=== decode_stage ===
$ cat config.mk
export PLATFORM = sky130hd
export DESIGN_NAME = decode_stage
export DESIGN_NICKNAME = d
export VERILOG_FILES = /design/src/rtl/decode_stage.sv
export SDC_FILE = /design/constraint.sdc
export NUM_CORES = 2
export LEC_CHECK = 0
export CORE_AREA = 2 2 375 377
export DETAILED_ROUTE_END_ITERATION = 8
export DIE_AREA = 0 0 377 379
export DONT_BUFFER_PORTS = 1
export GPL_ROUTABILITY_DRIVEN = 0
export PLACE_DENSITY = 0.68
export SLEW_MARGIN = 20
export SYNTH_ARGS = -nofsm -noshare
export SYNTH_HDL_FRONTEND = slang
export SYNTH_SLANG_ARGS = --single-unit
$ cat constraint.sdc
create_clock -name Clk -period 104 [get_ports Clk]
set_input_delay 15.6 -clock Clk [delete_from_list [all_inputs] [get_ports Clk]]
set_output_delay 15.6 -clock Clk [all_outputs]
set_load 0.01 [all_outputs]
$ cat src/rtl/decode_stage.sv
// D stage of the 5-stage MIPS pipeline: GPR file with W bypass, RS/RT forwarding,
// branch/jump resolution and the D/E pipeline register (bubble on stall).

module decode_opnd (
    input  logic [1:0]  i_sel,
    input  logic [31:0] i_rf,
    input  logic [31:0] i_fwd_e,
    input  logic [31:0] i_fwd_m,
    output logic [31:0] o_val
);
    // Select 3 is reserved and falls back to the register file.
    always_comb begin
        unique case (i_sel)
            2'd1:    o_val = i_fwd_m;
            2'd2:    o_val = i_fwd_e;
            default: o_val = i_rf;
        endcase
    end
endmodule

module decode_stage #(
    parameter logic [31:0] RESET_PC4 = 32'h0000_3004,
    parameter int          REG_COUNT = 32
) (
    input  logic        Clk,
    input  logic        Reset,
    input  logic [31:0] IRD,
    input  logic [31:0] PC4D,
    input  logic        PauseD,
    input  logic [1:0]  FwdSelRS,
    input  logic [1:0]  FwdSelRT,
    input  logic [31:0] FwdDataE,
    input  logic [31:0] FwdDataM,
    input  logic        RegWE_W,
    input  logic [4:0]  A3_W,
    input  logic [31:0] WD_W,
    output logic [31:0] NPC,
    output logic [1:0]  PCsrc,
    output logic        Branch,
    output logic [31:0] RS_D_OUT,
    output logic [31:0] IRE,
    output logic [31:0] PC4E,
    output logic [31:0] RS_E,
    output logic [31:0] RT_E,
    output logic [31:0] EXT_E
);
    localparam int NOPND = 2;

    localparam logic [5:0] OP_RTYPE = 6'h00;
    localparam logic [5:0] OP_J     = 6'h02;
    localparam logic [5:0] OP_JAL   = 6'h03;
    localparam logic [5:0] OP_BEQ   = 6'h04;
    localparam logic [5:0] OP_BNE   = 6'h05;
    localparam logic [5:0] OP_ANDI  = 6'h0C;
    localparam logic [5:0] OP_ORI   = 6'h0D;
    localparam logic [5:0] OP_XORI  = 6'h0E;
    localparam logic [5:0] OP_LUI   = 6'h0F;
    localparam logic [5:0] FN_JR    = 6'h08;

    localparam logic [1:0] PC_SEQ = 2'd0;
    localparam logic [1:0] PC_BR  = 2'd1;
    localparam logic [1:0] PC_J   = 2'd2;
    localparam logic [1:0] PC_JR  = 2'd3;

    typedef struct packed {
        logic [31:0] ir;
        logic [31:0] pc4;
        logic [31:0] rs;
        logic [31:0] rt;
        logic [31:0] ext;
    } de_t;

    logic [31:0] r_gpr [REG_COUNT];
    de_t         r_de;
    de_t         w_de_nxt;

    logic [NOPND-1:0][4:0]  w_addr;
    logic [NOPND-1:0][1:0]  w_sel;
    logic [NOPND-1:0][31:0] w_rf;
    logic [NOPND-1:0][31:0] w_opnd;

    logic [5:0]  w_op;
    logic [5:0]  w_fn;
    logic [15:0] w_imm;
    logic [31:0] w_br_tgt;
    logic [31:0] w_j_tgt;
    logic [31:0] w_ext;
    logic [31:0] w_npc;
    logic [1:0]  w_pcsrc;
    logic        w_branch;
    logic        w_eq;

    assign w_addr[0] = IRD[25:21];
    assign w_addr[1] = IRD[20:16];
    assign w_sel[0]  = FwdSelRS;
    assign w_sel[1]  = FwdSelRT;

    // Register read with same-cycle W bypass, then the forward mux.
    for (genvar g = 0; g < NOPND; g++) begin : g_opnd
        assign w_rf[g] = (w_addr[g] == 5'd0)                    ? 32'd0 :
                         (RegWE_W && (A3_W == w_addr[g]))       ? WD_W  :
                                                                  r_gpr[w_addr[g]];
        decode_opnd u_opnd (
            .i_sel   (w_sel[g]),
            .i_rf    (w_rf[g]),
            .i_fwd_e (FwdDataE),
            .i_fwd_m (FwdDataM),
            .o_val   (w_opnd[g])
        );
    end

    assign w_op     = IRD[31:26];
    assign w_fn     = IRD[5:0];
    assign w_imm    = IRD[15:0];
    assign w_br_tgt = PC4D + {{14{w_imm[15]}}, w_imm, 2'b00};
    assign w_j_tgt  = {PC4D[31:28], IRD[25:0], 2'b00};
    assign w_eq     = (w_opnd[0] == w_opnd[1]);

    always_comb begin
        w_npc    = PC4D;
        w_pcsrc  = PC_SEQ;
        w_branch = 1'b0;
        case (w_op)
            OP_BEQ: begin
                w_npc    = w_br_tgt;
                w_branch = w_eq;
            end
            OP_BNE: begin
                w_npc    = w_br_tgt;
                w_branch = !w_eq;
            end
            OP_J, OP_JAL: begin
                w_npc   = w_j_tgt;
                w_pcsrc = PC_J;
            end
            OP_RTYPE: begin
                if (w_fn == FN_JR) w_pcsrc = PC_JR;
            end
            default: ;
        endcase
        if (w_branch) w_pcsrc = PC_BR;
        // A stalled D instruction must not redirect fetch; NPC is left as computed.
        if (PauseD) begin
            w_pcsrc  = PC_SEQ;
            w_branch = 1'b0;
        end
    end

    always_comb begin
        case (w_op)
            OP_ANDI, OP_ORI, OP_XORI: w_ext = {16'd0, w_imm};
            OP_LUI:                   w_ext = {w_imm, 16'd0};
            default:                  w_ext = {{16{w_imm[15]}}, w_imm};
        endcase
    end

    always_comb begin
        w_de_nxt.ir  = IRD;
        w_de_nxt.pc4 = PC4D;
        w_de_nxt.rs  = w_opnd[0];
        w_de_nxt.rt  = w_opnd[1];
        w_de_nxt.ext = w_ext;
        if (PauseD) begin
            w_de_nxt.ir  = 32'd0;
            w_de_nxt.rs  = 32'd0;
            w_de_nxt.rt  = 32'd0;
            w_de_nxt.ext = 32'd0;
        end
    end

    always_ff @(posedge Clk or posedge Reset) begin
        if (Reset) begin
            for (int i = 0; i < REG_COUNT; i++) r_gpr[i] <= 32'd0;
        end else if (RegWE_W && (A3_W != 5'd0)) begin
            r_gpr[A3_W] <= WD_W;
        end
    end

    always_ff @(posedge Clk or posedge Reset) begin
        if (Reset) begin
            r_de.ir  <= 32'd0;
            r_de.pc4 <= RESET_PC4;
            r_de.rs  <= 32'd0;
            r_de.rt  <= 32'd0;
            r_de.ext <= 32'd0;
        end else begin
            r_de <= w_de_nxt;
        end
    end

    assign NPC      = w_npc;
    assign PCsrc    = w_pcsrc;
    assign Branch   = w_branch;
    assign RS_D_OUT = w_opnd[0];
    assign IRE      = r_de.ir;
    assign PC4E     = r_de.pc4;
    assign RS_E     = r_de.rs;
    assign RT_E     = r_de.rt;
    assign EXT_E    = r_de.ext;
endmodule
=== bus_arbiter ===
`config.mk`:
```
export PLATFORM = sky130hd
export DESIGN_NAME = bus_arbiter
export DESIGN_NICKNAME = d
export VERILOG_FILES = /design/src/rtl/bus_arbiter.sv
export SDC_FILE = /design/constraint.sdc
export NUM_CORES = 1
export LEC_CHECK = 0
export ABC_AREA = 1
export CAP_MARGIN = 30
export CORE_MARGIN = 5
export CORE_UTILIZATION = 40
export DETAILED_ROUTE_END_ITERATION = 8
export HOLD_SLACK_MARGIN = 0.02
export PLACE_DENSITY = 0.94
export SYNTH_ARGS = -nofsm -noshare
export SYNTH_HDL_FRONTEND = slang
export SYNTH_SLANG_ARGS = --single-unit
```
`constraint.sdc`:
```
create_clock -name clk_in -period 2.2 [get_ports clk_in]
set_input_delay 0.22 -clock clk_in [delete_from_list [all_inputs] [get_ports clk_in]]
set_output_delay 0.22 -clock clk_in [all_outputs]
set_load 0.01 [all_outputs]
```
`src/rtl/bus_arbiter.sv`:
```
// Bus arbiter between a CPU and a DMA engine sharing one memory port.
// The DMA engine gets the bus after the CPU has been halted for HALT_DELAY
// cycles, keeps it for at most BURST accesses, and then the CPU is
// guaranteed CPU_SLOTS cycles of ownership before the next DMA grant.
module bus_arbiter #(
    parameter int HALT_DELAY = 2,
    parameter int BURST      = 4,
    parameter int CPU_SLOTS  = 2
) (
    input  logic        clk_in,
    input  logic        rst_in,
    input  logic        cpu_write_in,
    input  logic [15:0] cpu_addr_in,
    input  logic [7:0]  cpu_wdata_in,
    output logic        cpu_halt_out,
    input  logic        dma_req_in,
    input  logic        dma_write_in,
    input  logic [15:0] dma_addr_in,
    input  logic [7:0]  dma_wdata_in,
    output logic        dma_ack_out,
    output logic [7:0]  dma_rdata_out,
    output logic        mem_write_out,
    output logic [15:0] mem_addr_out,
    output logic [7:0]  mem_wdata_out,
    input  logic [7:0]  mem_rdata_in,
    output logic        owner_out
);

    typedef enum logic [1:0] {
        ST_CPU     = 2'd0,
        ST_HALTING = 2'd1,
        ST_DMA     = 2'd2,
        ST_RECOVER = 2'd3
    } state_t;

    // Terminal counts for the timed states; counters run 0..LAST inclusive.
    localparam logic [3:0] HALT_LAST = 4'(HALT_DELAY - 1);
    localparam logic [3:0] SLOT_LAST = 4'(CPU_SLOTS - 1);
    localparam logic [7:0] BURST_MAX = 8'(BURST);

    state_t      state_q;
    logic [3:0]  cnt_q;
    logic [7:0]  beat_q;
    logic [7:0]  beat_d;
    logic        halt_q;
    logic        ack_q;
    logic [7:0]  rdata_q;

    // Beat count after the access completing at the coming edge.
    always_comb begin
        beat_d = beat_q + 8'd1;
    end

    // Arbitration FSM with registered halt, ack and read-data outputs.
    always_ff @(posedge clk_in) begin
        if (rst_in) begin
            state_q <= ST_CPU;
            cnt_q   <= 4'd0;
            beat_q  <= 8'd0;
            halt_q  <= 1'b0;
            ack_q   <= 1'b0;
            rdata_q <= 8'h00;
        end else begin
            // Ack is a single-cycle pulse; only a DMA access re-asserts it.
            ack_q <= 1'b0;
            case (state_q)
                ST_CPU: begin
                    if (dma_req_in) begin
                        state_q <= ST_HALTING;
                        cnt_q   <= 4'd0;
                        halt_q  <= 1'b1;
                    end
                end
                ST_HALTING: begin
                    // A request dropped here is not aborted; DMA exits on its first edge.
                    if (cnt_q == HALT_LAST) begin
                        state_q <= ST_DMA;
                        cnt_q   <= 4'd0;
                        beat_q  <= 8'd0;
                    end else begin
                        cnt_q <= cnt_q + 4'd1;
                    end
                end
                ST_DMA: begin
                    if (dma_req_in) begin
                        ack_q   <= 1'b1;
                        rdata_q <= mem_rdata_in;
                        beat_q  <= beat_d;
                        if (beat_d == BURST_MAX) begin
                            state_q <= ST_RECOVER;
                            cnt_q   <= 4'd0;
                            halt_q  <= 1'b0;
                        end
                    end else begin
                        state_q <= ST_RECOVER;
                        cnt_q   <= 4'd0;
                        halt_q  <= 1'b0;
                    end
                end
                ST_RECOVER: begin
                    if (cnt_q == SLOT_LAST) begin
                        state_q <= ST_CPU;
                        cnt_q   <= 4'd0;
                    end else begin
                        cnt_q <= cnt_q + 4'd1;
                    end
                end
                default: begin
                    state_q <= ST_CPU;
                    cnt_q   <= 4'd0;
                    halt_q  <= 1'b0;
                end
            endcase
        end
    end

    // Memory port mux: CPU passes through except while halting (writes
    // blocked) and during DMA ownership.
    always_comb begin
        mem_addr_out  = cpu_addr_in;
        mem_wdata_out = cpu_wdata_in;
        mem_write_out = cpu_write_in;
        owner_out     = 1'b0;
        case (state_q)
            ST_HALTING: begin
                mem_write_out = 1'b0;
            end
            ST_DMA: begin
                mem_addr_out  = dma_addr_in;
                mem_wdata_out = dma_wdata_in;
                mem_write_out = dma_write_in & dma_req_in;
                owner_out     = 1'b1;
            end
            default: begin
            end
        endcase
    end

    assign cpu_halt_out  = halt_q;
    assign dma_ack_out   = ack_q;
    assign dma_rdata_out = rdata_q;

endmodule

```
=== bb_lcd_static_drv_flat ===
[src/rtl/bb_lcd_static_drv_pkg.sv]
// Segment bit map and digit patterns shared by the static LCD driver and its decoder.
package bb_lcd_static_drv_pkg;

    typedef logic [6:0] seg_pat_t;
    typedef logic [3:0] bcd_t;

    localparam int SEG_A = 0;
    localparam int SEG_B = 1;
    localparam int SEG_C = 2;
    localparam int SEG_D = 3;
    localparam int SEG_E = 4;
    localparam int SEG_F = 5;
    localparam int SEG_G = 6;

    function automatic seg_pat_t seg_mask(
        input bit a, input bit b, input bit c, input bit d,
        input bit e, input bit f, input bit g
    );
        seg_pat_t m;
        m        = '0;
        m[SEG_A] = a;
        m[SEG_B] = b;
        m[SEG_C] = c;
        m[SEG_D] = d;
        m[SEG_E] = e;
        m[SEG_F] = f;
        m[SEG_G] = g;
        return m;
    endfunction

    localparam seg_pat_t PAT_0    = seg_mask(1'b1, 1'b1, 1'b1, 1'b1, 1'b1, 1'b1, 1'b0);
    localparam seg_pat_t PAT_1    = seg_mask(1'b0, 1'b1, 1'b1, 1'b0, 1'b0, 1'b0, 1'b0);
    localparam seg_pat_t PAT_2    = seg_mask(1'b1, 1'b1, 1'b0, 1'b1, 1'b1, 1'b0, 1'b1);
    localparam seg_pat_t PAT_3    = seg_mask(1'b1, 1'b1, 1'b1, 1'b1, 1'b0, 1'b0, 1'b1);
    localparam seg_pat_t PAT_4    = seg_mask(1'b0, 1'b1, 1'b1, 1'b0, 1'b0, 1'b1, 1'b1);
    localparam seg_pat_t PAT_5    = seg_mask(1'b1, 1'b0, 1'b1, 1'b1, 1'b0, 1'b1, 1'b1);
    localparam seg_pat_t PAT_6    = seg_mask(1'b1, 1'b0, 1'b1, 1'b1, 1'b1, 1'b1, 1'b1);
    localparam seg_pat_t PAT_7    = seg_mask(1'b1, 1'b1, 1'b1, 1'b0, 1'b0, 1'b0, 1'b0);
    localparam seg_pat_t PAT_8    = seg_mask(1'b1, 1'b1, 1'b1, 1'b1, 1'b1, 1'b1, 1'b1);
    localparam seg_pat_t PAT_9    = seg_mask(1'b1, 1'b1, 1'b1, 1'b1, 1'b0, 1'b1, 1'b1);
    localparam seg_pat_t PAT_DASH = seg_mask(1'b0, 1'b0, 1'b0, 1'b0, 1'b0, 1'b0, 1'b1);

endpackage

[src/rtl/bb_lcd_static_drv_if.sv]
// Digit inputs and glass pins of the static LCD driver; slave is the driver side.
interface bb_lcd_static_drv_if #(
    parameter int NDIG = 2
);
    logic [4*NDIG-1:0] bcd_in;
    logic [NDIG-1:0]   dp_in;
    logic              blank_lz;
    logic              lcd_bp;
    logic [7*NDIG-1:0] lcd_seg;
    logic [NDIG-1:0]   lcd_dp;
    logic              frame_tick;

    modport master (
        output bcd_in, dp_in, blank_lz,
        input  lcd_bp, lcd_seg, lcd_dp, frame_tick
    );

    modport slave (
        input  bcd_in, dp_in, blank_lz,
        output lcd_bp, lcd_seg, lcd_dp, frame_tick
    );
endinterface

[src/rtl/bb_seg7_dec.sv]
// Combinational BCD to 7-segment decoder; codes 10-15 show a dash.
module bb_seg7_dec
    import bb_lcd_static_drv_pkg::*;
(
    input  bcd_t     bcd,
    output seg_pat_t seg
);

    always_comb begin
        seg = PAT_DASH;
        case (bcd)
            4'd0:    seg = PAT_0;
            4'd1:    seg = PAT_1;
            4'd2:    seg = PAT_2;
            4'd3:    seg = PAT_3;
            4'd4:    seg = PAT_4;
            4'd5:    seg = PAT_5;
            4'd6:    seg = PAT_6;
            4'd7:    seg = PAT_7;
            4'd8:    seg = PAT_8;
            4'd9:    seg = PAT_9;
            default: seg = PAT_DASH;
        endcase
    end

endmodule

[src/rtl/bb_lcd_static_drv.sv]
// Static LCD driver: BCD digits to 7-segment glass, every pin XORed with the
// backplane square wave so the panel never sees DC. Inputs sampled once per frame.
module bb_lcd_static_drv
    import bb_lcd_static_drv_pkg::*;
#(
    parameter int NDIG = 2,
    parameter int DIV  = 16
) (
    input  logic               clk,
    input  logic               nrst,
    bb_lcd_static_drv_if.slave bus
);

    localparam int            PW       = (DIV > 1) ? $clog2(DIV) : 1;
    localparam logic [PW-1:0] PRESC_TC = PW'(DIV - 1);
    localparam int            NSEG     = 7 * NDIG;

    logic [PW-1:0]     presc;
    logic              bp_q;
    logic [4*NDIG-1:0] bcd_sh_p0;
    logic [NDIG-1:0]   dp_sh_p0;
    logic              blank_sh_p0;
    logic [NSEG-1:0]   seg_p1;
    logic [NDIG-1:0]   dp_p1;
    logic              vld_p1;

    logic              toggle;
    logic              frame_edge;
    logic [4*NDIG-1:0] bcd_src;
    logic [NDIG-1:0]   dp_src;
    logic              blank_src;
    logic [NDIG-1:0]   blank_dig;
    logic [NSEG-1:0]   pat_raw;
    logic [NSEG-1:0]   pat;

    assign toggle     = (presc == PRESC_TC);
    assign frame_edge = toggle & bp_q;

    // On the frame edge the outputs must already show the values being latched.
    assign bcd_src   = frame_edge ? bus.bcd_in   : bcd_sh_p0;
    assign dp_src    = frame_edge ? bus.dp_in    : dp_sh_p0;
    assign blank_src = frame_edge ? bus.blank_lz : blank_sh_p0;

    always_comb begin
        logic run;
        run       = 1'b1;
        blank_dig = '0;
        for (int d = NDIG - 1; d >= 1; d--) begin
            run          = run & (bcd_src[4*d +: 4] == 4'd0);
            blank_dig[d] = blank_src & run;
        end
    end

    for (genvar d = 0; d < NDIG; d++) begin : g_dig
        bb_seg7_dec u_dec (
            .bcd (bcd_src[4*d +: 4]),
            .seg (pat_raw[7*d +: 7])
        );
        assign pat[7*d +: 7] = blank_dig[d] ? 7'd0 : pat_raw[7*d +: 7];
    end

    // Stage p0: prescaler, backplane and shadow registers; stage p1: pin registers.
    always_ff @(posedge clk or negedge nrst) begin
        if (!nrst) begin
            presc       <= '0;
            bp_q        <= 1'b0;
            bcd_sh_p0   <= '0;
            dp_sh_p0    <= '0;
            blank_sh_p0 <= 1'b0;
            seg_p1      <= '0;
            dp_p1       <= '0;
            vld_p1      <= 1'b0;
        end else begin
            vld_p1 <= frame_edge;
            presc  <= toggle ? '0 : presc + PW'(1);
            if (frame_edge) begin
                bcd_sh_p0   <= bus.bcd_in;
                dp_sh_p0    <= bus.dp_in;
                blank_sh_p0 <= bus.blank_lz;
            end
            if (toggle) begin
                bp_q   <= ~bp_q;
                seg_p1 <= pat ^ {NSEG{~bp_q}};
                dp_p1  <= dp_src ^ {NDIG{~bp_q}};
            end
        end
    end

    assign bus.lcd_bp     = bp_q;
    assign bus.lcd_seg    = seg_p1;
    assign bus.lcd_dp     = dp_p1;
    assign bus.frame_tick = vld_p1;

endmodule

[src/flat_wrapper.sv]
// flat-port wrapper written by rule: the top's interface ports become plain ports
module bb_lcd_static_drv_flat import bb_lcd_static_drv_pkg::*;
#(
    parameter int NDIG = 2,
    parameter int DIV  = 16
)
  (clk, nrst, bus_bcd_in, bus_dp_in, bus_blank_lz, bus_lcd_bp, bus_lcd_seg, bus_lcd_dp, bus_frame_tick);
  bb_lcd_static_drv_if #(.NDIG(NDIG)) bus_i ();
  input  logic clk;
  input  logic nrst;
  input wire logic [$bits(bus_i.bcd_in)-1:0] bus_bcd_in;
  input wire logic [$bits(bus_i.dp_in)-1:0] bus_dp_in;
  input wire logic [$bits(bus_i.blank_lz)-1:0] bus_blank_lz;
  output wire logic [$bits(bus_i.lcd_bp)-1:0] bus_lcd_bp;
  output wire logic [$bits(bus_i.lcd_seg)-1:0] bus_lcd_seg;
  output wire logic [$bits(bus_i.lcd_dp)-1:0] bus_lcd_dp;
  output wire logic [$bits(bus_i.frame_tick)-1:0] bus_frame_tick;
  assign bus_i.bcd_in = bus_bcd_in;
  assign bus_i.dp_in = bus_dp_in;
  assign bus_i.blank_lz = bus_blank_lz;
  assign bus_lcd_bp = bus_i.lcd_bp;
  assign bus_lcd_seg = bus_i.lcd_seg;
  assign bus_lcd_dp = bus_i.lcd_dp;
  assign bus_frame_tick = bus_i.frame_tick;
  bb_lcd_static_drv #(.NDIG(NDIG), .DIV(DIV)) u_core (.clk(clk), .nrst(nrst), .bus(bus_i));
endmodule
[config.mk]
export PLATFORM = sky130hd
export DESIGN_NAME = bb_lcd_static_drv_flat
export DESIGN_NICKNAME = d
export VERILOG_FILES = /design/src/rtl/bb_lcd_static_drv_pkg.sv /design/src/rtl/bb_lcd_static_drv_if.sv /design/src/rtl/bb_seg7_dec.sv /design/src/rtl/bb_lcd_static_drv.sv /design/src/flat_wrapper.sv
export SDC_FILE = /design/constraint.sdc
export NUM_CORES = 1
export LEC_CHECK = 0
export ABC_AREA = 1
export CAP_MARGIN = 20
export CORE_MARGIN = 1.5
export CORE_UTILIZATION = 40
export CTS_BUF_LIST = sky130_fd_sc_hd__clkbuf_8
export DETAILED_ROUTE_END_ITERATION = 16
export HOLD_SLACK_MARGIN = 0.08
export PLACE_DENSITY = 0.68
export SLEW_MARGIN = 5
export SYNTH_ARGS = -nofsm -noshare
export SYNTH_HDL_FRONTEND = slang
export SYNTH_SLANG_ARGS = --single-unit
[constraint.sdc]
create_clock -name clk -period 3.3 [get_ports clk]
set_clock_uncertainty 0.2 [all_clocks]
set_input_delay 0.66 -clock clk [delete_from_list [all_inputs] [get_ports clk]]
set_output_delay 0.66 -clock clk [all_outputs]
set_load 0.02 [all_outputs]
=== acs_state_update_unit ===
$ cat src/rtl/acs_state_update_unit.sv
`default_nettype none
// ============================================================================
//  Module      : acs_state_update_unit
//  Description : Sequential add-compare-select engine. It updates the trellis
//                state metrics and survivor histories, one predecessor per cycle.
//  Revision    : 1.0 - initial release
// ============================================================================
module acs_state_update_unit #(
  parameter int N_S     = 4,
  parameter int H_DEPTH = 4,
  parameter int B_WIDTH = 8
) (
  input  logic                                    clk,
  input  logic                                    rst,
  input  logic                                    flush,
  input  logic [N_S-1:0][1:0]                     state_symbols,
  input  logic                                    in_valid,
  output logic                                    in_ready,
  input  logic [N_S-1:0][N_S-1:0][B_WIDTH-1:0]    branch_energies,
  output logic                                    out_valid,
  output logic [N_S-1:0][2*B_WIDTH-1:0]           state_energies,
  output logic [N_S-1:0][H_DEPTH-1:0][1:0]        state_histories
);

  localparam int EW = 2 * B_WIDTH;
  localparam int PW = (N_S > 1) ? $clog2(N_S) : 1;
  localparam logic [PW-1:0] c_P_LAST = PW'(N_S - 1);

  localparam logic [1:0] c_S_IDLE = 2'd0;
  localparam logic [1:0] c_S_ACS  = 2'd1;
  localparam logic [1:0] c_S_NORM = 2'd2;
  localparam logic [1:0] c_S_OUT  = 2'd3;

  logic [1:0]                              r_state;
  logic [PW-1:0]                           r_p;
  logic [N_S-1:0][N_S-1:0][B_WIDTH-1:0]    r_br;
  logic [N_S-1:0][EW-1:0]                  r_best;
  logic [N_S-1:0][PW-1:0]                  r_bp;
  logic [N_S-1:0][EW-1:0]                  r_energy;
  logic [N_S-1:0][H_DEPTH-1:0][1:0]        r_hist;

  logic [N_S-1:0][EW-1:0]                  w_cand;
  logic [EW-1:0]                           w_min;
  logic [N_S-1:0][H_DEPTH-1:0][1:0]        w_hist_nxt;

  // Branch cost is zero-extended; a carry out clamps to the all-ones metric.
  function automatic logic [EW-1:0] sat_add(input logic [EW-1:0] a, input logic [B_WIDTH-1:0] b);
    logic [EW:0] s;
    s = {1'b0, a} + {{(B_WIDTH + 1){1'b0}}, b};
    return s[EW] ? {EW{1'b1}} : s[EW-1:0];
  endfunction

  always_comb begin
    w_cand = '0;
    for (int i = 0; i < N_S; i++) begin
      w_cand[i] = sat_add(r_energy[r_p], r_br[r_p][i]);
    end
  end

  always_comb begin
    w_min = r_best[0];
    for (int i = 1; i < N_S; i++) begin
      if (r_best[i] < w_min) w_min = r_best[i];
    end
  end

  // New history: own symbol in front of the winning predecessor's old history.
  always_comb begin
    w_hist_nxt = '0;
    for (int i = 0; i < N_S; i++) begin
      w_hist_nxt[i][0] = state_symbols[i];
      for (int k = 1; k < H_DEPTH; k++) begin
        w_hist_nxt[i][k] = r_hist[r_bp[i]][k-1];
      end
    end
  end

  always_ff @(posedge clk) begin
    if (rst || flush) begin
      r_state  <= c_S_IDLE;
      r_p      <= '0;
      r_br     <= '0;
      r_best   <= '0;
      r_bp     <= '0;
      r_energy <= '0;
      r_hist   <= '0;
    end else begin
      case (r_state)
        c_S_IDLE: begin
          if (in_valid) begin
            r_br    <= branch_energies;
            r_p     <= '0;
            r_state <= c_S_ACS;
          end
        end
        c_S_ACS: begin
          // Strict compare keeps the lowest predecessor index on ties.
          for (int i = 0; i < N_S; i++) begin
            if ((r_p == '0) || (w_cand[i] < r_best[i])) begin
              r_best[i] <= w_cand[i];
              r_bp[i]   <= r_p;
            end
          end
          if (r_p == c_P_LAST) begin
            r_state <= c_S_NORM;
          end else begin
            r_p <= r_p + 1'b1;
          end
        end
        c_S_NORM: begin
          for (int i = 0; i < N_S; i++) begin
            r_energy[i] <= r_best[i] - w_min;
          end
          r_hist  <= w_hist_nxt;
          r_state <= c_S_OUT;
        end
        c_S_OUT: begin
          r_state <= c_S_IDLE;
        end
        default: begin
          r_state <= c_S_IDLE;
        end
      endcase
    end
  end

  assign in_ready        = (r_state == c_S_IDLE);
  assign out_valid       = (r_state == c_S_OUT);
  assign state_energies  = r_energy;
  assign state_histories = r_hist;

endmodule
`default_nettype wire

$ cat config.mk
export PLATFORM = sky130hd
export DESIGN_NAME = acs_state_update_unit
export DESIGN_NICKNAME = d
export VERILOG_FILES = /design/src/rtl/acs_state_update_unit.sv
export SDC_FILE = /design/constraint.sdc
export NUM_CORES = 1
export LEC_CHECK = 0
export CORE_MARGIN = 4
export CORE_UTILIZATION = 30
export DETAILED_ROUTE_END_ITERATION = 12
export HOLD_SLACK_MARGIN = 0.08
export PLACE_DENSITY = 0.51
export SLEW_MARGIN = 20
export SYNTH_ARGS = -nofsm -noshare
export SYNTH_HDL_FRONTEND = slang
export SYNTH_SLANG_ARGS = --single-unit
$ cat constraint.sdc
create_clock -name clk -period 31.2 [get_ports clk]
set_input_delay 4.68 -clock clk [delete_from_list [all_inputs] [get_ports clk]]
set_output_delay 4.68 -clock clk [all_outputs]
set_load 0.01 [all_outputs]

## Gallery

Routing congestion map.
shot_01.png
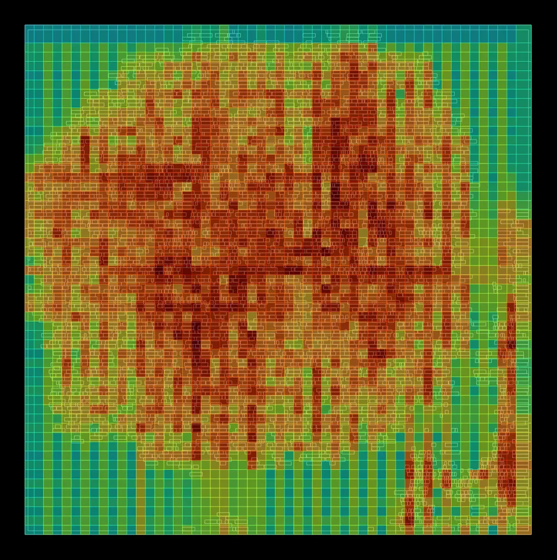
shot_02.png
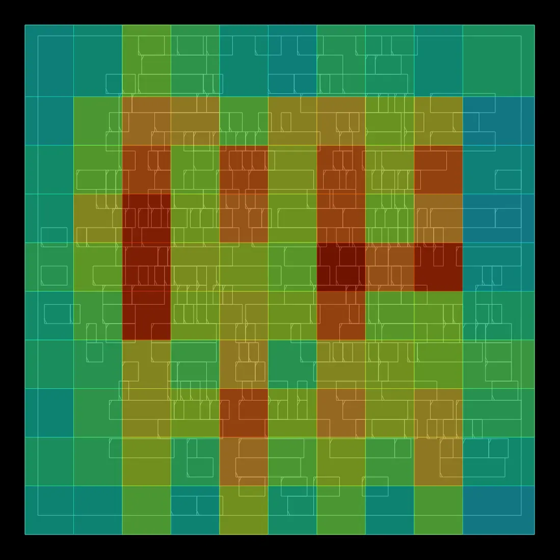
shot_03.png
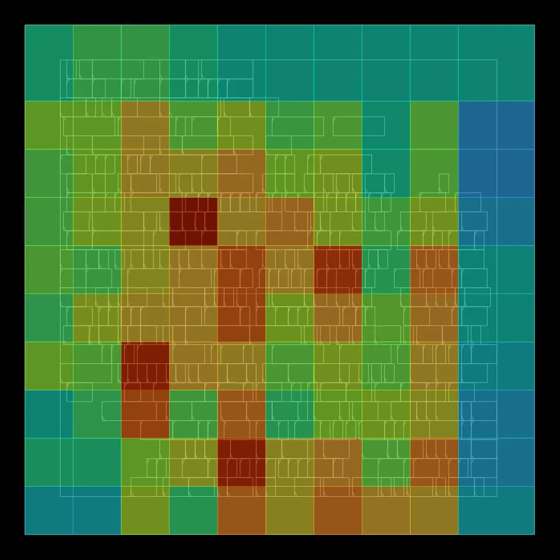
shot_04.png
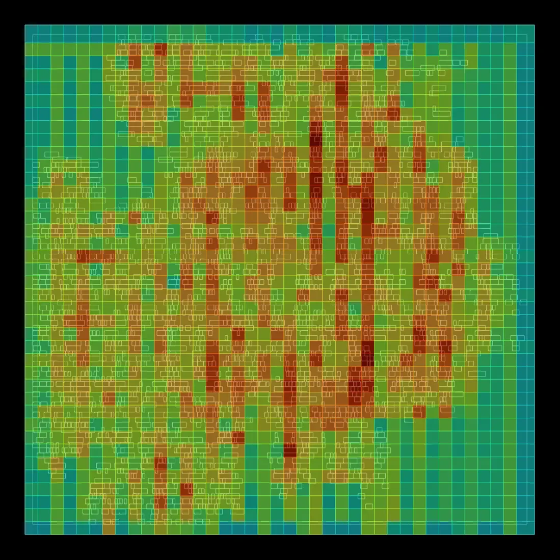
shot_01.png -> decode_stage
shot_04.png -> acs_state_update_unit
shot_03.png -> bus_arbiter
shot_02.png -> bb_lcd_static_drv_flat
Of these, highest track usage: shot_01.png

**acs_state_update_unit: register map, names as in the netlist**

(1 px per micron)
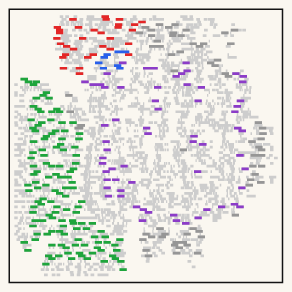
legend:
  purple:
    netlist_name: `r_best`
    flops: 64
  red:
    netlist_name: `state_histories`
    flops: 32
  blue:
    netlist_name: `r_bp`
    flops: 8
  green:
    netlist_name: `r_br`
    flops: 128
not colored: 68
Storage cell area: 6010 sq um
Final Core Density: 0.367
P_seq: 0.000399 W
Seq area share: 0.238

==> impl_metrics.tcl, acs_state_update_unit <==
# yosys + openroad results
set metrics [dict create \
    grt_use_met2 0.333 \
    synthMuxAreaShare 0.124 \
    final_cells 3688 \
    route.met2.wl_mm 35.7 \
    startpoint "r_best[11]$_SDFFE_PP0P_" \
    final-hold-violation-count 0 \
    clk_path_buf_depth 3 \
    clkbuf_count 57 \
    p_int_w 0.000891 \
    grt_max_degree 200 \
    synth.distinct_cells 86 \
    grt_pass1_vias 19400 \
    inverters 125 \
    nets 3031 \
    met3_usage 0.0275 \
    gp_congestion 0.936 \
    p_leak_nw 9.25 \
    crit_cells 41 \
    logic_family "AND-OR/OR-AND gates" \
    min_period_ns 11.13 \
    syn_area_sq_um 20900 \
    synth-adder-area-share 0.106 \
    whs_endpoint "r_br[23]$_SDFFE_PP0P_" \
    grt_pass1_wl_mm 117 \
    p_switching_w 0.000560 \
    synthTopCellsByCount "nand2_1, dfxtp_1, a21oi_1, nor2_1, ha_1" \
    ys_cells 2592 \
    cpLargestDelayFamily "AND-OR/OR-AND gates" \
    htree_levels 2 \
    crit_slowest_cell "a211oi_1" \
    finish.instance_area_sq_um 25300 \
    worstSetupPathType "reg -> reg" \
    wirelength_met1_mm 36.4 \
    port_buffers 237 \
    outcome "complete, no violations" \
    worst_path_largest_cell_delay_ns 0.62 \
    top_usage_layer "met2" \
    path_buffers 5 \
    reg2reg_slack_ns 20.07 \
    reg2regPathDepth 41 \
    min_path_cells 2 \
    compound_area_frac 0.195 \
    max-slew-margin-rel 0.197 \
    flops 300 \
    async_flop_share 0 \
    final.setup_skew_ns 0.0213 \
    diodes 0 \
    drt_wl_total_mm 77.5 \
    ctsHoldBuffers 0 \
    final_max_slew_viol_count 0 \
    largest_area_cell "dfxtp_1" \
    num_rows 96 \
    clock_sink_count 300 \
    critical_path_arrival_ns 11.52 \
    vias 19800 \
    worstSetupStartpointType "flop" \
    finalCritPeriodShare 0.357 \
    vias_per_cell 5.37 \
    pwr-share-comb 0.413 \
    coreArea_sq_um 68800 \
    syn2layout_area_growth_pct 21.1 \
    post_cts_resized 0 \
    synth_chip_area_sq_um 20900 \
    worstSetupEndpointType "flop" \
    p_sw_frac 0.386 \
    cts_buffers 39 \
    die_w_microns 272 \
    die.size.y_microns 272 \
    mi_logic_area_sq_um 13800 \
]
==> acs_state_update_unit: per-stage QoR <==
step	setup WS, ns	utilization	total power [W]	hold WS (ns)
6_report	20.07	0.367	0.00145	0.451
5_1_grt	19.14	0.367	0.00153	0.467
4_1_cts	20.08	0.367	0.00146	0.452
3_5_place_dp	20.14	0.349	0.00100	0.444
3_3_place_gp	20.31	0.349	0.000996	0.440
2_1_floorplan	20.14	-	0.000821	0.433
==> acs_state_update_unit: logic make-up after synthesis <==
group / count (synthesis)
simple gates: 899
compound gates: 650
flops: 300
buf+inv: 289
fa+ha+maj: 176
mux: 165
xor+xnor: 113
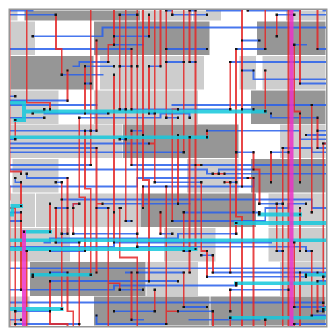
**Above:** decode_stage (zoomed window).
Region (176, 101) to (201, 126) microns. Cells in gray, sequential cells in the stronger gray; small squares are vias.
legend:
  red:
    layer: metal 2
  cyan:
    layer: metal 3
  magenta:
    layer: metal 4
  blue:
    layer: metal 1
sequential cells in the window: 10
netlist names of flops here include: `r_gpr` (10)
cells with their middle in the window: 28
most frequent: dfrtp_1 (10), mux4_2 (6), mux2_2 (6)

==> impl_metrics.tcl, decode_stage <==
# yosys + openroad results
set metrics [dict create \
    p_switching_w 0.000375 \
    synth_top_area_share 0.465 \
    cts_tree "done" \
    reg2regPathDepth 5 \
    cp_max_fo 269 \
    synth-adder-area-share 0.00682 \
    ctsHoldBuffers 0 \
    p_int_w 0.000973 \
    seq-power_w 0.000599 \
    grt_max_degree 270 \
    required_ns 88.40 \
    fill_cells 11600 \
    htree_levels 4 \
    startpoint "IRD[16]" \
    finish.instance_area_sq_um 69200 \
    syn_area_sq_um 63500 \
    p_sw_frac 0.278 \
    syn-num-nets 4674 \
    pwr-share-comb 0.195 \
    p_comb_w 0.000263 \
    min_period_ns 36.82 \
    layout_top_cells "dfrtp_1, mux2_2, mux4_2" \
    cp_common_cell "nand4_1" \
    final_cells 6162 \
    largest_area_cell "dfrtp_1" \
    power_w 0.00135 \
    drv_cap 0 \
    grtUsageTotal 0.314 \
    insertion_delay_ns 0.82 \
    setup_ws_ns 67.18 \
    layout_top_cell "dfrtp_1" \
    drc_errors 0 \
    outcome "complete, no violations" \
    tightest_slew_ns 1.25 \
    power_frac_clock 0.361 \
    synthTopCellsByCount "dfrtp_1, mux2_2, mux4_2, clkbuf_1, nor2_1" \
    r2r_end "RS_E[3]$_DFF_PP0_" \
    simple_gate_area_frac 0.0441 \
    dr.pass1.iters 6 \
    r2r_start "r_gpr[67]$_DFFE_PP0P_" \
    ys_ff 1184 \
    worstSetupStartpointType "primary input" \
    edf_count 0 \
    cpLargestDelayFamily "simple AND/OR/NAND/NOR gates" \
    vias_per_cell 7.03 \
    final-clk-cell-share 0.0647 \
    num_rows 137 \
    reg2reg_slack_ns 101.15 \
    grt_overflow 0 \
    taps 1807 \
    crit_end "Branch" \
    top_area_cell_class "logic gates" \
    syn2layout_area_growth_pct 8.96 \
    finalCritPeriodShare 0.354 \
    mi_logic_area_sq_um 31900 \
    final_max_slew_viol_count 0 \
    inverters 36 \
    drt_wl_total_mm 227 \
    ioPinCount 400 \
]
==> decode_stage: metal layers <==
| layer | up-vias | GRT usage | part of all wire |
|---|---|---|---|
| met3 | 675 | 0.149 | 0.14 |
| met5 | - | 0.00274 | 0.0012 |
| met2 | 2834 | 0.455 | 0.43 |
| li1 | 16700 | - | - |
| met1 | 23000 | 0.393 | 0.37 |
| met4 | 28 | 0.157 | 0.057 |
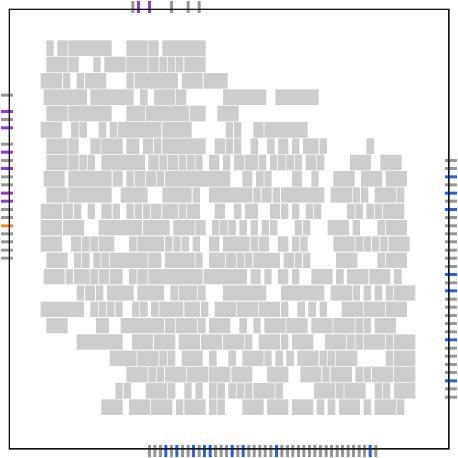
**Above:** bus_arbiter (I/O pins on the die edge).
(6 px per micron) Pins as bars across the die edge, other pins in gray.
legend:
  blue:
    port: `dma_addr_in`
    pins: 16
    direction: input
    edge: 9 bottom, 7 right
  orange:
    port: `dma_write_in`
    pins: 1
    direction: input
    edge: left
  purple:
    port: `mem_rdata_in`
    pins: 8
    direction: input
    edge: 6 left, 2 top
DIE WIDTH: 73.0 microns
Die Ht: 73.0 microns
Port Buf Inserts: 96

==> impl_metrics.tcl, bus_arbiter <==
# yosys + openroad results
set metrics [dict create \
    synth_chip_area_sq_um 1590 \
    outcome "complete, no violations" \
    reg2regPathDepth 12 \
    cts_tree "done" \
    worstSetupStartpointType "flop" \
    ys_ff 24 \
    finalCritPeriodShare 0.943 \
    drc_errors 0 \
    whs_endpoint "cpu_halt_out$_SDFFE_PP0P_" \
    avgSynthCellArea_sq_um 5.92 \
    min_from "cpu_halt_out$_SDFFE_PP0P_" \
    coreArea_sq_um 3910 \
    synth-adder-area-share 0.0709 \
    drv_cap 0 \
    ys_seq_frac 0.303 \
    vias_per_cell 4.71 \
    synthMuxAreaShare 0 \
    fmax_mhz 482 \
    max-slew-margin-rel 0.619 \
    crit_end "mem_addr_out[15]" \
    final.setup_skew_ns 0.00277 \
    crit_slowest_cell "clkdlybuf4s50_1" \
    drt_wl_total_mm 4.99 \
    initCoreUtil 0.406 \
    area_leaders "dfxtp_1, nand2_1, ha_1" \
    pre_cts_slack_ns 0.175 \
    ys_sh_xor 0.00552 \
    maxUsedRoutingLayer "met4" \
    min_path_cells 2 \
    ioPinCount 97 \
    worstSetupPathType "reg -> out" \
    grt_antenna_before_repair 0 \
    wirelength_met1_mm 2.06 \
    setup_ws_ns 0.126 \
    final_max_slew_viol_count 0 \
    tightest_slew_ns 0.566 \
    ctsHoldBuffers 0 \
    logic_family "simple AND/OR/NAND/NOR gates" \
    route.met2.wl_mm 2.44 \
    place_hpwl_mm 3.85 \
    die_area_sq_um 5330 \
    synth.distinct_cells 24 \
    r2r_end "state_q[0]$_SDFFE_PP0P_" \
    hold-worst-slack_ns 0.452 \
    grt_max_degree 26 \
    p_int_w 0.00141 \
    grt_use_met1 0.213 \
    yosys_warnings 0 \
    path_cells "inv_2 > ha_4 > buf_6 > nand2_1 > nand2_1 > clkdlybuf4s50_1" \
    power_w 0.00230 \
    p_comb_w 0.00133 \
]
==> bus_arbiter: final cells by class <==
cell class                      instances  area (sq um)  share of cell area
Clock buffer                            3          41.3              0.0152
Clock inverter                          1          30.0              0.0111
Inverter                               22          87.6              0.0323
Multi-Input combinational cell        214          1010               0.371
Sequential cell                        24           482               0.178
Tap cell                               50          62.6              0.0231
Timing Repair Buffer                  101          1000               0.369
==> bus_arbiter: sequential cells by signal, indices dropped and copies added (netlist names) <==
signal         cells
cnt_q              4
dma_rdata_out      8
dma_ack_out        1
state_q            2
cpu_halt_out       1
beat_q             8
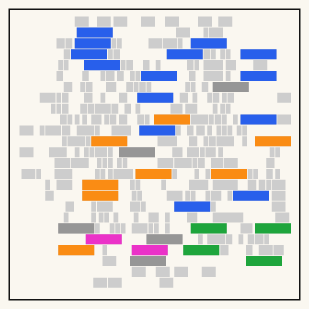
**Above:** bb_lcd_static_drv_flat (register map, names as in the netlist).
(4 px per micron)
legend:
  green:
    netlist_name: `u_core.presc`
    flops: 4
    where: lower right
  magenta:
    netlist_name: `u_core.dp_sh_p0`
    flops: 2
  orange:
    netlist_name: `u_core.bcd_sh_p0`
    flops: 8
  blue:
    netlist_name: `u_core.bus.lcd_seg`
    flops: 14
P_seq: 0.000440 W
Storage cell area: 826 sq um

==> impl_metrics.tcl, bb_lcd_static_drv_flat <==
# yosys + openroad results
set metrics [dict create \
    grt_max_degree 34 \
    synthCells 233 \
    tightest_slew_ns 0.564 \
    ys_cells 233 \
    area_leaders "dfrtp_1, nand2_1, nand3_1" \
    reg2regPathDepth 13 \
    flops 33 \
    clkTransAtPathRegs_ns 0.07 \
    clkbuf_count 6 \
    min_period_ns 2.80 \
    ys_seq_frac 0.430 \
    crit_slowest_cell "nor2_4" \
    r2r_end "u_core.bus.lcd_seg[9]$_DFFE_PN0N_" \
    wire_per_inst_microns 12.3 \
    worst_path_largest_cell_delay_ns 0.39 \
    power_leader "registers" \
    grt_antenna_before_repair 0 \
    tool_warnings 32 \
    critical_path_arrival_ns 2.81 \
    synth_chip_area_sq_um 1920 \
    ir_worst_vdd_uv 124 \
    nets 289 \
    outcome "complete, no violations" \
    whs_endpoint "u_core.dp_sh_p0[0]$_DFF_PN0_" \
    grtUsageTotal 0.176 \
    comb_area_frac 0.404 \
    hp-class "reg -> reg" \
    finalSetupViolations 0 \
    fill_cells 455 \
    p_leak_nw 1.19 \
    wl_met3_microns 142 \
    synthMuxAreaShare 0 \
    drt_iter0_drc 91 \
    synth_top_area_share 0.430 \
    final-hold-violation-count 0 \
]
[bb_lcd_static_drv_flat: Yosys cell counts (all sizes together)]
master  instances
clkbuf          1
o211ai          6
nand4           8
o21ai           6
nand3          36
xor2            1
buf             5
nand2          92
ha              9
nor2            7
or2             1
dfrtp          33
nand3b          1
inv            27
[bb_lcd_static_drv_flat: stage by stage]
step | power, W | utilization
5_1_grt | 0.000946 | 0.505
2_1_floorplan | 0.000538 | -
4_1_cts | 0.000908 | 0.505
6_report | 0.000898 | 0.505
3_3_place_gp | 0.000609 | 0.487
3_5_place_dp | 0.000610 | 0.487

=== flash_page_read_engine ===
**flash_page_read_engine: register map, names as in the netlist**

(2 px per micron)
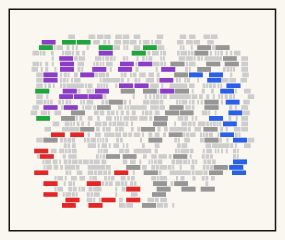

### src/rtl/nand_pkg.sv
// nand_pkg: shared constants, state encoding and helpers
// for the NAND page-read engine.
package nand_pkg;

    localparam logic [7:0] NAND_CMD_READ1 = 8'h00;
    localparam logic [7:0] NAND_CMD_READ2 = 8'h30;

    localparam int NAND_DEF_PAGE_BYTES  = 8192;
    localparam int NAND_DEF_SPARE_BYTES = 448;

    typedef enum logic [2:0] {
        ST_IDLE,
        ST_CMD1,
        ST_ADDR,
        ST_CMD2,
        ST_WAIT_WB,
        ST_WAIT_RB,
        ST_READ,
        ST_DONE
    } nand_state_e;

    // Address cycle byte: two zero column bytes, then the row LSB first.
    function automatic logic [7:0] nand_addr_byte(
        input logic [2:0]  idx,
        input logic [23:0] row
    );
        logic [7:0] b;
        b = 8'h00;
        case (idx)
            3'd2:    b = row[7:0];
            3'd3:    b = row[15:8];
            3'd4:    b = row[23:16];
            default: b = 8'h00;
        endcase
        return b;
    endfunction

endpackage

### src/rtl/nand_strobe_gen.sv
// nand_strobe_gen: one active-low strobe of T_LOW low clocks then
// T_HIGH high clocks; go on the end clock chains strobes back to back.
module nand_strobe_gen #(
    parameter int T_LOW  = 2,
    parameter int T_HIGH = 2
) (
    input  logic clk,
    input  logic rst,
    input  logic go,
    output logic strobe_n,
    output logic capture,
    output logic end_pulse
);

    localparam int CW = $clog2(T_LOW + T_HIGH);
    localparam logic [CW-1:0] LOW_LAST = CW'(T_LOW - 1);
    localparam logic [CW-1:0] LAST     = CW'(T_LOW + T_HIGH - 1);

    logic [CW-1:0] cnt_q, cnt_d;
    logic          active_q, active_d;
    logic          strobe_n_q, strobe_n_d;
    logic          capture_q, capture_d;
    logic          end_q, end_d;

    // Next phase position; outputs are decoded from the next count so they stay registered.
    always_comb begin
        cnt_d    = cnt_q;
        active_d = active_q;
        if (go) begin
            active_d = 1'b1;
            cnt_d    = '0;
        end else if (active_q) begin
            if (cnt_q == LAST) begin
                active_d = 1'b0;
                cnt_d    = '0;
            end else begin
                cnt_d = cnt_q + 1'b1;
            end
        end
        strobe_n_d = !(active_d && (cnt_d <= LOW_LAST));
        capture_d  = active_d && (cnt_d == LOW_LAST);
        end_d      = active_d && (cnt_d == LAST);
    end

    // Phase counter and strobe output registers.
    always_ff @(posedge clk) begin
        if (rst) begin
            cnt_q      <= '0;
            active_q   <= 1'b0;
            strobe_n_q <= 1'b1;
            capture_q  <= 1'b0;
            end_q      <= 1'b0;
        end else begin
            cnt_q      <= cnt_d;
            active_q   <= active_d;
            strobe_n_q <= strobe_n_d;
            capture_q  <= capture_d;
            end_q      <= end_d;
        end
    end

    assign strobe_n  = strobe_n_q;
    assign capture   = capture_q;
    assign end_pulse = end_q;

endmodule

### src/rtl/flash_page_read_engine.sv
// flash_page_read_engine: issues 00h / 5 addr / 30h, waits tWB and R/B#,
// then strobes RE# across the full page plus spare area.
module flash_page_read_engine
    import nand_pkg::*;
#(
    parameter int PAGE_BYTES  = NAND_DEF_PAGE_BYTES,
    parameter int SPARE_BYTES = NAND_DEF_SPARE_BYTES,
    parameter int T_LOW       = 2,
    parameter int T_HIGH      = 2,
    parameter int T_WB        = 4,
    parameter int RB_TIMEOUT  = 20000
) (
    input  logic        clk,
    input  logic        rst,
    input  logic        start,
    input  logic [23:0] read_addr_row,
    output logic        busy,
    output logic        done,
    output logic        rb_timeout,
    output logic [7:0]  read_data,
    output logic        read_data_valid,
    output logic [13:0] read_data_cnt,
    output logic        nand_ce_n,
    output logic        nand_cle,
    output logic        nand_ale,
    output logic        nand_we_n,
    output logic        nand_re_n,
    output logic [7:0]  nand_dq_out,
    output logic        nand_dq_oe,
    input  logic [7:0]  nand_dq_in,
    input  logic        nand_rb_n
);

    localparam int WMAX = (RB_TIMEOUT > T_WB) ? RB_TIMEOUT : T_WB;
    localparam int WCW  = $clog2(WMAX + 1);
    localparam logic [WCW-1:0] WB_LAST   = WCW'(T_WB - 1);
    localparam logic [WCW-1:0] TO_LAST   = WCW'(RB_TIMEOUT - 1);
    localparam logic [13:0]    LAST_BYTE = 14'(PAGE_BYTES + SPARE_BYTES - 1);

    nand_state_e    state_q, state_d;
    logic [23:0]    row_q, row_d;
    logic [2:0]     bus_idx_q, bus_idx_d;
    logic [WCW-1:0] wait_cnt_q, wait_cnt_d;
    logic [13:0]    byte_cnt_q, byte_cnt_d;
    logic           rb_sync_q, rb_sync_d;
    logic           busy_q, busy_d;
    logic           done_q, done_d;
    logic           rb_timeout_q, rb_timeout_d;
    logic [7:0]     rd_data_q, rd_data_d;
    logic           rd_valid_q, rd_valid_d;
    logic [13:0]    rd_cnt_q, rd_cnt_d;
    logic           ce_n_q, ce_n_d;
    logic           cle_q, cle_d;
    logic           ale_q, ale_d;
    logic [7:0]     dq_out_q, dq_out_d;
    logic           dq_oe_q, dq_oe_d;
    logic           we_sel_q, we_sel_d;
    logic           re_sel_q, re_sel_d;

    logic st_go;
    logic st_strobe_n;
    logic st_capture;
    logic st_end;

    nand_strobe_gen #(
        .T_LOW  (T_LOW),
        .T_HIGH (T_HIGH)
    ) u_strobe (
        .clk       (clk),
        .rst       (rst),
        .go        (st_go),
        .strobe_n  (st_strobe_n),
        .capture   (st_capture),
        .end_pulse (st_end)
    );

    // Sequencer next state and next values of all registered outputs.
    always_comb begin
        state_d      = state_q;
        row_d        = row_q;
        bus_idx_d    = bus_idx_q;
        wait_cnt_d   = wait_cnt_q;
        byte_cnt_d   = byte_cnt_q;
        busy_d       = busy_q;
        done_d       = 1'b0;
        rb_timeout_d = rb_timeout_q;
        rd_data_d    = rd_data_q;
        rd_valid_d   = 1'b0;
        rd_cnt_d     = rd_cnt_q;
        ce_n_d       = ce_n_q;
        cle_d        = cle_q;
        ale_d        = ale_q;
        dq_out_d     = dq_out_q;
        dq_oe_d      = dq_oe_q;
        we_sel_d     = we_sel_q;
        re_sel_d     = re_sel_q;
        st_go        = 1'b0;
        // R/B# is only looked at while waiting for ready.
        rb_sync_d    = (state_q == ST_WAIT_RB) ? nand_rb_n : 1'b0;

        unique case (state_q)
            ST_IDLE: begin
                if (start) begin
                    state_d      = ST_CMD1;
                    row_d        = read_addr_row;
                    rb_timeout_d = 1'b0;
                    busy_d       = 1'b1;
                    ce_n_d       = 1'b0;
                    cle_d        = 1'b1;
                    dq_oe_d      = 1'b1;
                    dq_out_d     = NAND_CMD_READ1;
                    we_sel_d     = 1'b1;
                    st_go        = 1'b1;
                end
            end
            ST_CMD1: begin
                if (st_end) begin
                    state_d   = ST_ADDR;
                    cle_d     = 1'b0;
                    ale_d     = 1'b1;
                    bus_idx_d = 3'd0;
                    dq_out_d  = nand_addr_byte(3'd0, row_q);
                    st_go     = 1'b1;
                end
            end
            ST_ADDR: begin
                if (st_end) begin
                    st_go = 1'b1;
                    if (bus_idx_q == 3'd4) begin
                        state_d  = ST_CMD2;
                        ale_d    = 1'b0;
                        cle_d    = 1'b1;
                        dq_out_d = NAND_CMD_READ2;
                    end else begin
                        bus_idx_d = bus_idx_q + 3'd1;
                        dq_out_d  = nand_addr_byte(bus_idx_q + 3'd1, row_q);
                    end
                end
            end
            ST_CMD2: begin
                if (st_end) begin
                    state_d    = ST_WAIT_WB;
                    cle_d      = 1'b0;
                    dq_oe_d    = 1'b0;
                    dq_out_d   = 8'h00;
                    we_sel_d   = 1'b0;
                    wait_cnt_d = '0;
                end
            end
            ST_WAIT_WB: begin
                if (wait_cnt_q == WB_LAST) begin
                    state_d    = ST_WAIT_RB;
                    wait_cnt_d = '0;
                end else begin
                    wait_cnt_d = wait_cnt_q + 1'b1;
                end
            end
            ST_WAIT_RB: begin
                if (rb_sync_q) begin
                    state_d    = ST_READ;
                    re_sel_d   = 1'b1;
                    byte_cnt_d = '0;
                    st_go      = 1'b1;
                end else if (wait_cnt_q == TO_LAST) begin
                    state_d      = ST_DONE;
                    rb_timeout_d = 1'b1;
                    done_d       = 1'b1;
                    ce_n_d       = 1'b1;
                end else begin
                    wait_cnt_d = wait_cnt_q + 1'b1;
                end
            end
            ST_READ: begin
                if (st_capture) begin
                    rd_data_d  = nand_dq_in;
                    rd_valid_d = 1'b1;
                    rd_cnt_d   = byte_cnt_q;
                end
                if (st_end) begin
                    if (byte_cnt_q == LAST_BYTE) begin
                        state_d  = ST_DONE;
                        done_d   = 1'b1;
                        ce_n_d   = 1'b1;
                        re_sel_d = 1'b0;
                    end else begin
                        byte_cnt_d = byte_cnt_q + 14'd1;
                        st_go      = 1'b1;
                    end
                end
            end
            ST_DONE: begin
                state_d = ST_IDLE;
                busy_d  = 1'b0;
            end
            default: begin
                state_d = ST_IDLE;
            end
        endcase
    end

    // Sequencer state and registered outputs.
    always_ff @(posedge clk) begin
        if (rst) begin
            state_q      <= ST_IDLE;
            row_q        <= '0;
            bus_idx_q    <= '0;
            wait_cnt_q   <= '0;
            byte_cnt_q   <= '0;
            rb_sync_q    <= 1'b0;
            busy_q       <= 1'b0;
            done_q       <= 1'b0;
            rb_timeout_q <= 1'b0;
            rd_data_q    <= '0;
            rd_valid_q   <= 1'b0;
            rd_cnt_q     <= '0;
            ce_n_q       <= 1'b1;
            cle_q        <= 1'b0;
            ale_q        <= 1'b0;
            dq_out_q     <= '0;
            dq_oe_q      <= 1'b0;
            we_sel_q     <= 1'b0;
            re_sel_q     <= 1'b0;
        end else begin
            state_q      <= state_d;
            row_q        <= row_d;
            bus_idx_q    <= bus_idx_d;
            wait_cnt_q   <= wait_cnt_d;
            byte_cnt_q   <= byte_cnt_d;
            rb_sync_q    <= rb_sync_d;
            busy_q       <= busy_d;
            done_q       <= done_d;
            rb_timeout_q <= rb_timeout_d;
            rd_data_q    <= rd_data_d;
            rd_valid_q   <= rd_valid_d;
            rd_cnt_q     <= rd_cnt_d;
            ce_n_q       <= ce_n_d;
            cle_q        <= cle_d;
            ale_q        <= ale_d;
            dq_out_q     <= dq_out_d;
            dq_oe_q      <= dq_oe_d;
            we_sel_q     <= we_sel_d;
            re_sel_q     <= re_sel_d;
        end
    end

    // Select flip only while the strobe is high, so the OR cannot glitch low.
    assign nand_we_n       = st_strobe_n | ~we_sel_q;
    assign nand_re_n       = st_strobe_n | ~re_sel_q;
    assign busy            = busy_q;
    assign done            = done_q;
    assign rb_timeout      = rb_timeout_q;
    assign read_data       = rd_data_q;
    assign read_data_valid = rd_valid_q;
    assign read_data_cnt   = rd_cnt_q;
    assign nand_ce_n       = ce_n_q;
    assign nand_cle        = cle_q;
    assign nand_ale        = ale_q;
    assign nand_dq_out     = dq_out_q;
    assign nand_dq_oe      = dq_oe_q;

endmodule

### config.mk
export PLATFORM = sky130hd
export DESIGN_NAME = flash_page_read_engine
export DESIGN_NICKNAME = d
export VERILOG_FILES = /design/src/rtl/nand_pkg.sv /design/src/rtl/nand_strobe_gen.sv /design/src/rtl/flash_page_read_engine.sv
export SDC_FILE = /design/constraint.sdc
export NUM_CORES = 1
export LEC_CHECK = 0
export CAP_MARGIN = 10
export CORE_ASPECT_RATIO = 0.8
export CORE_MARGIN = 10
export CORE_UTILIZATION = 47
export DETAILED_ROUTE_END_ITERATION = 6
export GPL_ROUTABILITY_DRIVEN = 0
export GPL_TIMING_DRIVEN = 0
export PLACE_DENSITY = 0.72
export SLEW_MARGIN = 25
export SYNTH_ARGS = -nofsm -noshare
export SYNTH_HDL_FRONTEND = slang
export SYNTH_SLANG_ARGS = --single-unit
### constraint.sdc
create_clock -name clk -period 3.1 [get_ports clk]
set_clock_uncertainty 0.1 [all_clocks]
set_input_delay 0.62 -clock clk [delete_from_list [all_inputs] [get_ports clk]]
set_output_delay 0.62 -clock clk [all_outputs]
set_load 0.05 [all_outputs]
=== expr_eval_flat ===
===== src/rtl/expr_eval_if.sv =====
// Character-stream handshake between a driver and the expr_eval evaluator.
// The driver presents one ASCII character with a valid strobe and reads back the expression status.
interface expr_eval_if #(
   parameter int DATA_W = 16
);
   logic [7:0]               in;
   logic                     in_valid;
   logic                     out;
   logic signed [DATA_W-1:0] result;
   logic                     err;
   logic                     ovf;

   modport master (
      output in, in_valid,
      input  out, result, err, ovf
   );

   modport slave (
      input  in, in_valid,
      output out, result, err, ovf
   );
endinterface


===== src/rtl/expr_eval.sv =====
// Streaming evaluator for "digit (op digit)*" with '*' binding tighter than '+'/'-'.
// Optional macro EXPR_SUB_EN enables '-' as an operator; undefined, '-' is a syntax error.
module expr_eval #(
   parameter int DATA_W      = 16,
   parameter int MULTI_DIGIT = 0
) (
   input  logic        clk,
   input  logic        clr,
   expr_eval_if.slave  bus
);

   localparam int W2 = 2 * DATA_W;

   localparam logic [1:0] S_IDLE = 2'd0;
   localparam logic [1:0] S_NUM  = 2'd1;
   localparam logic [1:0] S_OP   = 2'd2;
   localparam logic [1:0] S_ERR  = 2'd3;

   localparam logic signed [W2-1:0]     TEN = W2'(10);
   localparam logic signed [DATA_W-1:0] ONE = DATA_W'(1);

`ifdef EXPR_SUB_EN
   localparam bit SUB_EN = 1'b1;
`else
   localparam bit SUB_EN = 1'b0;
`endif

   // True when the wide value survives truncation to signed DATA_W unchanged.
   function automatic logic fits(input logic signed [W2-1:0] v);
      logic signed [DATA_W-1:0] t;
      t = v[DATA_W-1:0];
      return (W2'(t) == v);
   endfunction

   function automatic logic signed [DATA_W-1:0] wrap(input logic signed [W2-1:0] v);
      return v[DATA_W-1:0];
   endfunction

   logic [1:0]               state, state_n;
   logic signed [DATA_W-1:0] sum, sum_n;
   logic signed [DATA_W-1:0] prod, prod_n;
   logic signed [DATA_W-1:0] cur, cur_n;
   logic signed [DATA_W-1:0] res, res_n;
   logic                     ovf_q, ovf_n;
   logic                     out_q, err_q;
   logic                     neg;

   logic                     is_digit, is_mul, is_add, is_sub;
   logic                     take_digit, take_mul, take_add, go_err;
   logic signed [W2-1:0]     dig_ext, cur_full, cur_x, term, acc;

`ifdef EXPR_SUB_EN
   logic neg_n;
`else
   assign neg = 1'b0;
`endif

   always_comb begin
      is_digit = (bus.in >= 8'h30) && (bus.in <= 8'h39);
      is_mul   = (bus.in == 8'h2A);
      is_add   = (bus.in == 8'h2B);
      is_sub   = (bus.in == 8'h2D);

      // A digit following a digit extends the operand only in multi-digit mode.
      dig_ext  = W2'(bus.in[3:0]);
      cur_full = ((MULTI_DIGIT != 0) && (state == S_NUM)) ? (W2'(cur) * TEN + dig_ext) : dig_ext;
      cur_x    = is_digit ? cur_full : W2'(cur);
      term     = W2'(prod) * cur_x;
      acc      = W2'(sum) + (neg ? -term : term);

      take_digit = 1'b0;
      take_mul   = 1'b0;
      take_add   = 1'b0;
      go_err     = 1'b0;
      if (bus.in_valid) begin
         case (state)
            S_IDLE: begin
               if (is_digit) take_digit = 1'b1;
               else          go_err     = 1'b1;
            end
            S_NUM: begin
               if (is_digit && (MULTI_DIGIT != 0))  take_digit = 1'b1;
               else if (is_mul)                     take_mul   = 1'b1;
               else if (is_add || (is_sub && SUB_EN)) take_add = 1'b1;
               else                                 go_err     = 1'b1;
            end
            S_OP: begin
               if (is_digit) take_digit = 1'b1;
               else          go_err     = 1'b1;
            end
            default: ;
         endcase
      end

      state_n = state;
      sum_n   = sum;
      prod_n  = prod;
      cur_n   = cur;
      res_n   = res;
      ovf_n   = ovf_q;
`ifdef EXPR_SUB_EN
      neg_n   = neg;
`endif

      if (take_digit) begin
         state_n = S_NUM;
         cur_n   = wrap(cur_full);
         res_n   = wrap(acc);
         ovf_n   = ovf_q | ~fits(cur_full) | ~fits(acc);
      end
      if (take_mul) begin
         state_n = S_OP;
         prod_n  = wrap(term);
         ovf_n   = ovf_q | ~fits(term);
      end
      // Closing a term folds it into sum; the next term starts with a fresh product.
      if (take_add) begin
         state_n = S_OP;
         sum_n   = wrap(acc);
         prod_n  = ONE;
         ovf_n   = ovf_q | ~fits(acc);
`ifdef EXPR_SUB_EN
         neg_n   = is_sub;
`endif
      end
      if (go_err) begin
         state_n = S_ERR;
      end
   end

   always_ff @(posedge clk or negedge clr) begin
      if (!clr) begin
         state <= S_IDLE;
         sum   <= '0;
         prod  <= ONE;
         cur   <= '0;
         res   <= '0;
         ovf_q <= 1'b0;
         out_q <= 1'b0;
         err_q <= 1'b0;
      end else begin
         state <= state_n;
         sum   <= sum_n;
         prod  <= prod_n;
         cur   <= cur_n;
         res   <= res_n;
         ovf_q <= ovf_n;
         out_q <= (state_n == S_NUM);
         err_q <= (state_n == S_ERR);
      end
   end

`ifdef EXPR_SUB_EN
   always_ff @(posedge clk or negedge clr) begin
      if (!clr) neg <= 1'b0;
      else      neg <= neg_n;
   end
`endif

   assign bus.out    = out_q;
   assign bus.err    = err_q;
   assign bus.ovf    = ovf_q;
   assign bus.result = res;

endmodule


===== src/flat_wrapper.sv =====
// flat-port wrapper written by rule: the top's interface ports become plain ports
module expr_eval_flat 
#(
   parameter int DATA_W      = 16,
   parameter int MULTI_DIGIT = 0
)
  (clk, clr, bus_in, bus_in_valid, bus_out, bus_result, bus_err, bus_ovf);
  expr_eval_if #(.DATA_W(DATA_W)) bus_i ();
  input  logic clk;
  input  logic clr;
  input wire logic [$bits(bus_i.in)-1:0] bus_in;
  input wire logic [$bits(bus_i.in_valid)-1:0] bus_in_valid;
  output wire logic [$bits(bus_i.out)-1:0] bus_out;
  output wire logic [$bits(bus_i.result)-1:0] bus_result;
  output wire logic [$bits(bus_i.err)-1:0] bus_err;
  output wire logic [$bits(bus_i.ovf)-1:0] bus_ovf;
  assign bus_i.in = bus_in;
  assign bus_i.in_valid = bus_in_valid;
  assign bus_out = bus_i.out;
  assign bus_result = bus_i.result;
  assign bus_err = bus_i.err;
  assign bus_ovf = bus_i.ovf;
  expr_eval #(.DATA_W(DATA_W), .MULTI_DIGIT(MULTI_DIGIT)) u_core (.clk(clk), .clr(clr), .bus(bus_i));
endmodule

===== config.mk =====
export PLATFORM = sky130hd
export DESIGN_NAME = expr_eval_flat
export DESIGN_NICKNAME = d
export VERILOG_FILES = /design/src/rtl/expr_eval_if.sv /design/src/rtl/expr_eval.sv /design/src/flat_wrapper.sv
export SDC_FILE = /design/constraint.sdc
export NUM_CORES = 1
export LEC_CHECK = 0
export CAP_MARGIN = 25
export CORE_ASPECT_RATIO = 2
export CORE_MARGIN = 2
export CORE_UTILIZATION = 55
export DETAILED_ROUTE_END_ITERATION = 7
export PLACE_DENSITY = 0.72
export SETUP_SLACK_MARGIN = 0.4
export SYNTH_ARGS = -nofsm -noshare
export SYNTH_HDL_FRONTEND = slang
export SYNTH_SLANG_ARGS = --single-unit

===== constraint.sdc =====
create_clock -name clk -period 8.4 [get_ports clk]
set_clock_uncertainty 0.1 [all_clocks]
set_input_delay 2.52 -clock clk [delete_from_list [all_inputs] [get_ports clk]]
set_output_delay 2.52 -clock clk [all_outputs]
set_load 0.05 [all_outputs]

**flash_page_read_engine: routing congestion map**

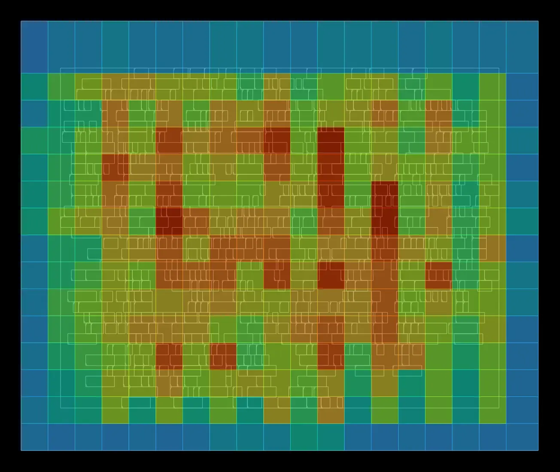
met3 GRT Util: 0.0438
met2 Usage GRT: 0.276
grt met1 use: 0.208
Final Core Density: 0.612
Top Usage Layer GRT: met2

About 'register map, names as in the netlist' of flash_page_read_engine:
legend:
  green:
    netlist_name: `nand_dq_out`
    flops: 8
  red:
    netlist_name: `wait_cnt_q`
    flops: 15
    where: lower left
  purple:
    netlist_name: `row_q`
    flops: 24
  blue:
    netlist_name: `read_data_cnt`
    flops: 14
    where: middle right
Seq area share: 0.351
Storage cell area: 2100 sq um
P_seq: 0.00151 W

==> impl_metrics.tcl, flash_page_read_engine <==
# yosys + openroad results
set metrics [dict create \
    drive_above_1_share 0.0698 \
    crit_end "row_q[5]$_SDFFE_PP0P_" \
    vias_per_cell 5.42 \
    drc_errors 0 \
    hold-worst-slack_ns 0.356 \
    reg2reg_slack_ns 0.86 \
    diodes 0 \
    finalCritPeriodShare 0.746 \
    clkbuf_count 10 \
    num_rows 32 \
    drt_iter0_drc 422 \
    yosys_warnings 0 \
    p_sw_frac 0.290 \
    place_hpwl_mm 9.32 \
    ys_seq_frac 0.442 \
    wire_per_inst_microns 15.3 \
    ctsHoldBuffers 0 \
    worstSetupStartpointType "primary input" \
    clock_power_w 0.00120 \
    nets 712 \
    avgSynthCellArea_sq_um 8.15 \
    power_leader "registers" \
    syn-num-nets 627 \
    power_frac_clock 0.356 \
    crit_cells 7 \
    worstSetupPathType "in -> reg" \
    outcome "complete, no violations" \
    grt_max_degree 18 \
    synthTopCellsByCount "nand2_1, dfxtp_1, a21oi_1, nor2_1, clkbuf_1" \
    synthCells 583 \
    regMostFlops "row_q" \
    htree_levels 3 \
    r2r_end "u_strobe.capture$_SDFF_PP0_" \
    largest_reg_flops 24 \
    ys_cells 583 \
    min_from "read_data_cnt[7]$_SDFFE_PP0P_" \
    die_w_microns 132 \
    cpLargestDelayFamily "buffers and inverters" \
    top_cell "nand2_1" \
    cts_tree "done" \
    path_buffers 3 \
    fill_cells 908 \
    syn_area_sq_um 4750 \
    grtUsageTotal 0.167 \
    layout.non_clock_buffers 109 \
    ioPinCount 76 \
    antenna_left 0 \
    largest_area_cell "dfxtp_1" \
    ir_worst_vdd_uv 397 \
    worstSetupEndpointType "flop" \
    crit_slowest_cell "clkdlybuf4s50_1" \
    flop_cell "dfxtp_1" \
    finish.instance_area_sq_um 5980 \
    edf_count 0 \
    clk_path_buf_depth 2 \
    maxUsedRoutingLayer "met4" \
    insertion_delay_ns 0.35 \
    route.met2.wl_mm 5.77 \
    final_max_slew_viol_count 0 \
    initCoreUtil 0.487 \
    cp_max_fo 10 \
    taps 136 \
    postCtsSetupRepairBufs 0 \
    layout_top_cells "nand2_1, dfxtp_1, a21oi_1" \
    wirelength_met1_mm 5.72 \
    post_cts_resized 0 \
    comb_cells 431 \
    hp-class "reg -> reg" \
    synth_top_area_share 0.442 \
]
[flash_page_read_engine: logic make-up after synthesis]
group           count (synthesis)  share of synthesized area
compound gates                140                      0.182
xor+xnor                       16                     0.0295
mux                             4                    0.00895
fa+ha+maj                       8                     0.0211
flops                         105                      0.442
simple gates                  263                      0.270
buf+inv                        47                     0.0458
[flash_page_read_engine: per-stage QoR]
stage	setup slack [ns]	std cells
2_1_floorplan	1.17	583
3_3_place_gp	0.461	793
3_5_place_dp	0.443	793
4_1_cts	0.775	809
5_1_grt	0.572	809
6_report	0.786	809
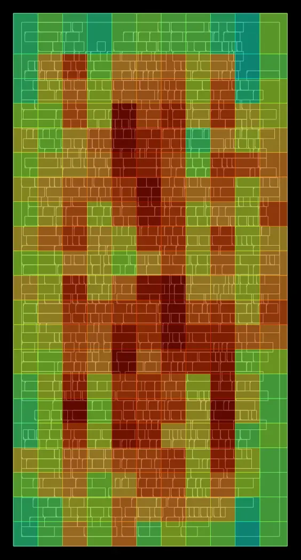
**Above:** expr_eval_flat (routing congestion map).
Total GRT Usage: 0.299
Top Usage Layer GRT: met2
met2 Usage GRT: 0.577

==> impl_metrics.tcl, expr_eval_flat <==
# yosys + openroad results
set metrics [dict create \
    outcome "complete, but fails checks" \
    violations "negative setup slack" \
    p_per_area_nw_per_um2 82.8 \
    synth.distinct_cells 58 \
    grt_pass1_wl_mm 27.2 \
    port_buffers 29 \
    clk_path_buf_depth 2 \
    wl_met3_microns 617 \
    tightest_slew_ns 0.775 \
    drt_iter0_drc 313 \
    largest_area_cell "dfrtp_1" \
    finalSetupViolations 1 \
    cpLargestDelayFamily "AND-OR/OR-AND gates" \
    logic_family "adder cells" \
    grt_max_degree 58 \
    ys_seq_frac 0.246 \
    final_cells 922 \
    synthMuxAreaShare 0.0644 \
    top_cell "ha_1" \
    worstSetupPathType "in -> reg" \
    wirelength_met1_mm 6.35 \
    startpoint "bus_in[6]" \
    area_leaders "dfrtp_1, ha_1, fa_1" \
    drv_cap 0 \
    worstSetupEndpointType "flop" \
    fmax_mhz 119 \
    setup_ws_ns -0.00234 \
    insertion_delay_ns 0.34 \
    avgSynthCellArea_sq_um 9.51 \
    gp_congestion 0.924 \
    crit_slowest_cell "fa_1" \
    drc_errors 0 \
    ir_worst_vdd_uv 166 \
    finalCritPeriodShare 1.00 \
    placed_area_sq_um 7220 \
    power_frac_clock 0.563 \
    ioPinCount 30 \
    seq-power_w 0.000275 \
    grt_pass1_vias 5722 \
    ys_cells 611 \
    tool_warnings 35 \
    met3_usage 0.0387 \
    dr.pass1.iters 5 \
    power_leader "the clock network" \
    postCtsSetupRepairBufs 12 \
    vias 5411 \
    drt_wl_total_mm 17.6 \
    final-hold-violation-count 0 \
    worstSetupStartpointType "primary input" \
    syn2layout_area_growth_pct 43.0 \
]
expr_eval_flat: area by class of cell:
type                            count  share of cell area
Multi-Input combinational cell    478               0.574
Sequential cell                    57               0.172
Timing Repair Buffer              172               0.168
Inverter                           62              0.0280
Clock buffer                        9              0.0271
Tap cell                          137              0.0206
Clock inverter                      7              0.0102
expr_eval_flat: kinds of logic (layout without fill, tap and decap cells):
logic type / after synthesis / after routing
and+or+nand+nor: 169 / 170
adders and majority gates: 100 / 100
DFF: 57 / 57
AOI/OAI and AO/OA: 136 / 136
buffers and inverters: 77 / 250
muxes: 33 / 33
xor gates and xnor gates: 39 / 39

=== icache_direct_mapped ===
**icache_direct_mapped: register map, names as in the netlist**

(1 px per micron)
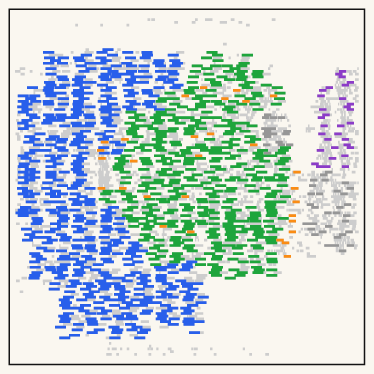

`src/rtl/icache_direct_mapped_pkg.sv`:
```
// Shared types for the direct-mapped instruction cache.
package icache_direct_mapped_pkg;

  localparam int ICACHE_SETS = 16;
  localparam int IIDX_W      = $clog2(ICACHE_SETS);
  localparam int ITAG_W      = 30 - IIDX_W;

  // Fetch address split for the default geometry.
  typedef struct packed {
    logic [ITAG_W-1:0] tag;
    logic [IIDX_W-1:0] idx;
    logic [1:0]        bytoff;
  } icache_addr_t;

  // One cache frame for the default geometry.
  typedef struct packed {
    logic              valid;
    logic [ITAG_W-1:0] tag;
    logic [31:0]       data;
  } icache_frame_t;

  typedef enum logic {
    IC_IDLE  = 1'b0,
    IC_FETCH = 1'b1
  } icache_state_t;

endpackage

```
`src/rtl/icache_frame_array.sv`:
```
// Frame storage: async read by index, one sync write port, sync valid clear.
module icache_frame_array #(
  parameter int SETS  = 16,
  parameter int IDX_W = $clog2(SETS),
  parameter int TAG_W = 30 - IDX_W
) (
  input  logic             CLK,
  input  logic             nRST,
  input  logic [IDX_W-1:0] ridx,
  output logic             rvalid,
  output logic [TAG_W-1:0] rtag,
  output logic [31:0]      rdata,
  input  logic             we,
  input  logic [IDX_W-1:0] widx,
  input  logic [TAG_W-1:0] wtag,
  input  logic [31:0]      wdata
);

  logic [SETS-1:0]  valid;
  logic [TAG_W-1:0] tags [SETS];
  logic [31:0]      data [SETS];

  // Valid bits: cleared on reset, set by a fill.
  always_ff @(posedge CLK) begin
    if (!nRST)   valid       <= '0;
    else if (we) valid[widx] <= 1'b1;
  end

  // Tag/data payload needs no reset; it is qualified by valid.
  always_ff @(posedge CLK) begin
    if (we) begin
      tags[widx] <= wtag;
      data[widx] <= wdata;
    end
  end

  assign rvalid = valid[ridx];
  assign rtag   = tags[ridx];
  assign rdata  = data[ridx];

endmodule

```
`src/rtl/icache_direct_mapped.sv`:
```
// Direct-mapped, one-word-block, read-only instruction cache.
// Misses fetch a single word from memory; the access hits the cycle after the fill.
module icache_direct_mapped
  import icache_direct_mapped_pkg::*;
#(
  parameter int SETS  = ICACHE_SETS,
  parameter int CNT_W = 32
) (
  input  logic             CLK,
  input  logic             nRST,
  input  logic             imemREN,
  input  logic [31:0]      imemaddr,
  output logic             ihit,
  output logic [31:0]      imemload,
  output logic             iREN,
  output logic [31:0]      iaddr,
  input  logic             iwait,
  input  logic [31:0]      iload,
  output logic [CNT_W-1:0] hit_count,
  output logic [CNT_W-1:0] miss_count
);

  localparam int IDX_W = $clog2(SETS);
  localparam int TAG_W = 30 - IDX_W;

  icache_state_t    state, next_state;
  logic [29:0]      miss_wa;   // word address of the outstanding miss
  logic [IDX_W-1:0] idx;
  logic [TAG_W-1:0] tag;
  logic             rvalid;
  logic [TAG_W-1:0] rtag;
  logic [31:0]      rdata;
  logic             hit, miss, fill;
  logic             unused_bytoff;

  assign idx           = imemaddr[IDX_W+1:2];
  assign tag           = imemaddr[31:IDX_W+2];
  assign unused_bytoff = ^imemaddr[1:0];

  assign hit  = (state == IC_IDLE) & imemREN & rvalid & (rtag == tag);
  assign miss = (state == IC_IDLE) & imemREN & ~hit;
  assign fill = (state == IC_FETCH) & ~iwait;

  icache_frame_array #(.SETS(SETS), .IDX_W(IDX_W), .TAG_W(TAG_W)) u_frames (
    .CLK   (CLK),
    .nRST  (nRST),
    .ridx  (idx),
    .rvalid(rvalid),
    .rtag  (rtag),
    .rdata (rdata),
    .we    (fill),
    .widx  (miss_wa[IDX_W-1:0]),
    .wtag  (miss_wa[29:IDX_W]),
    .wdata (iload)
  );

  // State register.
  always_ff @(posedge CLK) begin
    if (!nRST) state <= IC_IDLE;
    else       state <= next_state;
  end

  // Next state: a miss starts a fetch; the fetch ends when memory drops iwait.
  always_comb begin
    next_state = state;
    case (state)
      IC_IDLE:  if (miss)   next_state = IC_FETCH;
      IC_FETCH: if (!iwait) next_state = IC_IDLE;
      default:              next_state = IC_IDLE;
    endcase
  end

  // Outputs: hits answer combinationally in IDLE; FETCH drives the memory request.
  always_comb begin
    ihit     = 1'b0;
    imemload = '0;
    iREN     = 1'b0;
    iaddr    = '0;
    case (state)
      IC_IDLE: begin
        ihit     = hit;
        imemload = hit ? rdata : '0;
      end
      IC_FETCH: begin
        iREN  = 1'b1;
        iaddr = {miss_wa, 2'b00};
      end
      default: ;
    endcase
  end

  // Capture the miss address so the request is immune to fetch-port changes.
  always_ff @(posedge CLK) begin
    if (!nRST)     miss_wa <= '0;
    else if (miss) miss_wa <= imemaddr[31:2];
  end

  // Saturating performance counters.
  always_ff @(posedge CLK) begin
    if (!nRST) begin
      hit_count  <= '0;
      miss_count <= '0;
    end else begin
      if (hit  && hit_count  != '1) hit_count  <= hit_count  + 1'b1;
      if (miss && miss_count != '1) miss_count <= miss_count + 1'b1;
    end
  end

endmodule
```
`config.mk`:
```
export PLATFORM = sky130hd
export DESIGN_NAME = icache_direct_mapped
export DESIGN_NICKNAME = d
export VERILOG_FILES = /design/src/rtl/icache_direct_mapped_pkg.sv /design/src/rtl/icache_frame_array.sv /design/src/rtl/icache_direct_mapped.sv
export SDC_FILE = /design/constraint.sdc
export NUM_CORES = 1
export LEC_CHECK = 0
export CORE_MARGIN = 5
export CORE_UTILIZATION = 35
export DETAILED_ROUTE_END_ITERATION = 8
export REMOVE_ABC_BUFFERS = 1
export SLEW_MARGIN = 20
export SYNTH_ARGS = -nofsm -noshare
export SYNTH_HDL_FRONTEND = slang
export SYNTH_SLANG_ARGS = --single-unit
```
`constraint.sdc`:
```
create_clock -name CLK -period 6.71 [get_ports CLK]
set_clock_uncertainty 0.05 [all_clocks]
set_input_delay 0.671 -clock CLK [delete_from_list [all_inputs] [get_ports CLK]]
set_output_delay 0.671 -clock CLK [all_outputs]
set_load 0.05 [all_outputs]
```
=== pcileech_ft601_txpack ===
**config.mk**
```make
export PLATFORM = sky130hd
export DESIGN_NAME = pcileech_ft601_txpack
export DESIGN_NICKNAME = d
export VERILOG_FILES = /design/src/rtl/pcileech_pkg.sv /design/src/rtl/pcileech_ft601_txpack.sv
export SDC_FILE = /design/constraint.sdc
export NUM_CORES = 1
export LEC_CHECK = 0
export CAP_MARGIN = 20
export CORE_ASPECT_RATIO = 1.1
export CORE_UTILIZATION = 27
export CTS_BUF_LIST = sky130_fd_sc_hd__clkbuf_8
export CTS_CLUSTER_SIZE = 25
export DETAILED_ROUTE_END_ITERATION = 7
export PLACE_DENSITY = 0.53
export SETUP_SLACK_MARGIN = 0.02
export SYNTH_ARGS = -nofsm -noshare
export SYNTH_HDL_FRONTEND = slang
export SYNTH_SLANG_ARGS = --single-unit
```
**constraint.sdc**
```tcl
create_clock -name clk -period 3.5 [get_ports clk]
set_input_delay 0.7 -clock clk [delete_from_list [all_inputs] [get_ports clk]]
set_output_delay 0.7 -clock clk [all_outputs]
set_load 0.005 [all_outputs]
```
**src/rtl/pcileech_pkg.sv**
```systemverilog
// Shared constants and types for the pcileech FT601 output path.
// No logic; types and values only.
// Not applicable (package).
package pcileech_pkg;

   // FTDI transfer-termination workaround: magic pad DWORD and group size
   localparam logic [31:0] PCILEECH_FTDI_MAGIC     = 32'h66665555;
   localparam int          PCILEECH_FTDI_PAD_COUNT = 5;

   // TX packer control state
   typedef enum logic [1:0] {
      TXPACK_IDLE = 2'd0,
      TXPACK_DATA = 2'd1,
      TXPACK_PAD  = 2'd2
   } txpack_state_t;

endpackage

```
**src/rtl/pcileech_ft601_txpack.sv**
```systemverilog
// 256->32 TX packer: eight DWORDs per accepted word (low first), plus atomic magic pad groups when idle.
// Latency: word accepted on edge N, DWORD k registered on edge N+1+k (one DWORD per clock, no gap between words).
// Backpressure: dout_almost_full freezes emission (dout_valid=0, idx/pcnt hold); din_ready only in IDLE or on the final unstalled DWORD.
module pcileech_ft601_txpack
   import pcileech_pkg::*;
#(
   parameter int          PARAM_PAD_COUNT = PCILEECH_FTDI_PAD_COUNT,  // 1..15
   parameter logic [31:0] PARAM_MAGIC     = PCILEECH_FTDI_MAGIC
)(
   input  logic         clk,
   input  logic         rst,
   input  logic [255:0] din,
   input  logic         din_valid,
   output logic         din_ready,
   output logic [31:0]  dout,
   output logic         dout_valid,
   input  logic         dout_almost_full,
   input  logic         fifo_prog_empty,
   input  logic         ft601_txe_n,
   output logic [15:0]  pad_groups
);

   localparam logic [3:0] PAD_LAST = 4'(PARAM_PAD_COUNT - 1);

   txpack_state_t state;
   logic [255:0]  hold;
   logic [2:0]    idx;
   logic [3:0]    pcnt;
   logic          stall;
   logic          word_last;

   // The deep FIFO's threshold leaves >=2 free slots, so reacting on the same edge is safe
   assign stall = dout_almost_full;

   // Last DWORD of the held word goes out this cycle, so a new word may be loaded behind it
   assign word_last = (state == TXPACK_DATA) && (idx == 3'd7) && !stall;

   // Ready is never asserted mid-word or mid-pad-group; pad groups are atomic
   assign din_ready = (state == TXPACK_IDLE) || word_last;

   // Control FSM with registered DWORD output, hold register and pad-group counter
   always_ff @(posedge clk) begin
      if (rst) begin
         state      <= TXPACK_IDLE;
         hold       <= '0;
         idx        <= 3'd0;
         pcnt       <= 4'd0;
         dout       <= 32'd0;
         dout_valid <= 1'b0;
         pad_groups <= 16'd0;
      end else begin
         dout_valid <= 1'b0;
         unique case (state)
            TXPACK_IDLE: begin
               // data wins over pad when both are possible
               if (din_valid) begin
                  hold  <= din;
                  idx   <= 3'd0;
                  state <= TXPACK_DATA;
               end else if (fifo_prog_empty && ft601_txe_n) begin
                  pcnt  <= 4'd0;
                  state <= TXPACK_PAD;
               end
            end
            TXPACK_DATA: begin
               if (!stall) begin
                  dout       <= hold[{idx, 5'd0} +: 32];
                  dout_valid <= 1'b1;
                  if (idx == 3'd7) begin
                     idx <= 3'd0;
                     // reload behind the last DWORD so consecutive words run without a bubble
                     if (din_valid) begin
                        hold <= din;
                     end else begin
                        state <= TXPACK_IDLE;
                     end
                  end else begin
                     idx <= idx + 3'd1;
                  end
               end
            end
            TXPACK_PAD: begin
               if (!stall) begin
                  dout       <= PARAM_MAGIC;
                  dout_valid <= 1'b1;
                  pcnt       <= pcnt + 4'd1;
                  if (pcnt == PAD_LAST) begin
                     pad_groups <= pad_groups + 16'd1;
                     state      <= TXPACK_IDLE;
                  end
               end
            end
            default: begin
               state <= TXPACK_IDLE;
            end
         endcase
      end
   end

endmodule
```
=== flash_bus_bridge_flat ===
File: config.mk
export PLATFORM = sky130hd
export DESIGN_NAME = flash_bus_bridge_flat
export DESIGN_NICKNAME = d
export VERILOG_FILES = /design/src/rtl/flash_bus_bridge_if.sv /design/src/rtl/flash_bus_bridge.sv /design/src/flat_wrapper.sv
export SDC_FILE = /design/constraint.sdc
export NUM_CORES = 1
export LEC_CHECK = 0
export ABC_CLOCK_PERIOD_IN_PS = 2300
export CAP_MARGIN = 25
export CELL_PAD_IN_SITES_DETAIL_PLACEMENT = 1
export CELL_PAD_IN_SITES_GLOBAL_PLACEMENT = 2
export CORE_ASPECT_RATIO = 0.75
export CORE_UTILIZATION = 34
export CTS_BUF_LIST = sky130_fd_sc_hd__clkbuf_4
export DETAILED_ROUTE_END_ITERATION = 8
export GPL_TIMING_DRIVEN = 0
export PLACE_DENSITY = 0.91
export SKIP_LAST_GASP = 1
export SLEW_MARGIN = 30
export SYNTH_ARGS = -nofsm -noshare
export SYNTH_HDL_FRONTEND = slang
export SYNTH_SLANG_ARGS = --single-unit
File: constraint.sdc
create_clock -name clk -period 2.3 [get_ports clk]
set_clock_uncertainty 0.1 [all_clocks]
set_input_delay 0.345 -clock clk [delete_from_list [all_inputs] [get_ports clk]]
set_output_delay 0.345 -clock clk [all_outputs]
set_load 0.01 [all_outputs]
File: src/rtl/flash_bus_bridge_if.sv
// CPU-bus and SPI-controller signal bundle for flash_bus_bridge.
// The slave modport is the bridge's view; the master modport is the CPU/controller side.
interface flash_bus_bridge_if;
  logic [15:0] i_ADDRESS_BUS;
  logic [7:0]  i_DataBus;
  logic        i_RW;
  logic        i_VMA;
  logic        o_MRDY;
  logic [7:0]  o_DataBus;
  logic        o_DataOE;
  logic        o_spi_ce;
  logic [15:0] o_spi_addr;
  logic [7:0]  o_spi_wdata;
  logic        o_spi_rw;
  logic [7:0]  i_spi_data;
  logic        i_MemoryReady;
  logic        o_timeout;

  modport slave (
    input  i_ADDRESS_BUS, i_DataBus, i_RW, i_VMA, i_spi_data, i_MemoryReady,
    output o_MRDY, o_DataBus, o_DataOE, o_spi_ce, o_spi_addr, o_spi_wdata,
           o_spi_rw, o_timeout
  );

  modport master (
    output i_ADDRESS_BUS, i_DataBus, i_RW, i_VMA, i_spi_data, i_MemoryReady,
    input  o_MRDY, o_DataBus, o_DataOE, o_spi_ce, o_spi_addr, o_spi_wdata,
           o_spi_rw, o_timeout
  );
endinterface

File: src/rtl/flash_bus_bridge.sv
// CPU front end for spi_flash_controller: window decode, cycle stretching,
// request timeout and a one-entry read cache.
module flash_bus_bridge #(
  parameter logic [15:0] WIN_MASK       = 16'hF000,
  parameter logic [15:0] WIN_MATCH      = 16'h3000,
  parameter int unsigned TIMEOUT_CYCLES = 1024,
  parameter bit          CACHE_EN       = 1'b1
) (
  input logic              clk,
  input logic              reset,
  flash_bus_bridge_if.slave bus
);
  localparam int unsigned   CW       = (TIMEOUT_CYCLES > 1) ? $clog2(TIMEOUT_CYCLES) : 1;
  localparam logic [CW-1:0] CNT_LAST = CW'(TIMEOUT_CYCLES - 1);

  typedef enum logic [1:0] {IDLE, REQ, HOLD} state_t;

  state_t        r_state, w_state_nxt;
  logic          r_spi_ce, w_spi_ce_nxt;
  logic [15:0]   r_spi_addr, w_spi_addr_nxt;
  logic [7:0]    r_spi_wdata, w_spi_wdata_nxt;
  logic          r_spi_rw, w_spi_rw_nxt;
  logic [7:0]    r_data, w_data_nxt;
  logic          r_oe, w_oe_nxt;
  logic          r_timeout, w_timeout_nxt;
  logic          r_cache_valid, w_cache_valid_nxt;
  logic [15:0]   r_cache_tag, w_cache_tag_nxt;
  logic [7:0]    r_cache_data, w_cache_data_nxt;
  logic          r_from_cache, w_from_cache_nxt;
  logic [CW-1:0] r_cnt, w_cnt_nxt;

  logic          w_hit, w_cache_hit;
  logic [15:0]   w_hold_addr;

  always_comb begin
    w_hit       = bus.i_VMA && ((bus.i_ADDRESS_BUS & WIN_MASK) == WIN_MATCH);
    w_cache_hit = CACHE_EN && r_cache_valid && bus.i_RW && (r_cache_tag == bus.i_ADDRESS_BUS);
    // A HOLD entered from the cache has no latched request address; compare the tag instead.
    w_hold_addr = r_from_cache ? r_cache_tag : r_spi_addr;
  end

  always_comb begin
    w_state_nxt       = r_state;
    w_spi_ce_nxt      = r_spi_ce;
    w_spi_addr_nxt    = r_spi_addr;
    w_spi_wdata_nxt   = r_spi_wdata;
    w_spi_rw_nxt      = r_spi_rw;
    w_data_nxt        = r_data;
    w_oe_nxt          = r_oe;
    w_timeout_nxt     = r_timeout;
    w_cache_valid_nxt = r_cache_valid;
    w_cache_tag_nxt   = r_cache_tag;
    w_cache_data_nxt  = r_cache_data;
    w_from_cache_nxt  = r_from_cache;
    w_cnt_nxt         = r_cnt;
    case (r_state)
      IDLE: begin
        if (w_hit) begin
          if (w_cache_hit) begin
            w_data_nxt       = r_cache_data;
            w_oe_nxt         = 1'b1;
            w_from_cache_nxt = 1'b1;
            w_state_nxt      = HOLD;
          end else begin
            w_spi_addr_nxt   = bus.i_ADDRESS_BUS;
            w_spi_wdata_nxt  = bus.i_DataBus;
            w_spi_rw_nxt     = bus.i_RW;
            w_spi_ce_nxt     = 1'b1;
            w_cnt_nxt        = '0;
            w_from_cache_nxt = 1'b0;
            w_state_nxt      = REQ;
            if (!bus.i_RW && (r_cache_tag == bus.i_ADDRESS_BUS))
              w_cache_valid_nxt = 1'b0;
          end
        end
      end
      REQ: begin
        // Ready is tested first so it wins over a coincident timeout.
        if (bus.i_MemoryReady) begin
          w_spi_ce_nxt = 1'b0;
          if (r_spi_rw) begin
            w_data_nxt        = bus.i_spi_data;
            w_oe_nxt          = 1'b1;
            w_cache_tag_nxt   = r_spi_addr;
            w_cache_data_nxt  = bus.i_spi_data;
            w_cache_valid_nxt = 1'b1;
          end
          w_state_nxt = HOLD;
        end else if (r_cnt == CNT_LAST) begin
          w_spi_ce_nxt  = 1'b0;
          w_timeout_nxt = 1'b1;
          if (r_spi_rw) begin
            w_data_nxt = 8'hFF;
            w_oe_nxt   = 1'b1;
          end
          w_state_nxt = HOLD;
        end else begin
          w_cnt_nxt = r_cnt + 1'b1;
        end
      end
      HOLD: begin
        if (!w_hit || (bus.i_ADDRESS_BUS != w_hold_addr)) begin
          w_oe_nxt    = 1'b0;
          w_state_nxt = IDLE;
        end
      end
      default: w_state_nxt = IDLE;
    endcase
  end

  always_ff @(posedge clk or negedge reset) begin
    if (!reset) begin
      r_state       <= IDLE;
      r_spi_ce      <= 1'b0;
      r_spi_addr    <= '0;
      r_spi_wdata   <= '0;
      r_spi_rw      <= 1'b1;
      r_data        <= '1;
      r_oe          <= 1'b0;
      r_timeout     <= 1'b0;
      r_cache_valid <= 1'b0;
      r_cache_tag   <= '0;
      r_cache_data  <= '0;
      r_from_cache  <= 1'b0;
      r_cnt         <= '0;
    end else begin
      r_state       <= w_state_nxt;
      r_spi_ce      <= w_spi_ce_nxt;
      r_spi_addr    <= w_spi_addr_nxt;
      r_spi_wdata   <= w_spi_wdata_nxt;
      r_spi_rw      <= w_spi_rw_nxt;
      r_data        <= w_data_nxt;
      r_oe          <= w_oe_nxt;
      r_timeout     <= w_timeout_nxt;
      r_cache_valid <= w_cache_valid_nxt;
      r_cache_tag   <= w_cache_tag_nxt;
      r_cache_data  <= w_cache_data_nxt;
      r_from_cache  <= w_from_cache_nxt;
      r_cnt         <= w_cnt_nxt;
    end
  end

  always_comb begin
    bus.o_MRDY = !reset || !(w_hit && (((r_state == IDLE) && !w_cache_hit) || (r_state == REQ)));
  end

  assign bus.o_spi_ce    = r_spi_ce;
  assign bus.o_spi_addr  = r_spi_addr;
  assign bus.o_spi_wdata = r_spi_wdata;
  assign bus.o_spi_rw    = r_spi_rw;
  assign bus.o_DataBus   = r_data;
  assign bus.o_DataOE    = r_oe;
  assign bus.o_timeout   = r_timeout;
endmodule

File: src/flat_wrapper.sv
// flat-port wrapper written by rule: the top's interface ports become plain ports
module flash_bus_bridge_flat 
#(
  parameter logic [15:0] WIN_MASK       = 16'hF000,
  parameter logic [15:0] WIN_MATCH      = 16'h3000,
  parameter int unsigned TIMEOUT_CYCLES = 1024,
  parameter bit          CACHE_EN       = 1'b1
)
  (clk, reset, bus_i_ADDRESS_BUS, bus_i_DataBus, bus_i_RW, bus_i_VMA, bus_i_spi_data, bus_i_MemoryReady, bus_o_MRDY, bus_o_DataBus, bus_o_DataOE, bus_o_spi_ce, bus_o_spi_addr, bus_o_spi_wdata, bus_o_spi_rw, bus_o_timeout);
  flash_bus_bridge_if bus_i ();
  input logic clk;
  input logic reset;
  input wire logic [$bits(bus_i.i_ADDRESS_BUS)-1:0] bus_i_ADDRESS_BUS;
  input wire logic [$bits(bus_i.i_DataBus)-1:0] bus_i_DataBus;
  input wire logic [$bits(bus_i.i_RW)-1:0] bus_i_RW;
  input wire logic [$bits(bus_i.i_VMA)-1:0] bus_i_VMA;
  input wire logic [$bits(bus_i.i_spi_data)-1:0] bus_i_spi_data;
  input wire logic [$bits(bus_i.i_MemoryReady)-1:0] bus_i_MemoryReady;
  output wire logic [$bits(bus_i.o_MRDY)-1:0] bus_o_MRDY;
  output wire logic [$bits(bus_i.o_DataBus)-1:0] bus_o_DataBus;
  output wire logic [$bits(bus_i.o_DataOE)-1:0] bus_o_DataOE;
  output wire logic [$bits(bus_i.o_spi_ce)-1:0] bus_o_spi_ce;
  output wire logic [$bits(bus_i.o_spi_addr)-1:0] bus_o_spi_addr;
  output wire logic [$bits(bus_i.o_spi_wdata)-1:0] bus_o_spi_wdata;
  output wire logic [$bits(bus_i.o_spi_rw)-1:0] bus_o_spi_rw;
  output wire logic [$bits(bus_i.o_timeout)-1:0] bus_o_timeout;
  assign bus_i.i_ADDRESS_BUS = bus_i_ADDRESS_BUS;
  assign bus_i.i_DataBus = bus_i_DataBus;
  assign bus_i.i_RW = bus_i_RW;
  assign bus_i.i_VMA = bus_i_VMA;
  assign bus_i.i_spi_data = bus_i_spi_data;
  assign bus_i.i_MemoryReady = bus_i_MemoryReady;
  assign bus_o_MRDY = bus_i.o_MRDY;
  assign bus_o_DataBus = bus_i.o_DataBus;
  assign bus_o_DataOE = bus_i.o_DataOE;
  assign bus_o_spi_ce = bus_i.o_spi_ce;
  assign bus_o_spi_addr = bus_i.o_spi_addr;
  assign bus_o_spi_wdata = bus_i.o_spi_wdata;
  assign bus_o_spi_rw = bus_i.o_spi_rw;
  assign bus_o_timeout = bus_i.o_timeout;
  flash_bus_bridge #(.WIN_MASK(WIN_MASK), .WIN_MATCH(WIN_MATCH), .TIMEOUT_CYCLES(TIMEOUT_CYCLES), .CACHE_EN(CACHE_EN)) u_core (.clk(clk), .reset(reset), .bus(bus_i));
endmodule
=== trap_sequencer ===
--- config.mk ---
export PLATFORM = sky130hd
export DESIGN_NAME = trap_sequencer
export DESIGN_NICKNAME = d
export VERILOG_FILES = /design/src/rtl/trap_sequencer.sv
export SDC_FILE = /design/constraint.sdc
export NUM_CORES = 1
export LEC_CHECK = 0
export ABC_AREA = 1
export CAP_MARGIN = 5
export CELL_PAD_IN_SITES_DETAIL_PLACEMENT = 1
export CELL_PAD_IN_SITES_GLOBAL_PLACEMENT = 2
export CORE_MARGIN = 1
export CORE_UTILIZATION = 26
export DETAILED_ROUTE_END_ITERATION = 8
export PLACE_DENSITY_LB_ADDON = 0.1
export SYNTH_ARGS = -nofsm -noshare
export SYNTH_HDL_FRONTEND = slang
export SYNTH_SLANG_ARGS = --single-unit
--- constraint.sdc ---
create_clock -name clk -period 5.65 [get_ports clk]
set_input_delay 0.565 -clock clk [delete_from_list [all_inputs] [get_ports clk]]
set_output_delay 0.565 -clock clk [all_outputs]
set_load 0.02 [all_outputs]
--- src/rtl/trap_sequencer.sv ---
// M-mode trap entry/exit sequencer: CSR writes for mepc/mcause/mtval, vector or mepc read, redirect.
// Optional mstatus stacking state enabled by defining MSTATUS_STACK_EN.
module trap_sequencer #(
    parameter int unsigned XLEN        = 32,
    parameter logic [11:0] CSR_MSTATUS = 12'h300,
    parameter logic [11:0] CSR_MTVEC   = 12'h305,
    parameter logic [11:0] CSR_MEPC    = 12'h341,
    parameter logic [11:0] CSR_MCAUSE  = 12'h342,
    parameter logic [11:0] CSR_MTVAL   = 12'h343
) (
    input  logic            clk,
    input  logic            reset,
    input  logic            clk_enable,
    input  logic [2:0]      trap_status,
    input  logic [XLEN-1:0] trap_pc,
    input  logic [XLEN-1:0] trap_value,
    input  logic            csr_ready,
    input  logic [XLEN-1:0] csr_read_data,
    output logic [11:0]     csr_read_address,
    output logic            csr_write_enable,
    output logic [11:0]     csr_write_address,
    output logic [XLEN-1:0] csr_write_data,
    output logic            trap_done,
    output logic            pth_done_flush,
    output logic [XLEN-1:0] redirect_pc,
    output logic            busy
);

    localparam logic [2:0] TrapNone     = 3'b000;
    localparam logic [2:0] TrapEcall    = 3'b001;
    localparam logic [2:0] TrapEbreak   = 3'b010;
    localparam logic [2:0] TrapMret     = 3'b011;
    localparam logic [2:0] TrapMisInstr = 3'b100;
    localparam logic [2:0] TrapMisLoad  = 3'b101;
    localparam logic [2:0] TrapMisStore = 3'b110;
    localparam logic [2:0] TrapIllegal  = 3'b111;

`ifdef MSTATUS_STACK_EN
    typedef enum logic [2:0] {
        StIdle, StWrMepc, StWrMcause, StWrMtval, StRdMtvec, StRdMepc, StMstatus, StRedirect
    } state_e;
    localparam state_e StAfterRead = StMstatus;
`else
    typedef enum logic [2:0] {
        StIdle, StWrMepc, StWrMcause, StWrMtval, StRdMtvec, StRdMepc, StRedirect
    } state_e;
    localparam state_e StAfterRead = StRedirect;
`endif

    state_e          r_state;
    state_e          w_state_next;
    logic [2:0]      r_status;
    logic [XLEN-1:0] r_pc;
    logic [XLEN-1:0] r_value;
    logic [XLEN-1:0] r_target;
    logic            w_load_trap;
    logic            w_load_target;
    logic [4:0]      w_cause_code;
    logic [XLEN-1:0] w_mcause;
    logic [XLEN-1:0] w_mtval;
    logic [XLEN-1:0] w_read_aligned;
    logic            w_unused;

    always_comb begin
        w_cause_code = 5'd0;
        case (r_status)
            TrapEcall:    w_cause_code = 5'd11;
            TrapEbreak:   w_cause_code = 5'd3;
            TrapMisInstr: w_cause_code = 5'd0;
            TrapMisLoad:  w_cause_code = 5'd4;
            TrapMisStore: w_cause_code = 5'd6;
            TrapIllegal:  w_cause_code = 5'd2;
            default:      w_cause_code = 5'd0;
        endcase
    end

    assign w_mcause       = {{(XLEN-5){1'b0}}, w_cause_code};
    // Environment-call traps carry no faulting value.
    assign w_mtval        = (r_status == TrapEcall || r_status == TrapEbreak) ? '0 : r_value;
    assign w_read_aligned = {csr_read_data[XLEN-1:2], 2'b00};
    assign w_unused       = ^{CSR_MSTATUS, r_pc[1:0], csr_read_data[1:0]};

`ifdef MSTATUS_STACK_EN
    logic [XLEN-1:0] w_mstatus_new;

    always_comb begin
        w_mstatus_new        = csr_read_data;
        w_mstatus_new[12:11] = 2'b11;
        if (r_status == TrapMret) begin
            w_mstatus_new[3] = csr_read_data[7];
            w_mstatus_new[7] = 1'b1;
        end else begin
            w_mstatus_new[7] = csr_read_data[3];
            w_mstatus_new[3] = 1'b0;
        end
    end
`endif

    always_comb begin
        w_state_next      = r_state;
        w_load_trap       = 1'b0;
        w_load_target     = 1'b0;
        csr_read_address  = '0;
        csr_write_enable  = 1'b0;
        csr_write_address = '0;
        csr_write_data    = '0;
        pth_done_flush    = 1'b0;
        redirect_pc       = '0;
        case (r_state)
            StIdle: begin
                if (trap_status != TrapNone) begin
                    w_load_trap  = 1'b1;
                    w_state_next = (trap_status == TrapMret) ? StRdMepc : StWrMepc;
                end
            end
            StWrMepc: begin
                csr_write_enable  = 1'b1;
                csr_write_address = CSR_MEPC;
                csr_write_data    = {r_pc[XLEN-1:2], 2'b00};
                if (csr_ready) w_state_next = StWrMcause;
            end
            StWrMcause: begin
                csr_write_enable  = 1'b1;
                csr_write_address = CSR_MCAUSE;
                csr_write_data    = w_mcause;
                if (csr_ready) w_state_next = StWrMtval;
            end
            StWrMtval: begin
                csr_write_enable  = 1'b1;
                csr_write_address = CSR_MTVAL;
                csr_write_data    = w_mtval;
                if (csr_ready) w_state_next = StRdMtvec;
            end
            StRdMtvec: begin
                csr_read_address = CSR_MTVEC;
                w_load_target    = 1'b1;
                w_state_next     = StAfterRead;
            end
            StRdMepc: begin
                csr_read_address = CSR_MEPC;
                w_load_target    = 1'b1;
                w_state_next     = StAfterRead;
            end
`ifdef MSTATUS_STACK_EN
            StMstatus: begin
                csr_read_address  = CSR_MSTATUS;
                csr_write_enable  = 1'b1;
                csr_write_address = CSR_MSTATUS;
                csr_write_data    = w_mstatus_new;
                if (csr_ready) w_state_next = StRedirect;
            end
`endif
            StRedirect: begin
                pth_done_flush = 1'b1;
                redirect_pc    = r_target;
                w_state_next   = StIdle;
            end
            default: w_state_next = StIdle;
        endcase
    end

    always_ff @(posedge clk or posedge reset) begin
        if (reset) begin
            r_state  <= StIdle;
            r_status <= TrapNone;
            r_pc     <= '0;
            r_value  <= '0;
            r_target <= '0;
        end else if (clk_enable) begin
            r_state <= w_state_next;
            if (w_load_trap) begin
                r_status <= trap_status;
                r_pc     <= trap_pc;
                r_value  <= trap_value;
            end
            if (w_load_target) r_target <= w_read_aligned;
        end
    end

    // Stall asserts combinationally in the detection cycle; released during the redirect.
    assign trap_done = !((r_state != StIdle) || (trap_status != TrapNone)) ||
                       (r_state == StRedirect);
    assign busy      = (r_state != StIdle);

endmodule
**trap_sequencer: routing congestion map**

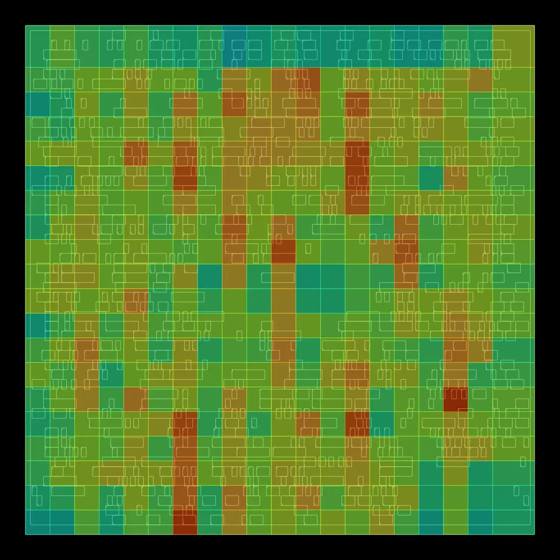
Final Core Density: 0.372
met2 Usage GRT: 0.259
wire per inst: 13.4 microns
met3 GRT Util: 0.0449

==> impl_metrics.tcl, trap_sequencer <==
# yosys + openroad results
set metrics [dict create \
    outcome "complete, no violations" \
    diodes 0 \
    grtUsageTotal 0.149 \
    final_cells 1077 \
    port_buffers 174 \
    insertion_delay_ns 0.34 \
    edf_count 0 \
    async_flop_share 1.00 \
    ys_ff 98 \
    cts_buffers 9 \
    flops 98 \
    p_int_w 0.00210 \
    num_rows 51 \
    avgSynthCellArea_sq_um 7.88 \
    power_frac_clock 0.192 \
    synthCells 655 \
    fill_cells 2338 \
    taps 265 \
    clock_power_w 0.000679 \
    simple_gate_area_frac 0.256 \
    cp_max_fo 25 \
    power_leader "combinational logic" \
    htree_levels 3 \
    synth_top_area_share 0.475 \
    top_area_cell_class "sequential cells" \
    final.setup_skew_ns 0.00850 \
    crit_slowest_cell "clkdlybuf4s50_1" \
    placedCellCount 1061 \
    drv_cap 0 \
    worstSetupStartpointType "flop" \
    mi_logic_area_sq_um 1940 \
    min_from "r_target[14]$_DFFE_PP0P_" \
    rsz0062_at_grt "no" \
    grt_max_degree 71 \
    p_switching_w 0.00144 \
    antenna_left 0 \
    pre_cts_slack_ns 2.48 \
    clkTransAtPathRegs_ns 0.06 \
    p_sw_frac 0.407 \
    critical_path_arrival_ns 2.71 \
    r2r_start "r_state[1]$_DFFE_PP0P_" \
    die_w_microns 143 \
    reg2regPathDepth 6 \
    pwr-share-seq 0.345 \
    clkbuf_count 10 \
    ys_cells 655 \
    finish.instance_area_sq_um 7240 \
    syn2layout_area_growth_pct 40.4 \
]
## trap_sequencer: tightest hold or removal path, delay by kind of cell (launching register included)
kind | cells | cell delay (ns)
flops | 1 | 0.34
simple gates | 2 | 0.10
## trap_sequencer: routing by layer
metal / wire, microns / global-route usage
met4: 127 / 0.0374
met5: 0 / 0
met3: 881 / 0.0449
met1: 6420 / 0.179
met2: 7020 / 0.259
## trap_sequencer: registers in the layout (all words and copies together), names as in the netlist
register	flops
r_pc	30
r_value	32
r_status	3
r_state	3
r_target	30
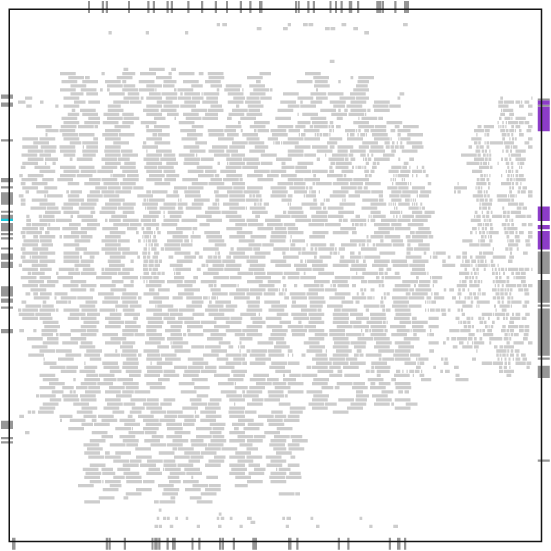
**Above:** icache_direct_mapped (I/O pins on the die edge).
(1.5 px per micron) Pins as bars across the die edge, other pins in gray.
legend:
  cyan:
    port: `iwait`
    pins: 1
    direction: input
    edge: left
  purple:
    port: `miss_count`
    pins: 32
    direction: output
    edge: right
Die Ht: 354 microns
DIE WIDTH: 354 microns
Port Buf Inserts: 193

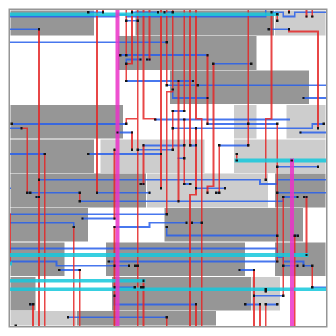
**Above:** icache_direct_mapped (zoomed window).
Region (164, 94) to (189, 119) microns. Cells in gray, sequential cells in the stronger gray; small squares are vias.
legend:
  magenta:
    layer: metal 4
  cyan:
    layer: metal 3
  red:
    layer: metal 2
  blue:
    layer: metal 1
sequential cells in the window: 11
most frequent: edfxtp_1 (11)
cells with their middle in the window: 16
netlist names of flops here include: `u_frames.tags` (8), `u_frames.data` (3)

Notes on 'register map, names as in the netlist' of icache_direct_mapped above:
legend:
  blue:
    netlist_name: `u_frames.data`
    flops: 512
  orange:
    netlist_name: `miss_wa`
    flops: 30
  purple:
    netlist_name: `miss_count`
    flops: 32
  green:
    netlist_name: `u_frames.tags`
    flops: 416
not colored: 49
Seq area share: 0.618
Final Core Density: 0.413
Storage cell area: 30,100 sq um
P_seq: 0.00715 W

==> impl_metrics.tcl, icache_direct_mapped <==
# yosys + openroad results
set metrics [dict create \
    critical_path_arrival_ns 4.97 \
    hp-class "reg -> reg" \
    comb_area_frac 0.221 \
    drt_iter0_drc 1891 \
    drv_cap 0 \
    fill_cells 10300 \
    ys_sh_xor 0.00508 \
    wire_per_inst_microns 25.7 \
    synthCells 2165 \
    worstSetupEndpointType "output port" \
    post_cts_resized 0 \
    grt_pass1_vias 22200 \
    syn2layout_area_growth_pct 17.6 \
    whs_endpoint "u_frames.valid[14]$_SDFFE_PN0P_" \
    diodes 7 \
    grt_antenna_before_repair 8 \
    logic_family "multiplexers" \
    crit_end "ihit" \
    insertion_delay_ns 0.68 \
    cts_tree "done" \
    dr.pass1.iters 5 \
    r2r_start "u_frames.tags[12][10]$_DFFE_PP_" \
    flops 1039 \
    flop_cell "edfxtp_1" \
    final_cells 4025 \
    mi_logic_area_sq_um 10700 \
    area_leaders "edfxtp_1, mux4_2, dfxtp_1" \
    grtUsageTotal 0.162 \
    grt_use_met2 0.274 \
    layout_top_cells "edfxtp_1, mux4_2, clkdlybuf4s50_1" \
    path_cells "buf_4 > buf_4 > mux4_2 > mux2i_1 > or2_1 > and3_1 > nor4_1 > nand4_1 > or2_4 > inv_1 > clkdlybuf4s50_1" \
    final-hold-violation-count 0 \
    compound_area_frac 0.0187 \
    top_area_cell_class "sequential cells" \
    cpLargestDelayFamily "buffers and inverters" \
    power_leader "registers" \
    gp_congestion 0.760 \
    min_path_cells 2 \
    grt_max_degree 76 \
    outcome "complete, no violations" \
    finalSetupViolations 0 \
    synthMuxAreaShare 0.170 \
    drive_above_1_share 0.211 \
    syn_area_sq_um 41400 \
    p_int_w 0.0108 \
    drt_wl_total_mm 103 \
    ioPinCount 198 \
    synth_chip_area_sq_um 41400 \
    buf_share 0.0483 \
    worstSetupStartpointType "primary input" \
    avgSynthCellArea_sq_um 19.1 \
    num_rows 126 \
    crit_cells 11 \
    startpoint "imemaddr[5]" \
    vias_per_cell 5.36 \
    root_buffer "clkbuf_16" \
    ys_seq_frac 0.727 \
    layout_top_cell "edfxtp_1" \
    setup_tns_ns 0 \
    final-clk-cell-share 0.0720 \
    max-slew-margin-rel 0.256 \
]
## icache_direct_mapped: through the flow
step           utilization  hold slack [ns]  worst slack (ns)  instance area (sq um)  power (W)
2_1_floorplan            -            0.385             0.569                  40700    0.00759
3_3_place_gp         0.383            0.398             0.985                  45100    0.00792
3_5_place_dp         0.383            0.405             0.934                  45100    0.00794
4_1_cts              0.413            0.418             0.928                  48600     0.0138
5_1_grt              0.413            0.448             0.771                  48600     0.0141
6_report             0.413            0.417              1.02                  48700     0.0137
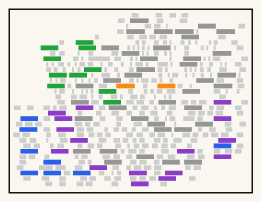
**Above:** flash_bus_bridge_flat (register map, names as in the netlist).
(2 px per micron)
legend:
  orange:
    netlist_name: `u_core.r_state`
    flops: 2
  green:
    netlist_name: `u_core.r_cnt`
    flops: 10
  purple:
    netlist_name: `u_core.bus.o_spi_addr`
    flops: 16
  blue:
    netlist_name: `u_core.bus.o_spi_wdata`
    flops: 8
    where: lower left
Seq area share: 0.390
Final Core Density: 0.464
P_seq: 0.00168 W
Storage cell area: 1860 sq um

==> impl_metrics.tcl, flash_bus_bridge_flat <==
# yosys + openroad results
set metrics [dict create \
    die.size.y_microns 91.0 \
    drive_above_1_share 0.253 \
    pre_cts_slack_ns -0.860 \
    reg2reg_slack_ns -0.07 \
    grt_use_met2 0.278 \
    finalSetupViolations 23 \
    setup_ws_ns -0.251 \
    mi_logic_area_sq_um 1680 \
    crit_cells 8 \
    min_period_ns 2.55 \
    ys_seq_frac 0.518 \
    final-hold-violation-count 0 \
    ir_worst_vdd_uv 286 \
    final-clk-cell-share 0.0288 \
    drc_errors 1 \
    layout_top_cells "clkdlybuf4s50_1, dfrtp_1, mux2_2" \
    post_cts_resized 10 \
    p_switching_w 0.000995 \
    wirelength_met1_mm 4.25 \
    gp_congestion 0.766 \
    ys_cells 308 \
    worstSetupEndpointType "output port" \
    final_cells 543 \
    fmax_mhz 392 \
    ys_sh_xor 0.0975 \
    violations "design-rule violations, negative setup slack" \
    drt_iter0_drc 81 \
    logic_family "multiplexers" \
    pwr-share-seq 0.503 \
    fill_cells 1121 \
    hold-worst-slack_ns 0.326 \
    port_buffers 73 \
    ys_ff 74 \
    comb_area_frac 0.351 \
    p_leak_nw 2.03 \
    buf_share 0.185 \
    place_hpwl_mm 6.45 \
    htree_levels 3 \
    coreArea_sq_um 10300 \
    outcome "complete, but fails checks" \
    synth-adder-area-share 0.00348 \
    ctsHoldBuffers 1 \
    p_per_area_nw_per_um2 702 \
    power_w 0.00335 \
    vias 2673 \
]
## flash_bus_bridge_flat: power groups by stage
stage,Sequential [W],Combinational (W),Clock (W)
after global routing,0.00172,0.000924,0.000913
after global placement,0.00169,0.000798,0
final,0.00168,0.000843,0.000825
after CTS,0.00168,0.000845,0.000870
after detailed placement,0.00171,0.000828,0
after floorplan,0.00172,0.000370,0
## flash_bus_bridge_flat: logic make-up after synthesis
group | count (synthesis)
AOI/OAI and AO/OA | 28
xor gates and xnor gates | 40
adders and majority gates | 1
buffers and inverters | 22
DFF | 74
muxes | 63
and+or+nand+nor | 80
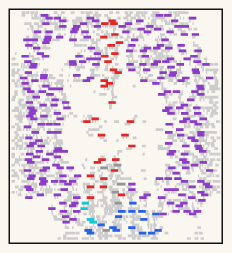
**Above:** pcileech_ft601_txpack (register map, names as in the netlist).
(1 px per micron)
legend:
  red:
    netlist_name: `dout`
    flops: 32
    where: a vertical strip down the middle
  blue:
    netlist_name: `pad_groups`
    flops: 16
    where: bottom center
  purple:
    netlist_name: `hold`
    flops: 256
    where: all over the die
  cyan:
    netlist_name: `pcnt`
    flops: 4
not colored: 6
Final Core Density: 0.377
Seq area share: 0.350
Storage cell area: 6290 sq um

==> impl_metrics.tcl, pcileech_ft601_txpack <==
# yosys + openroad results
set metrics [dict create \
    grt_overflow 0 \
    worst_path_largest_cell_delay_ns 0.57 \
    post_cts_resized 0 \
    dr.pass1.iters 5 \
    clock_sink_count 314 \
    finish.instance_area_sq_um 18000 \
    outcome "complete, no violations" \
    mi_logic_area_sq_um 6190 \
    cts_tree "done" \
    logic_family "simple AND/OR/NAND/NOR gates" \
    gp_congestion 0.807 \
    coreArea_sq_um 47700 \
    inverters 8 \
    wire_per_inst_microns 17.5 \
    r2r_end "dout[3]$_SDFFE_PP0P_" \
    top_usage_layer "met2" \
    buf_share 0.190 \
    finalSetupViolations 0 \
    seq-power_w 0.00415 \
    grt_pass1_vias 11600 \
    yosys_warnings 0 \
    root_buffer "clkbuf_8" \
    pre_cts_slack_ns 0.524 \
    crit_cells 4 \
    rsz0062_at_grt "no" \
    ys_sh_xor 0.00738 \
    antenna_left 0 \
    postCtsSetupRepairBufs 0 \
    startpoint "dout_almost_full" \
    grt_use_met1 0.240 \
    ir_worst_vdd_uv 269 \
    synthTopCellsByCount "nand2_1, dfxtp_1, a21oi_1, clkbuf_1, mux2i_1" \
    drive_above_1_share 0.0855 \
    top_regs "hold x256, dout x32, pad_groups x16" \
    route.met2.wl_mm 19.5 \
    taps 645 \
    flop_cell "dfxtp_1" \
    r2r_start "idx[1]$_SDFFE_PP0P_" \
    insertion_delay_ns 0.63 \
    flops 314 \
    largest_area_cell "dfxtp_1" \
    crit_slowest_cell "clkdlybuf4s50_1" \
    final-hold-violation-count 0 \
    cp_common_cell "clkdlybuf4s50_1" \
    p_int_w 0.00697 \
    power_w 0.00986 \
    drt_wl_total_mm 44.1 \
    cp_max_fo 11 \
    regMostFlops "hold" \
    pwr-share-seq 0.421 \
    largest_reg_flops 256 \
    fill_cells 5007 \
    vias_per_cell 4.66 \
    placedCellCount 2413 \
    diodes 3 \
    clkTransAtPathRegs_ns 0.06 \
    worstSetupStartpointType "primary input" \
    p_comb_w 0.00203 \
    die_w_microns 212 \
    final_cells 2519 \
    fmax_mhz 337 \
    syn-num-nets 1827 \
    drc_errors 0 \
    top_area_cell_class "sequential cells" \
    path_cells "clkdlybuf4s50_1 > nand3b_1 > nand2b_1 > clkdlybuf4s50_1" \
    comb_area_frac 0.345 \
    ys_seq_frac 0.482 \
    comb_cells 1113 \
    die_area_sq_um 49200 \
]
[pcileech_ft601_txpack: placed cells by master (no fill, tap or decap), types with 12 or more instances in the layout]
| master | instances |
|---|---|
| a22oi_1 | 13 |
| clkbuf_8 | 74 |
| inv_1 | 24 |
| o22ai_1 | 16 |
| nor3_1 | 20 |
| clkdlybuf4s50_1 | 310 |
| mux2i_1 | 58 |
| dfxtp_1 | 311 |
| a21oi_1 | 267 |
| nand2_1 | 526 |
| a211oi_1 | 12 |
| a32oi_1 | 14 |
| mux4_2 | 37 |
| nand2b_1 | 20 |
| nor2_1 | 50 |

=== karatsuba_issue_ctrl ===
### src/rtl/karatsuba_issue_ctrl.sv
// -----------------------------------------------------------------------------
// karatsuba_issue_ctrl
//
// Issue/collect controller wrapped around an iterative (multi-cycle) unsigned
// multiplier. One operand pair is accepted at a time. The operands are latched
// onto the multiplier inputs and the multiplier is held enabled for LAT cycles.
// The product is then captured into an output register and handed downstream
// over a valid/ready handshake. While the product is captured, the multiplier
// is pulsed into reset for one cycle.
//
// Parameters
//   N    : operand width; the product is 2N bits wide
//   LAT  : cycles the multiplier stays enabled per operation (1..255)
//
// Ports
//   clk, rst             : clock and asynchronous active-high reset
//   in_valid / in_ready  : operand handshake; in_ready is high only when idle
//   in_a, in_b           : operands (N bits each)
//   out_valid / out_ready: product handshake
//   out_z                : captured product (2N bits)
//   mul_rst, mul_enable  : control lines of the iterative multiplier
//   mul_a, mul_b         : latched operands presented to the multiplier
//   mul_c                : multiplier result
//   op_count             : number of completed output handshakes (wraps)
// -----------------------------------------------------------------------------
module karatsuba_issue_ctrl #(
    parameter int N   = 32,
    parameter int LAT = 5
) (
    input  logic             clk,
    input  logic             rst,
    input  logic             in_valid,
    output logic             in_ready,
    input  logic [N-1:0]     in_a,
    input  logic [N-1:0]     in_b,
    output logic             out_valid,
    input  logic             out_ready,
    output logic [2*N-1:0]   out_z,
    output logic             mul_rst,
    output logic             mul_enable,
    output logic [N-1:0]     mul_a,
    output logic [N-1:0]     mul_b,
    input  logic [2*N-1:0]   mul_c,
    output logic [15:0]      op_count
);

    typedef enum logic [1:0] {
        IDLE  = 2'd0,
        RUN   = 2'd1,
        CLEAR = 2'd2,
        HOLD  = 2'd3
    } state_t;

    // Last counter value of RUN; capture happens on the edge that sees it.
    localparam logic [7:0] LAST_CNT = 8'(LAT - 1);

    state_t            state_q, state_d;
    logic [7:0]        cnt_q, cnt_d;
    logic              out_valid_q, out_valid_d;
    logic [2*N-1:0]    out_z_q, out_z_d;
    logic              mul_rst_q, mul_rst_d;
    logic              mul_enable_q, mul_enable_d;
    logic [N-1:0]      mul_a_q, mul_a_d;
    logic [N-1:0]      mul_b_q, mul_b_d;
    logic [15:0]       op_count_q, op_count_d;

    always_ff @(posedge clk or posedge rst) begin
        if (rst) begin
            state_q      <= IDLE;
            cnt_q        <= '0;
            out_valid_q  <= 1'b0;
            out_z_q      <= '0;
            mul_rst_q    <= 1'b1;
            mul_enable_q <= 1'b0;
            mul_a_q      <= '0;
            mul_b_q      <= '0;
            op_count_q   <= '0;
        end else begin
            state_q      <= state_d;
            cnt_q        <= cnt_d;
            out_valid_q  <= out_valid_d;
            out_z_q      <= out_z_d;
            mul_rst_q    <= mul_rst_d;
            mul_enable_q <= mul_enable_d;
            mul_a_q      <= mul_a_d;
            mul_b_q      <= mul_b_d;
            op_count_q   <= op_count_d;
        end
    end

    always_comb begin
        state_d      = state_q;
        cnt_d        = cnt_q;
        out_valid_d  = out_valid_q;
        out_z_d      = out_z_q;
        // mul_rst is a single-cycle pulse raised only on capture; the first
        // edge after reset also drops it here.
        mul_rst_d    = 1'b0;
        mul_enable_d = mul_enable_q;
        mul_a_d      = mul_a_q;
        mul_b_d      = mul_b_q;
        op_count_d   = op_count_q;

        case (state_q)
            IDLE: begin
                if (in_valid) begin
                    mul_a_d      = in_a;
                    mul_b_d      = in_b;
                    mul_enable_d = 1'b1;
                    cnt_d        = '0;
                    state_d      = RUN;
                end
            end
            RUN: begin
                cnt_d = cnt_q + 8'd1;
                if (cnt_q == LAST_CNT) begin
                    out_z_d      = mul_c;
                    out_valid_d  = 1'b1;
                    mul_enable_d = 1'b0;
                    mul_rst_d    = 1'b1;
                    state_d      = CLEAR;
                end
            end
            CLEAR, HOLD: begin
                // CLEAR always leaves after one cycle; it falls into HOLD
                // when downstream is not ready yet.
                if (out_valid_q && out_ready) begin
                    out_valid_d = 1'b0;
                    op_count_d  = op_count_q + 16'd1;
                    state_d     = IDLE;
                end else begin
                    state_d     = HOLD;
                end
            end
            default: state_d = IDLE;
        endcase
    end

    assign in_ready   = (state_q == IDLE);
    assign out_valid  = out_valid_q;
    assign out_z      = out_z_q;
    assign mul_rst    = mul_rst_q;
    assign mul_enable = mul_enable_q;
    assign mul_a      = mul_a_q;
    assign mul_b      = mul_b_q;
    assign op_count   = op_count_q;

endmodule

### config.mk
export PLATFORM = sky130hd
export DESIGN_NAME = karatsuba_issue_ctrl
export DESIGN_NICKNAME = d
export VERILOG_FILES = /design/src/rtl/karatsuba_issue_ctrl.sv
export SDC_FILE = /design/constraint.sdc
export NUM_CORES = 1
export LEC_CHECK = 0
export ABC_AREA = 0
export CAP_MARGIN = 20
export CORE_ASPECT_RATIO = 1.5
export CORE_MARGIN = 10
export CORE_UTILIZATION = 42
export CTS_CLUSTER_DIAMETER = 30
export DETAILED_ROUTE_END_ITERATION = 10
export PLACE_DENSITY = 0.81
export SLEW_MARGIN = 10
export SYNTH_ARGS = -nofsm -noshare
export SYNTH_HDL_FRONTEND = slang
export SYNTH_SLANG_ARGS = --single-unit
### constraint.sdc
create_clock -name clk -period 6.1 [get_ports clk]
set_clock_uncertainty 0.1 [all_clocks]
set_input_delay 1.22 -clock clk [delete_from_list [all_inputs] [get_ports clk]]
set_output_delay 1.22 -clock clk [all_outputs]
set_load 0.03 [all_outputs]
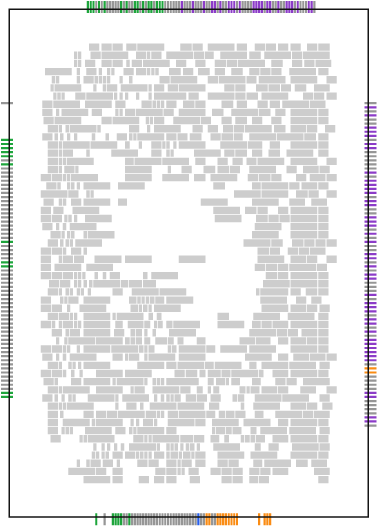
**Above:** karatsuba_issue_ctrl (I/O pins on the die edge).
(3 px per micron) Pins as bars across the die edge, other pins in gray.
legend:
  purple:
    port: `out_z`
    pins: 64
    direction: output
    edge: 41 right, 23 top
  orange:
    port: `op_count`
    pins: 16
    direction: output
    edge: 14 bottom, 2 right
  green:
    port: `in_a`
    pins: 32
    direction: input
    edge: 15 top, 11 left, 6 bottom
  blue:
    port: `in_valid`
    pins: 1
    direction: input
    edge: bottom
DIE WIDTH: 119 microns
Die Ht: 169 microns

==> impl_metrics.tcl <==
# yosys + openroad results
set metrics [dict create \
    outcome "complete, no violations" \
    layout_top_cell "clkdlybuf4s50_1" \
    reg2regPathDepth 3 \
    reg2reg_slack_ns 3.65 \
    ys_seq_frac 0.634 \
    grt_overflow 0 \
    die_area_sq_um 20100 \
    place_hpwl_mm 14.3 \
    path_buffers 1 \
    drt_iter0_drc 287 \
    ioPinCount 280 \
    worstSetupEndpointType "output port" \
    largest_area_cell "dfrtp_1" \
    yosys_warnings 0 \
    postLayoutCoreUtil 0.671 \
    grt_antenna_before_repair 0 \
    final_cells 1016 \
    port_buffers 279 \
    rsz0062_at_grt "no" \
    crit_end "in_ready" \
    crit_cells 2 \
    placedCellCount 984 \
    drive_above_1_share 0.129 \
    p_switching_w 0.00217 \
    grtUsageTotal 0.182 \
    antenna_left 0 \
    ys_ff 157 \
    clk_path_buf_depth 2 \
    p_per_area_nw_per_um2 559 \
]
[kinds of logic after synthesis]
group / count (synthesis) / synth area share
simple gates: 245 / 0.162
fa+ha+maj: 3 / 0.00606
flops: 157 / 0.634
buf+inv: 31 / 0.0267
xor+xnor: 15 / 0.0212
mux: 68 / 0.139
compound gates: 12 / 0.0109
[final cells by class]
class                   instances  area (sq um)
clock buffers                  19           453
clock inverters                13           155
fillers                      1078          4780
inverters                       6          27.5
multi-input cells             343          2120
flip-flops and latches        157          3930
well taps                     196           245
repair buffers                282          2820


==> gallery <==
Routing congestion map.
(a)
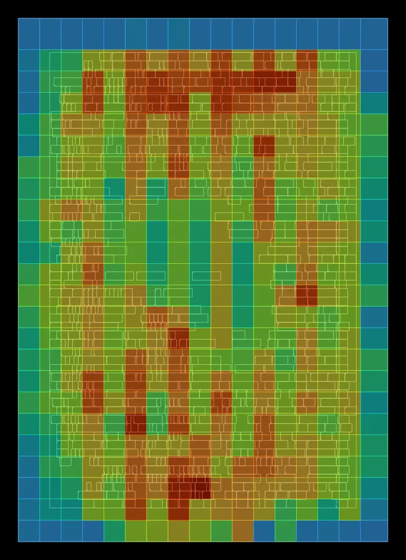
(b)
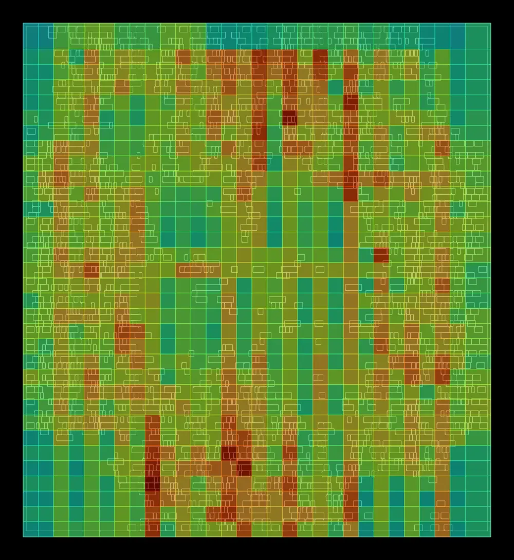
(c)
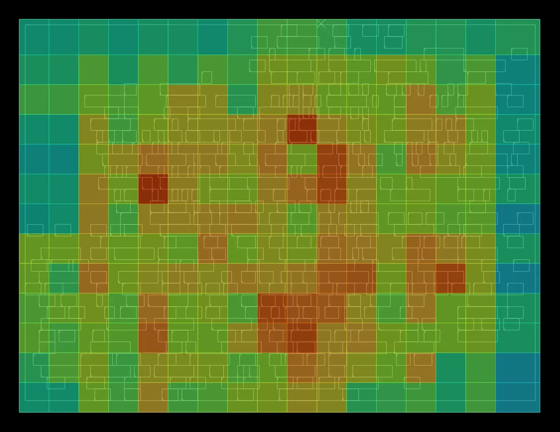
(d)
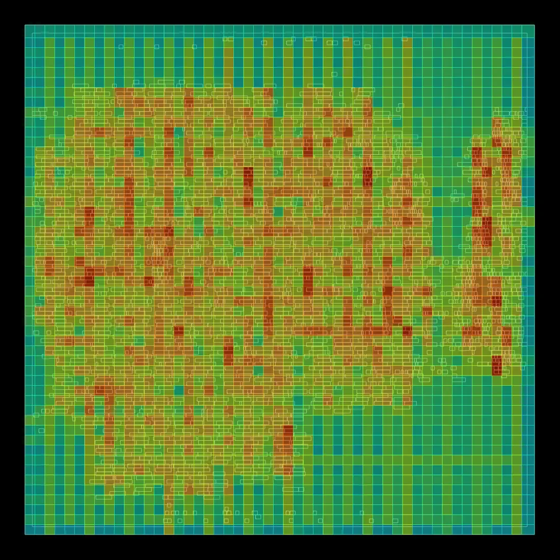
| from | picture |
|---|---|
| icache_direct_mapped | (d) |
| karatsuba_issue_ctrl | (a) |
| pcileech_ft601_txpack | (b) |
| flash_bus_bridge_flat | (c) |
Of these, most wire per cell: (d)
Of these, highest utilization: (a)


==> notes/layouts.md <==
Pictures saved along the way, in no particular order.

Register map, names as in the netlist.
Plate I
(2 px per micron)
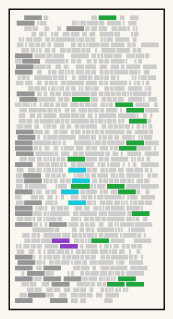
Plate II
(2 px per micron)
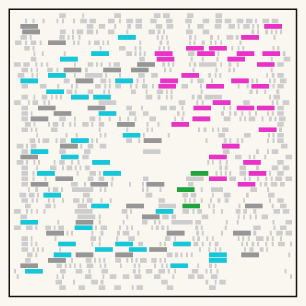
Plate III
(1.5 px per micron)
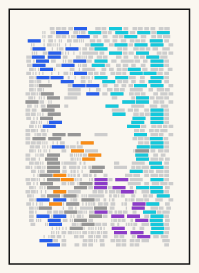
Plate IV
(1 px per micron)
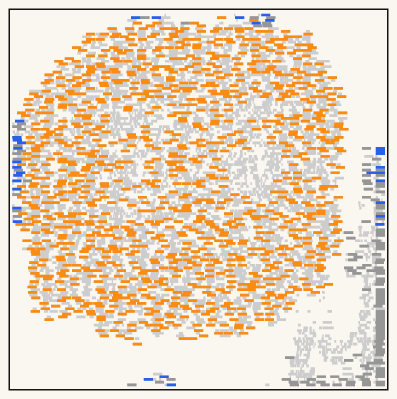
Plate V
(4 px per micron)
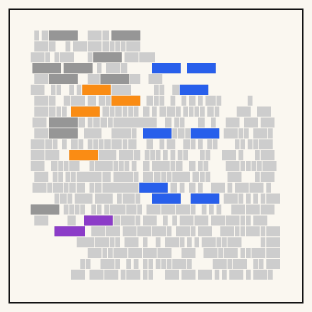
Plate IV comes from decode_stage.
Plate V comes from bus_arbiter.
Plate II comes from trap_sequencer.
Plate III comes from karatsuba_issue_ctrl.
Plate I comes from expr_eval_flat.
The one with the largest die is Plate IV.
The one with the most sequential cells is Plate IV.

Key to Plate II:
legend:
  magenta:
    netlist_name: `r_target`
    flops: 30
  green:
    netlist_name: `r_status`
    flops: 3
  cyan:
    netlist_name: `r_value`
    flops: 32
not colored: 33

No activity file was given, so power comes from the tool's default toggle rates.
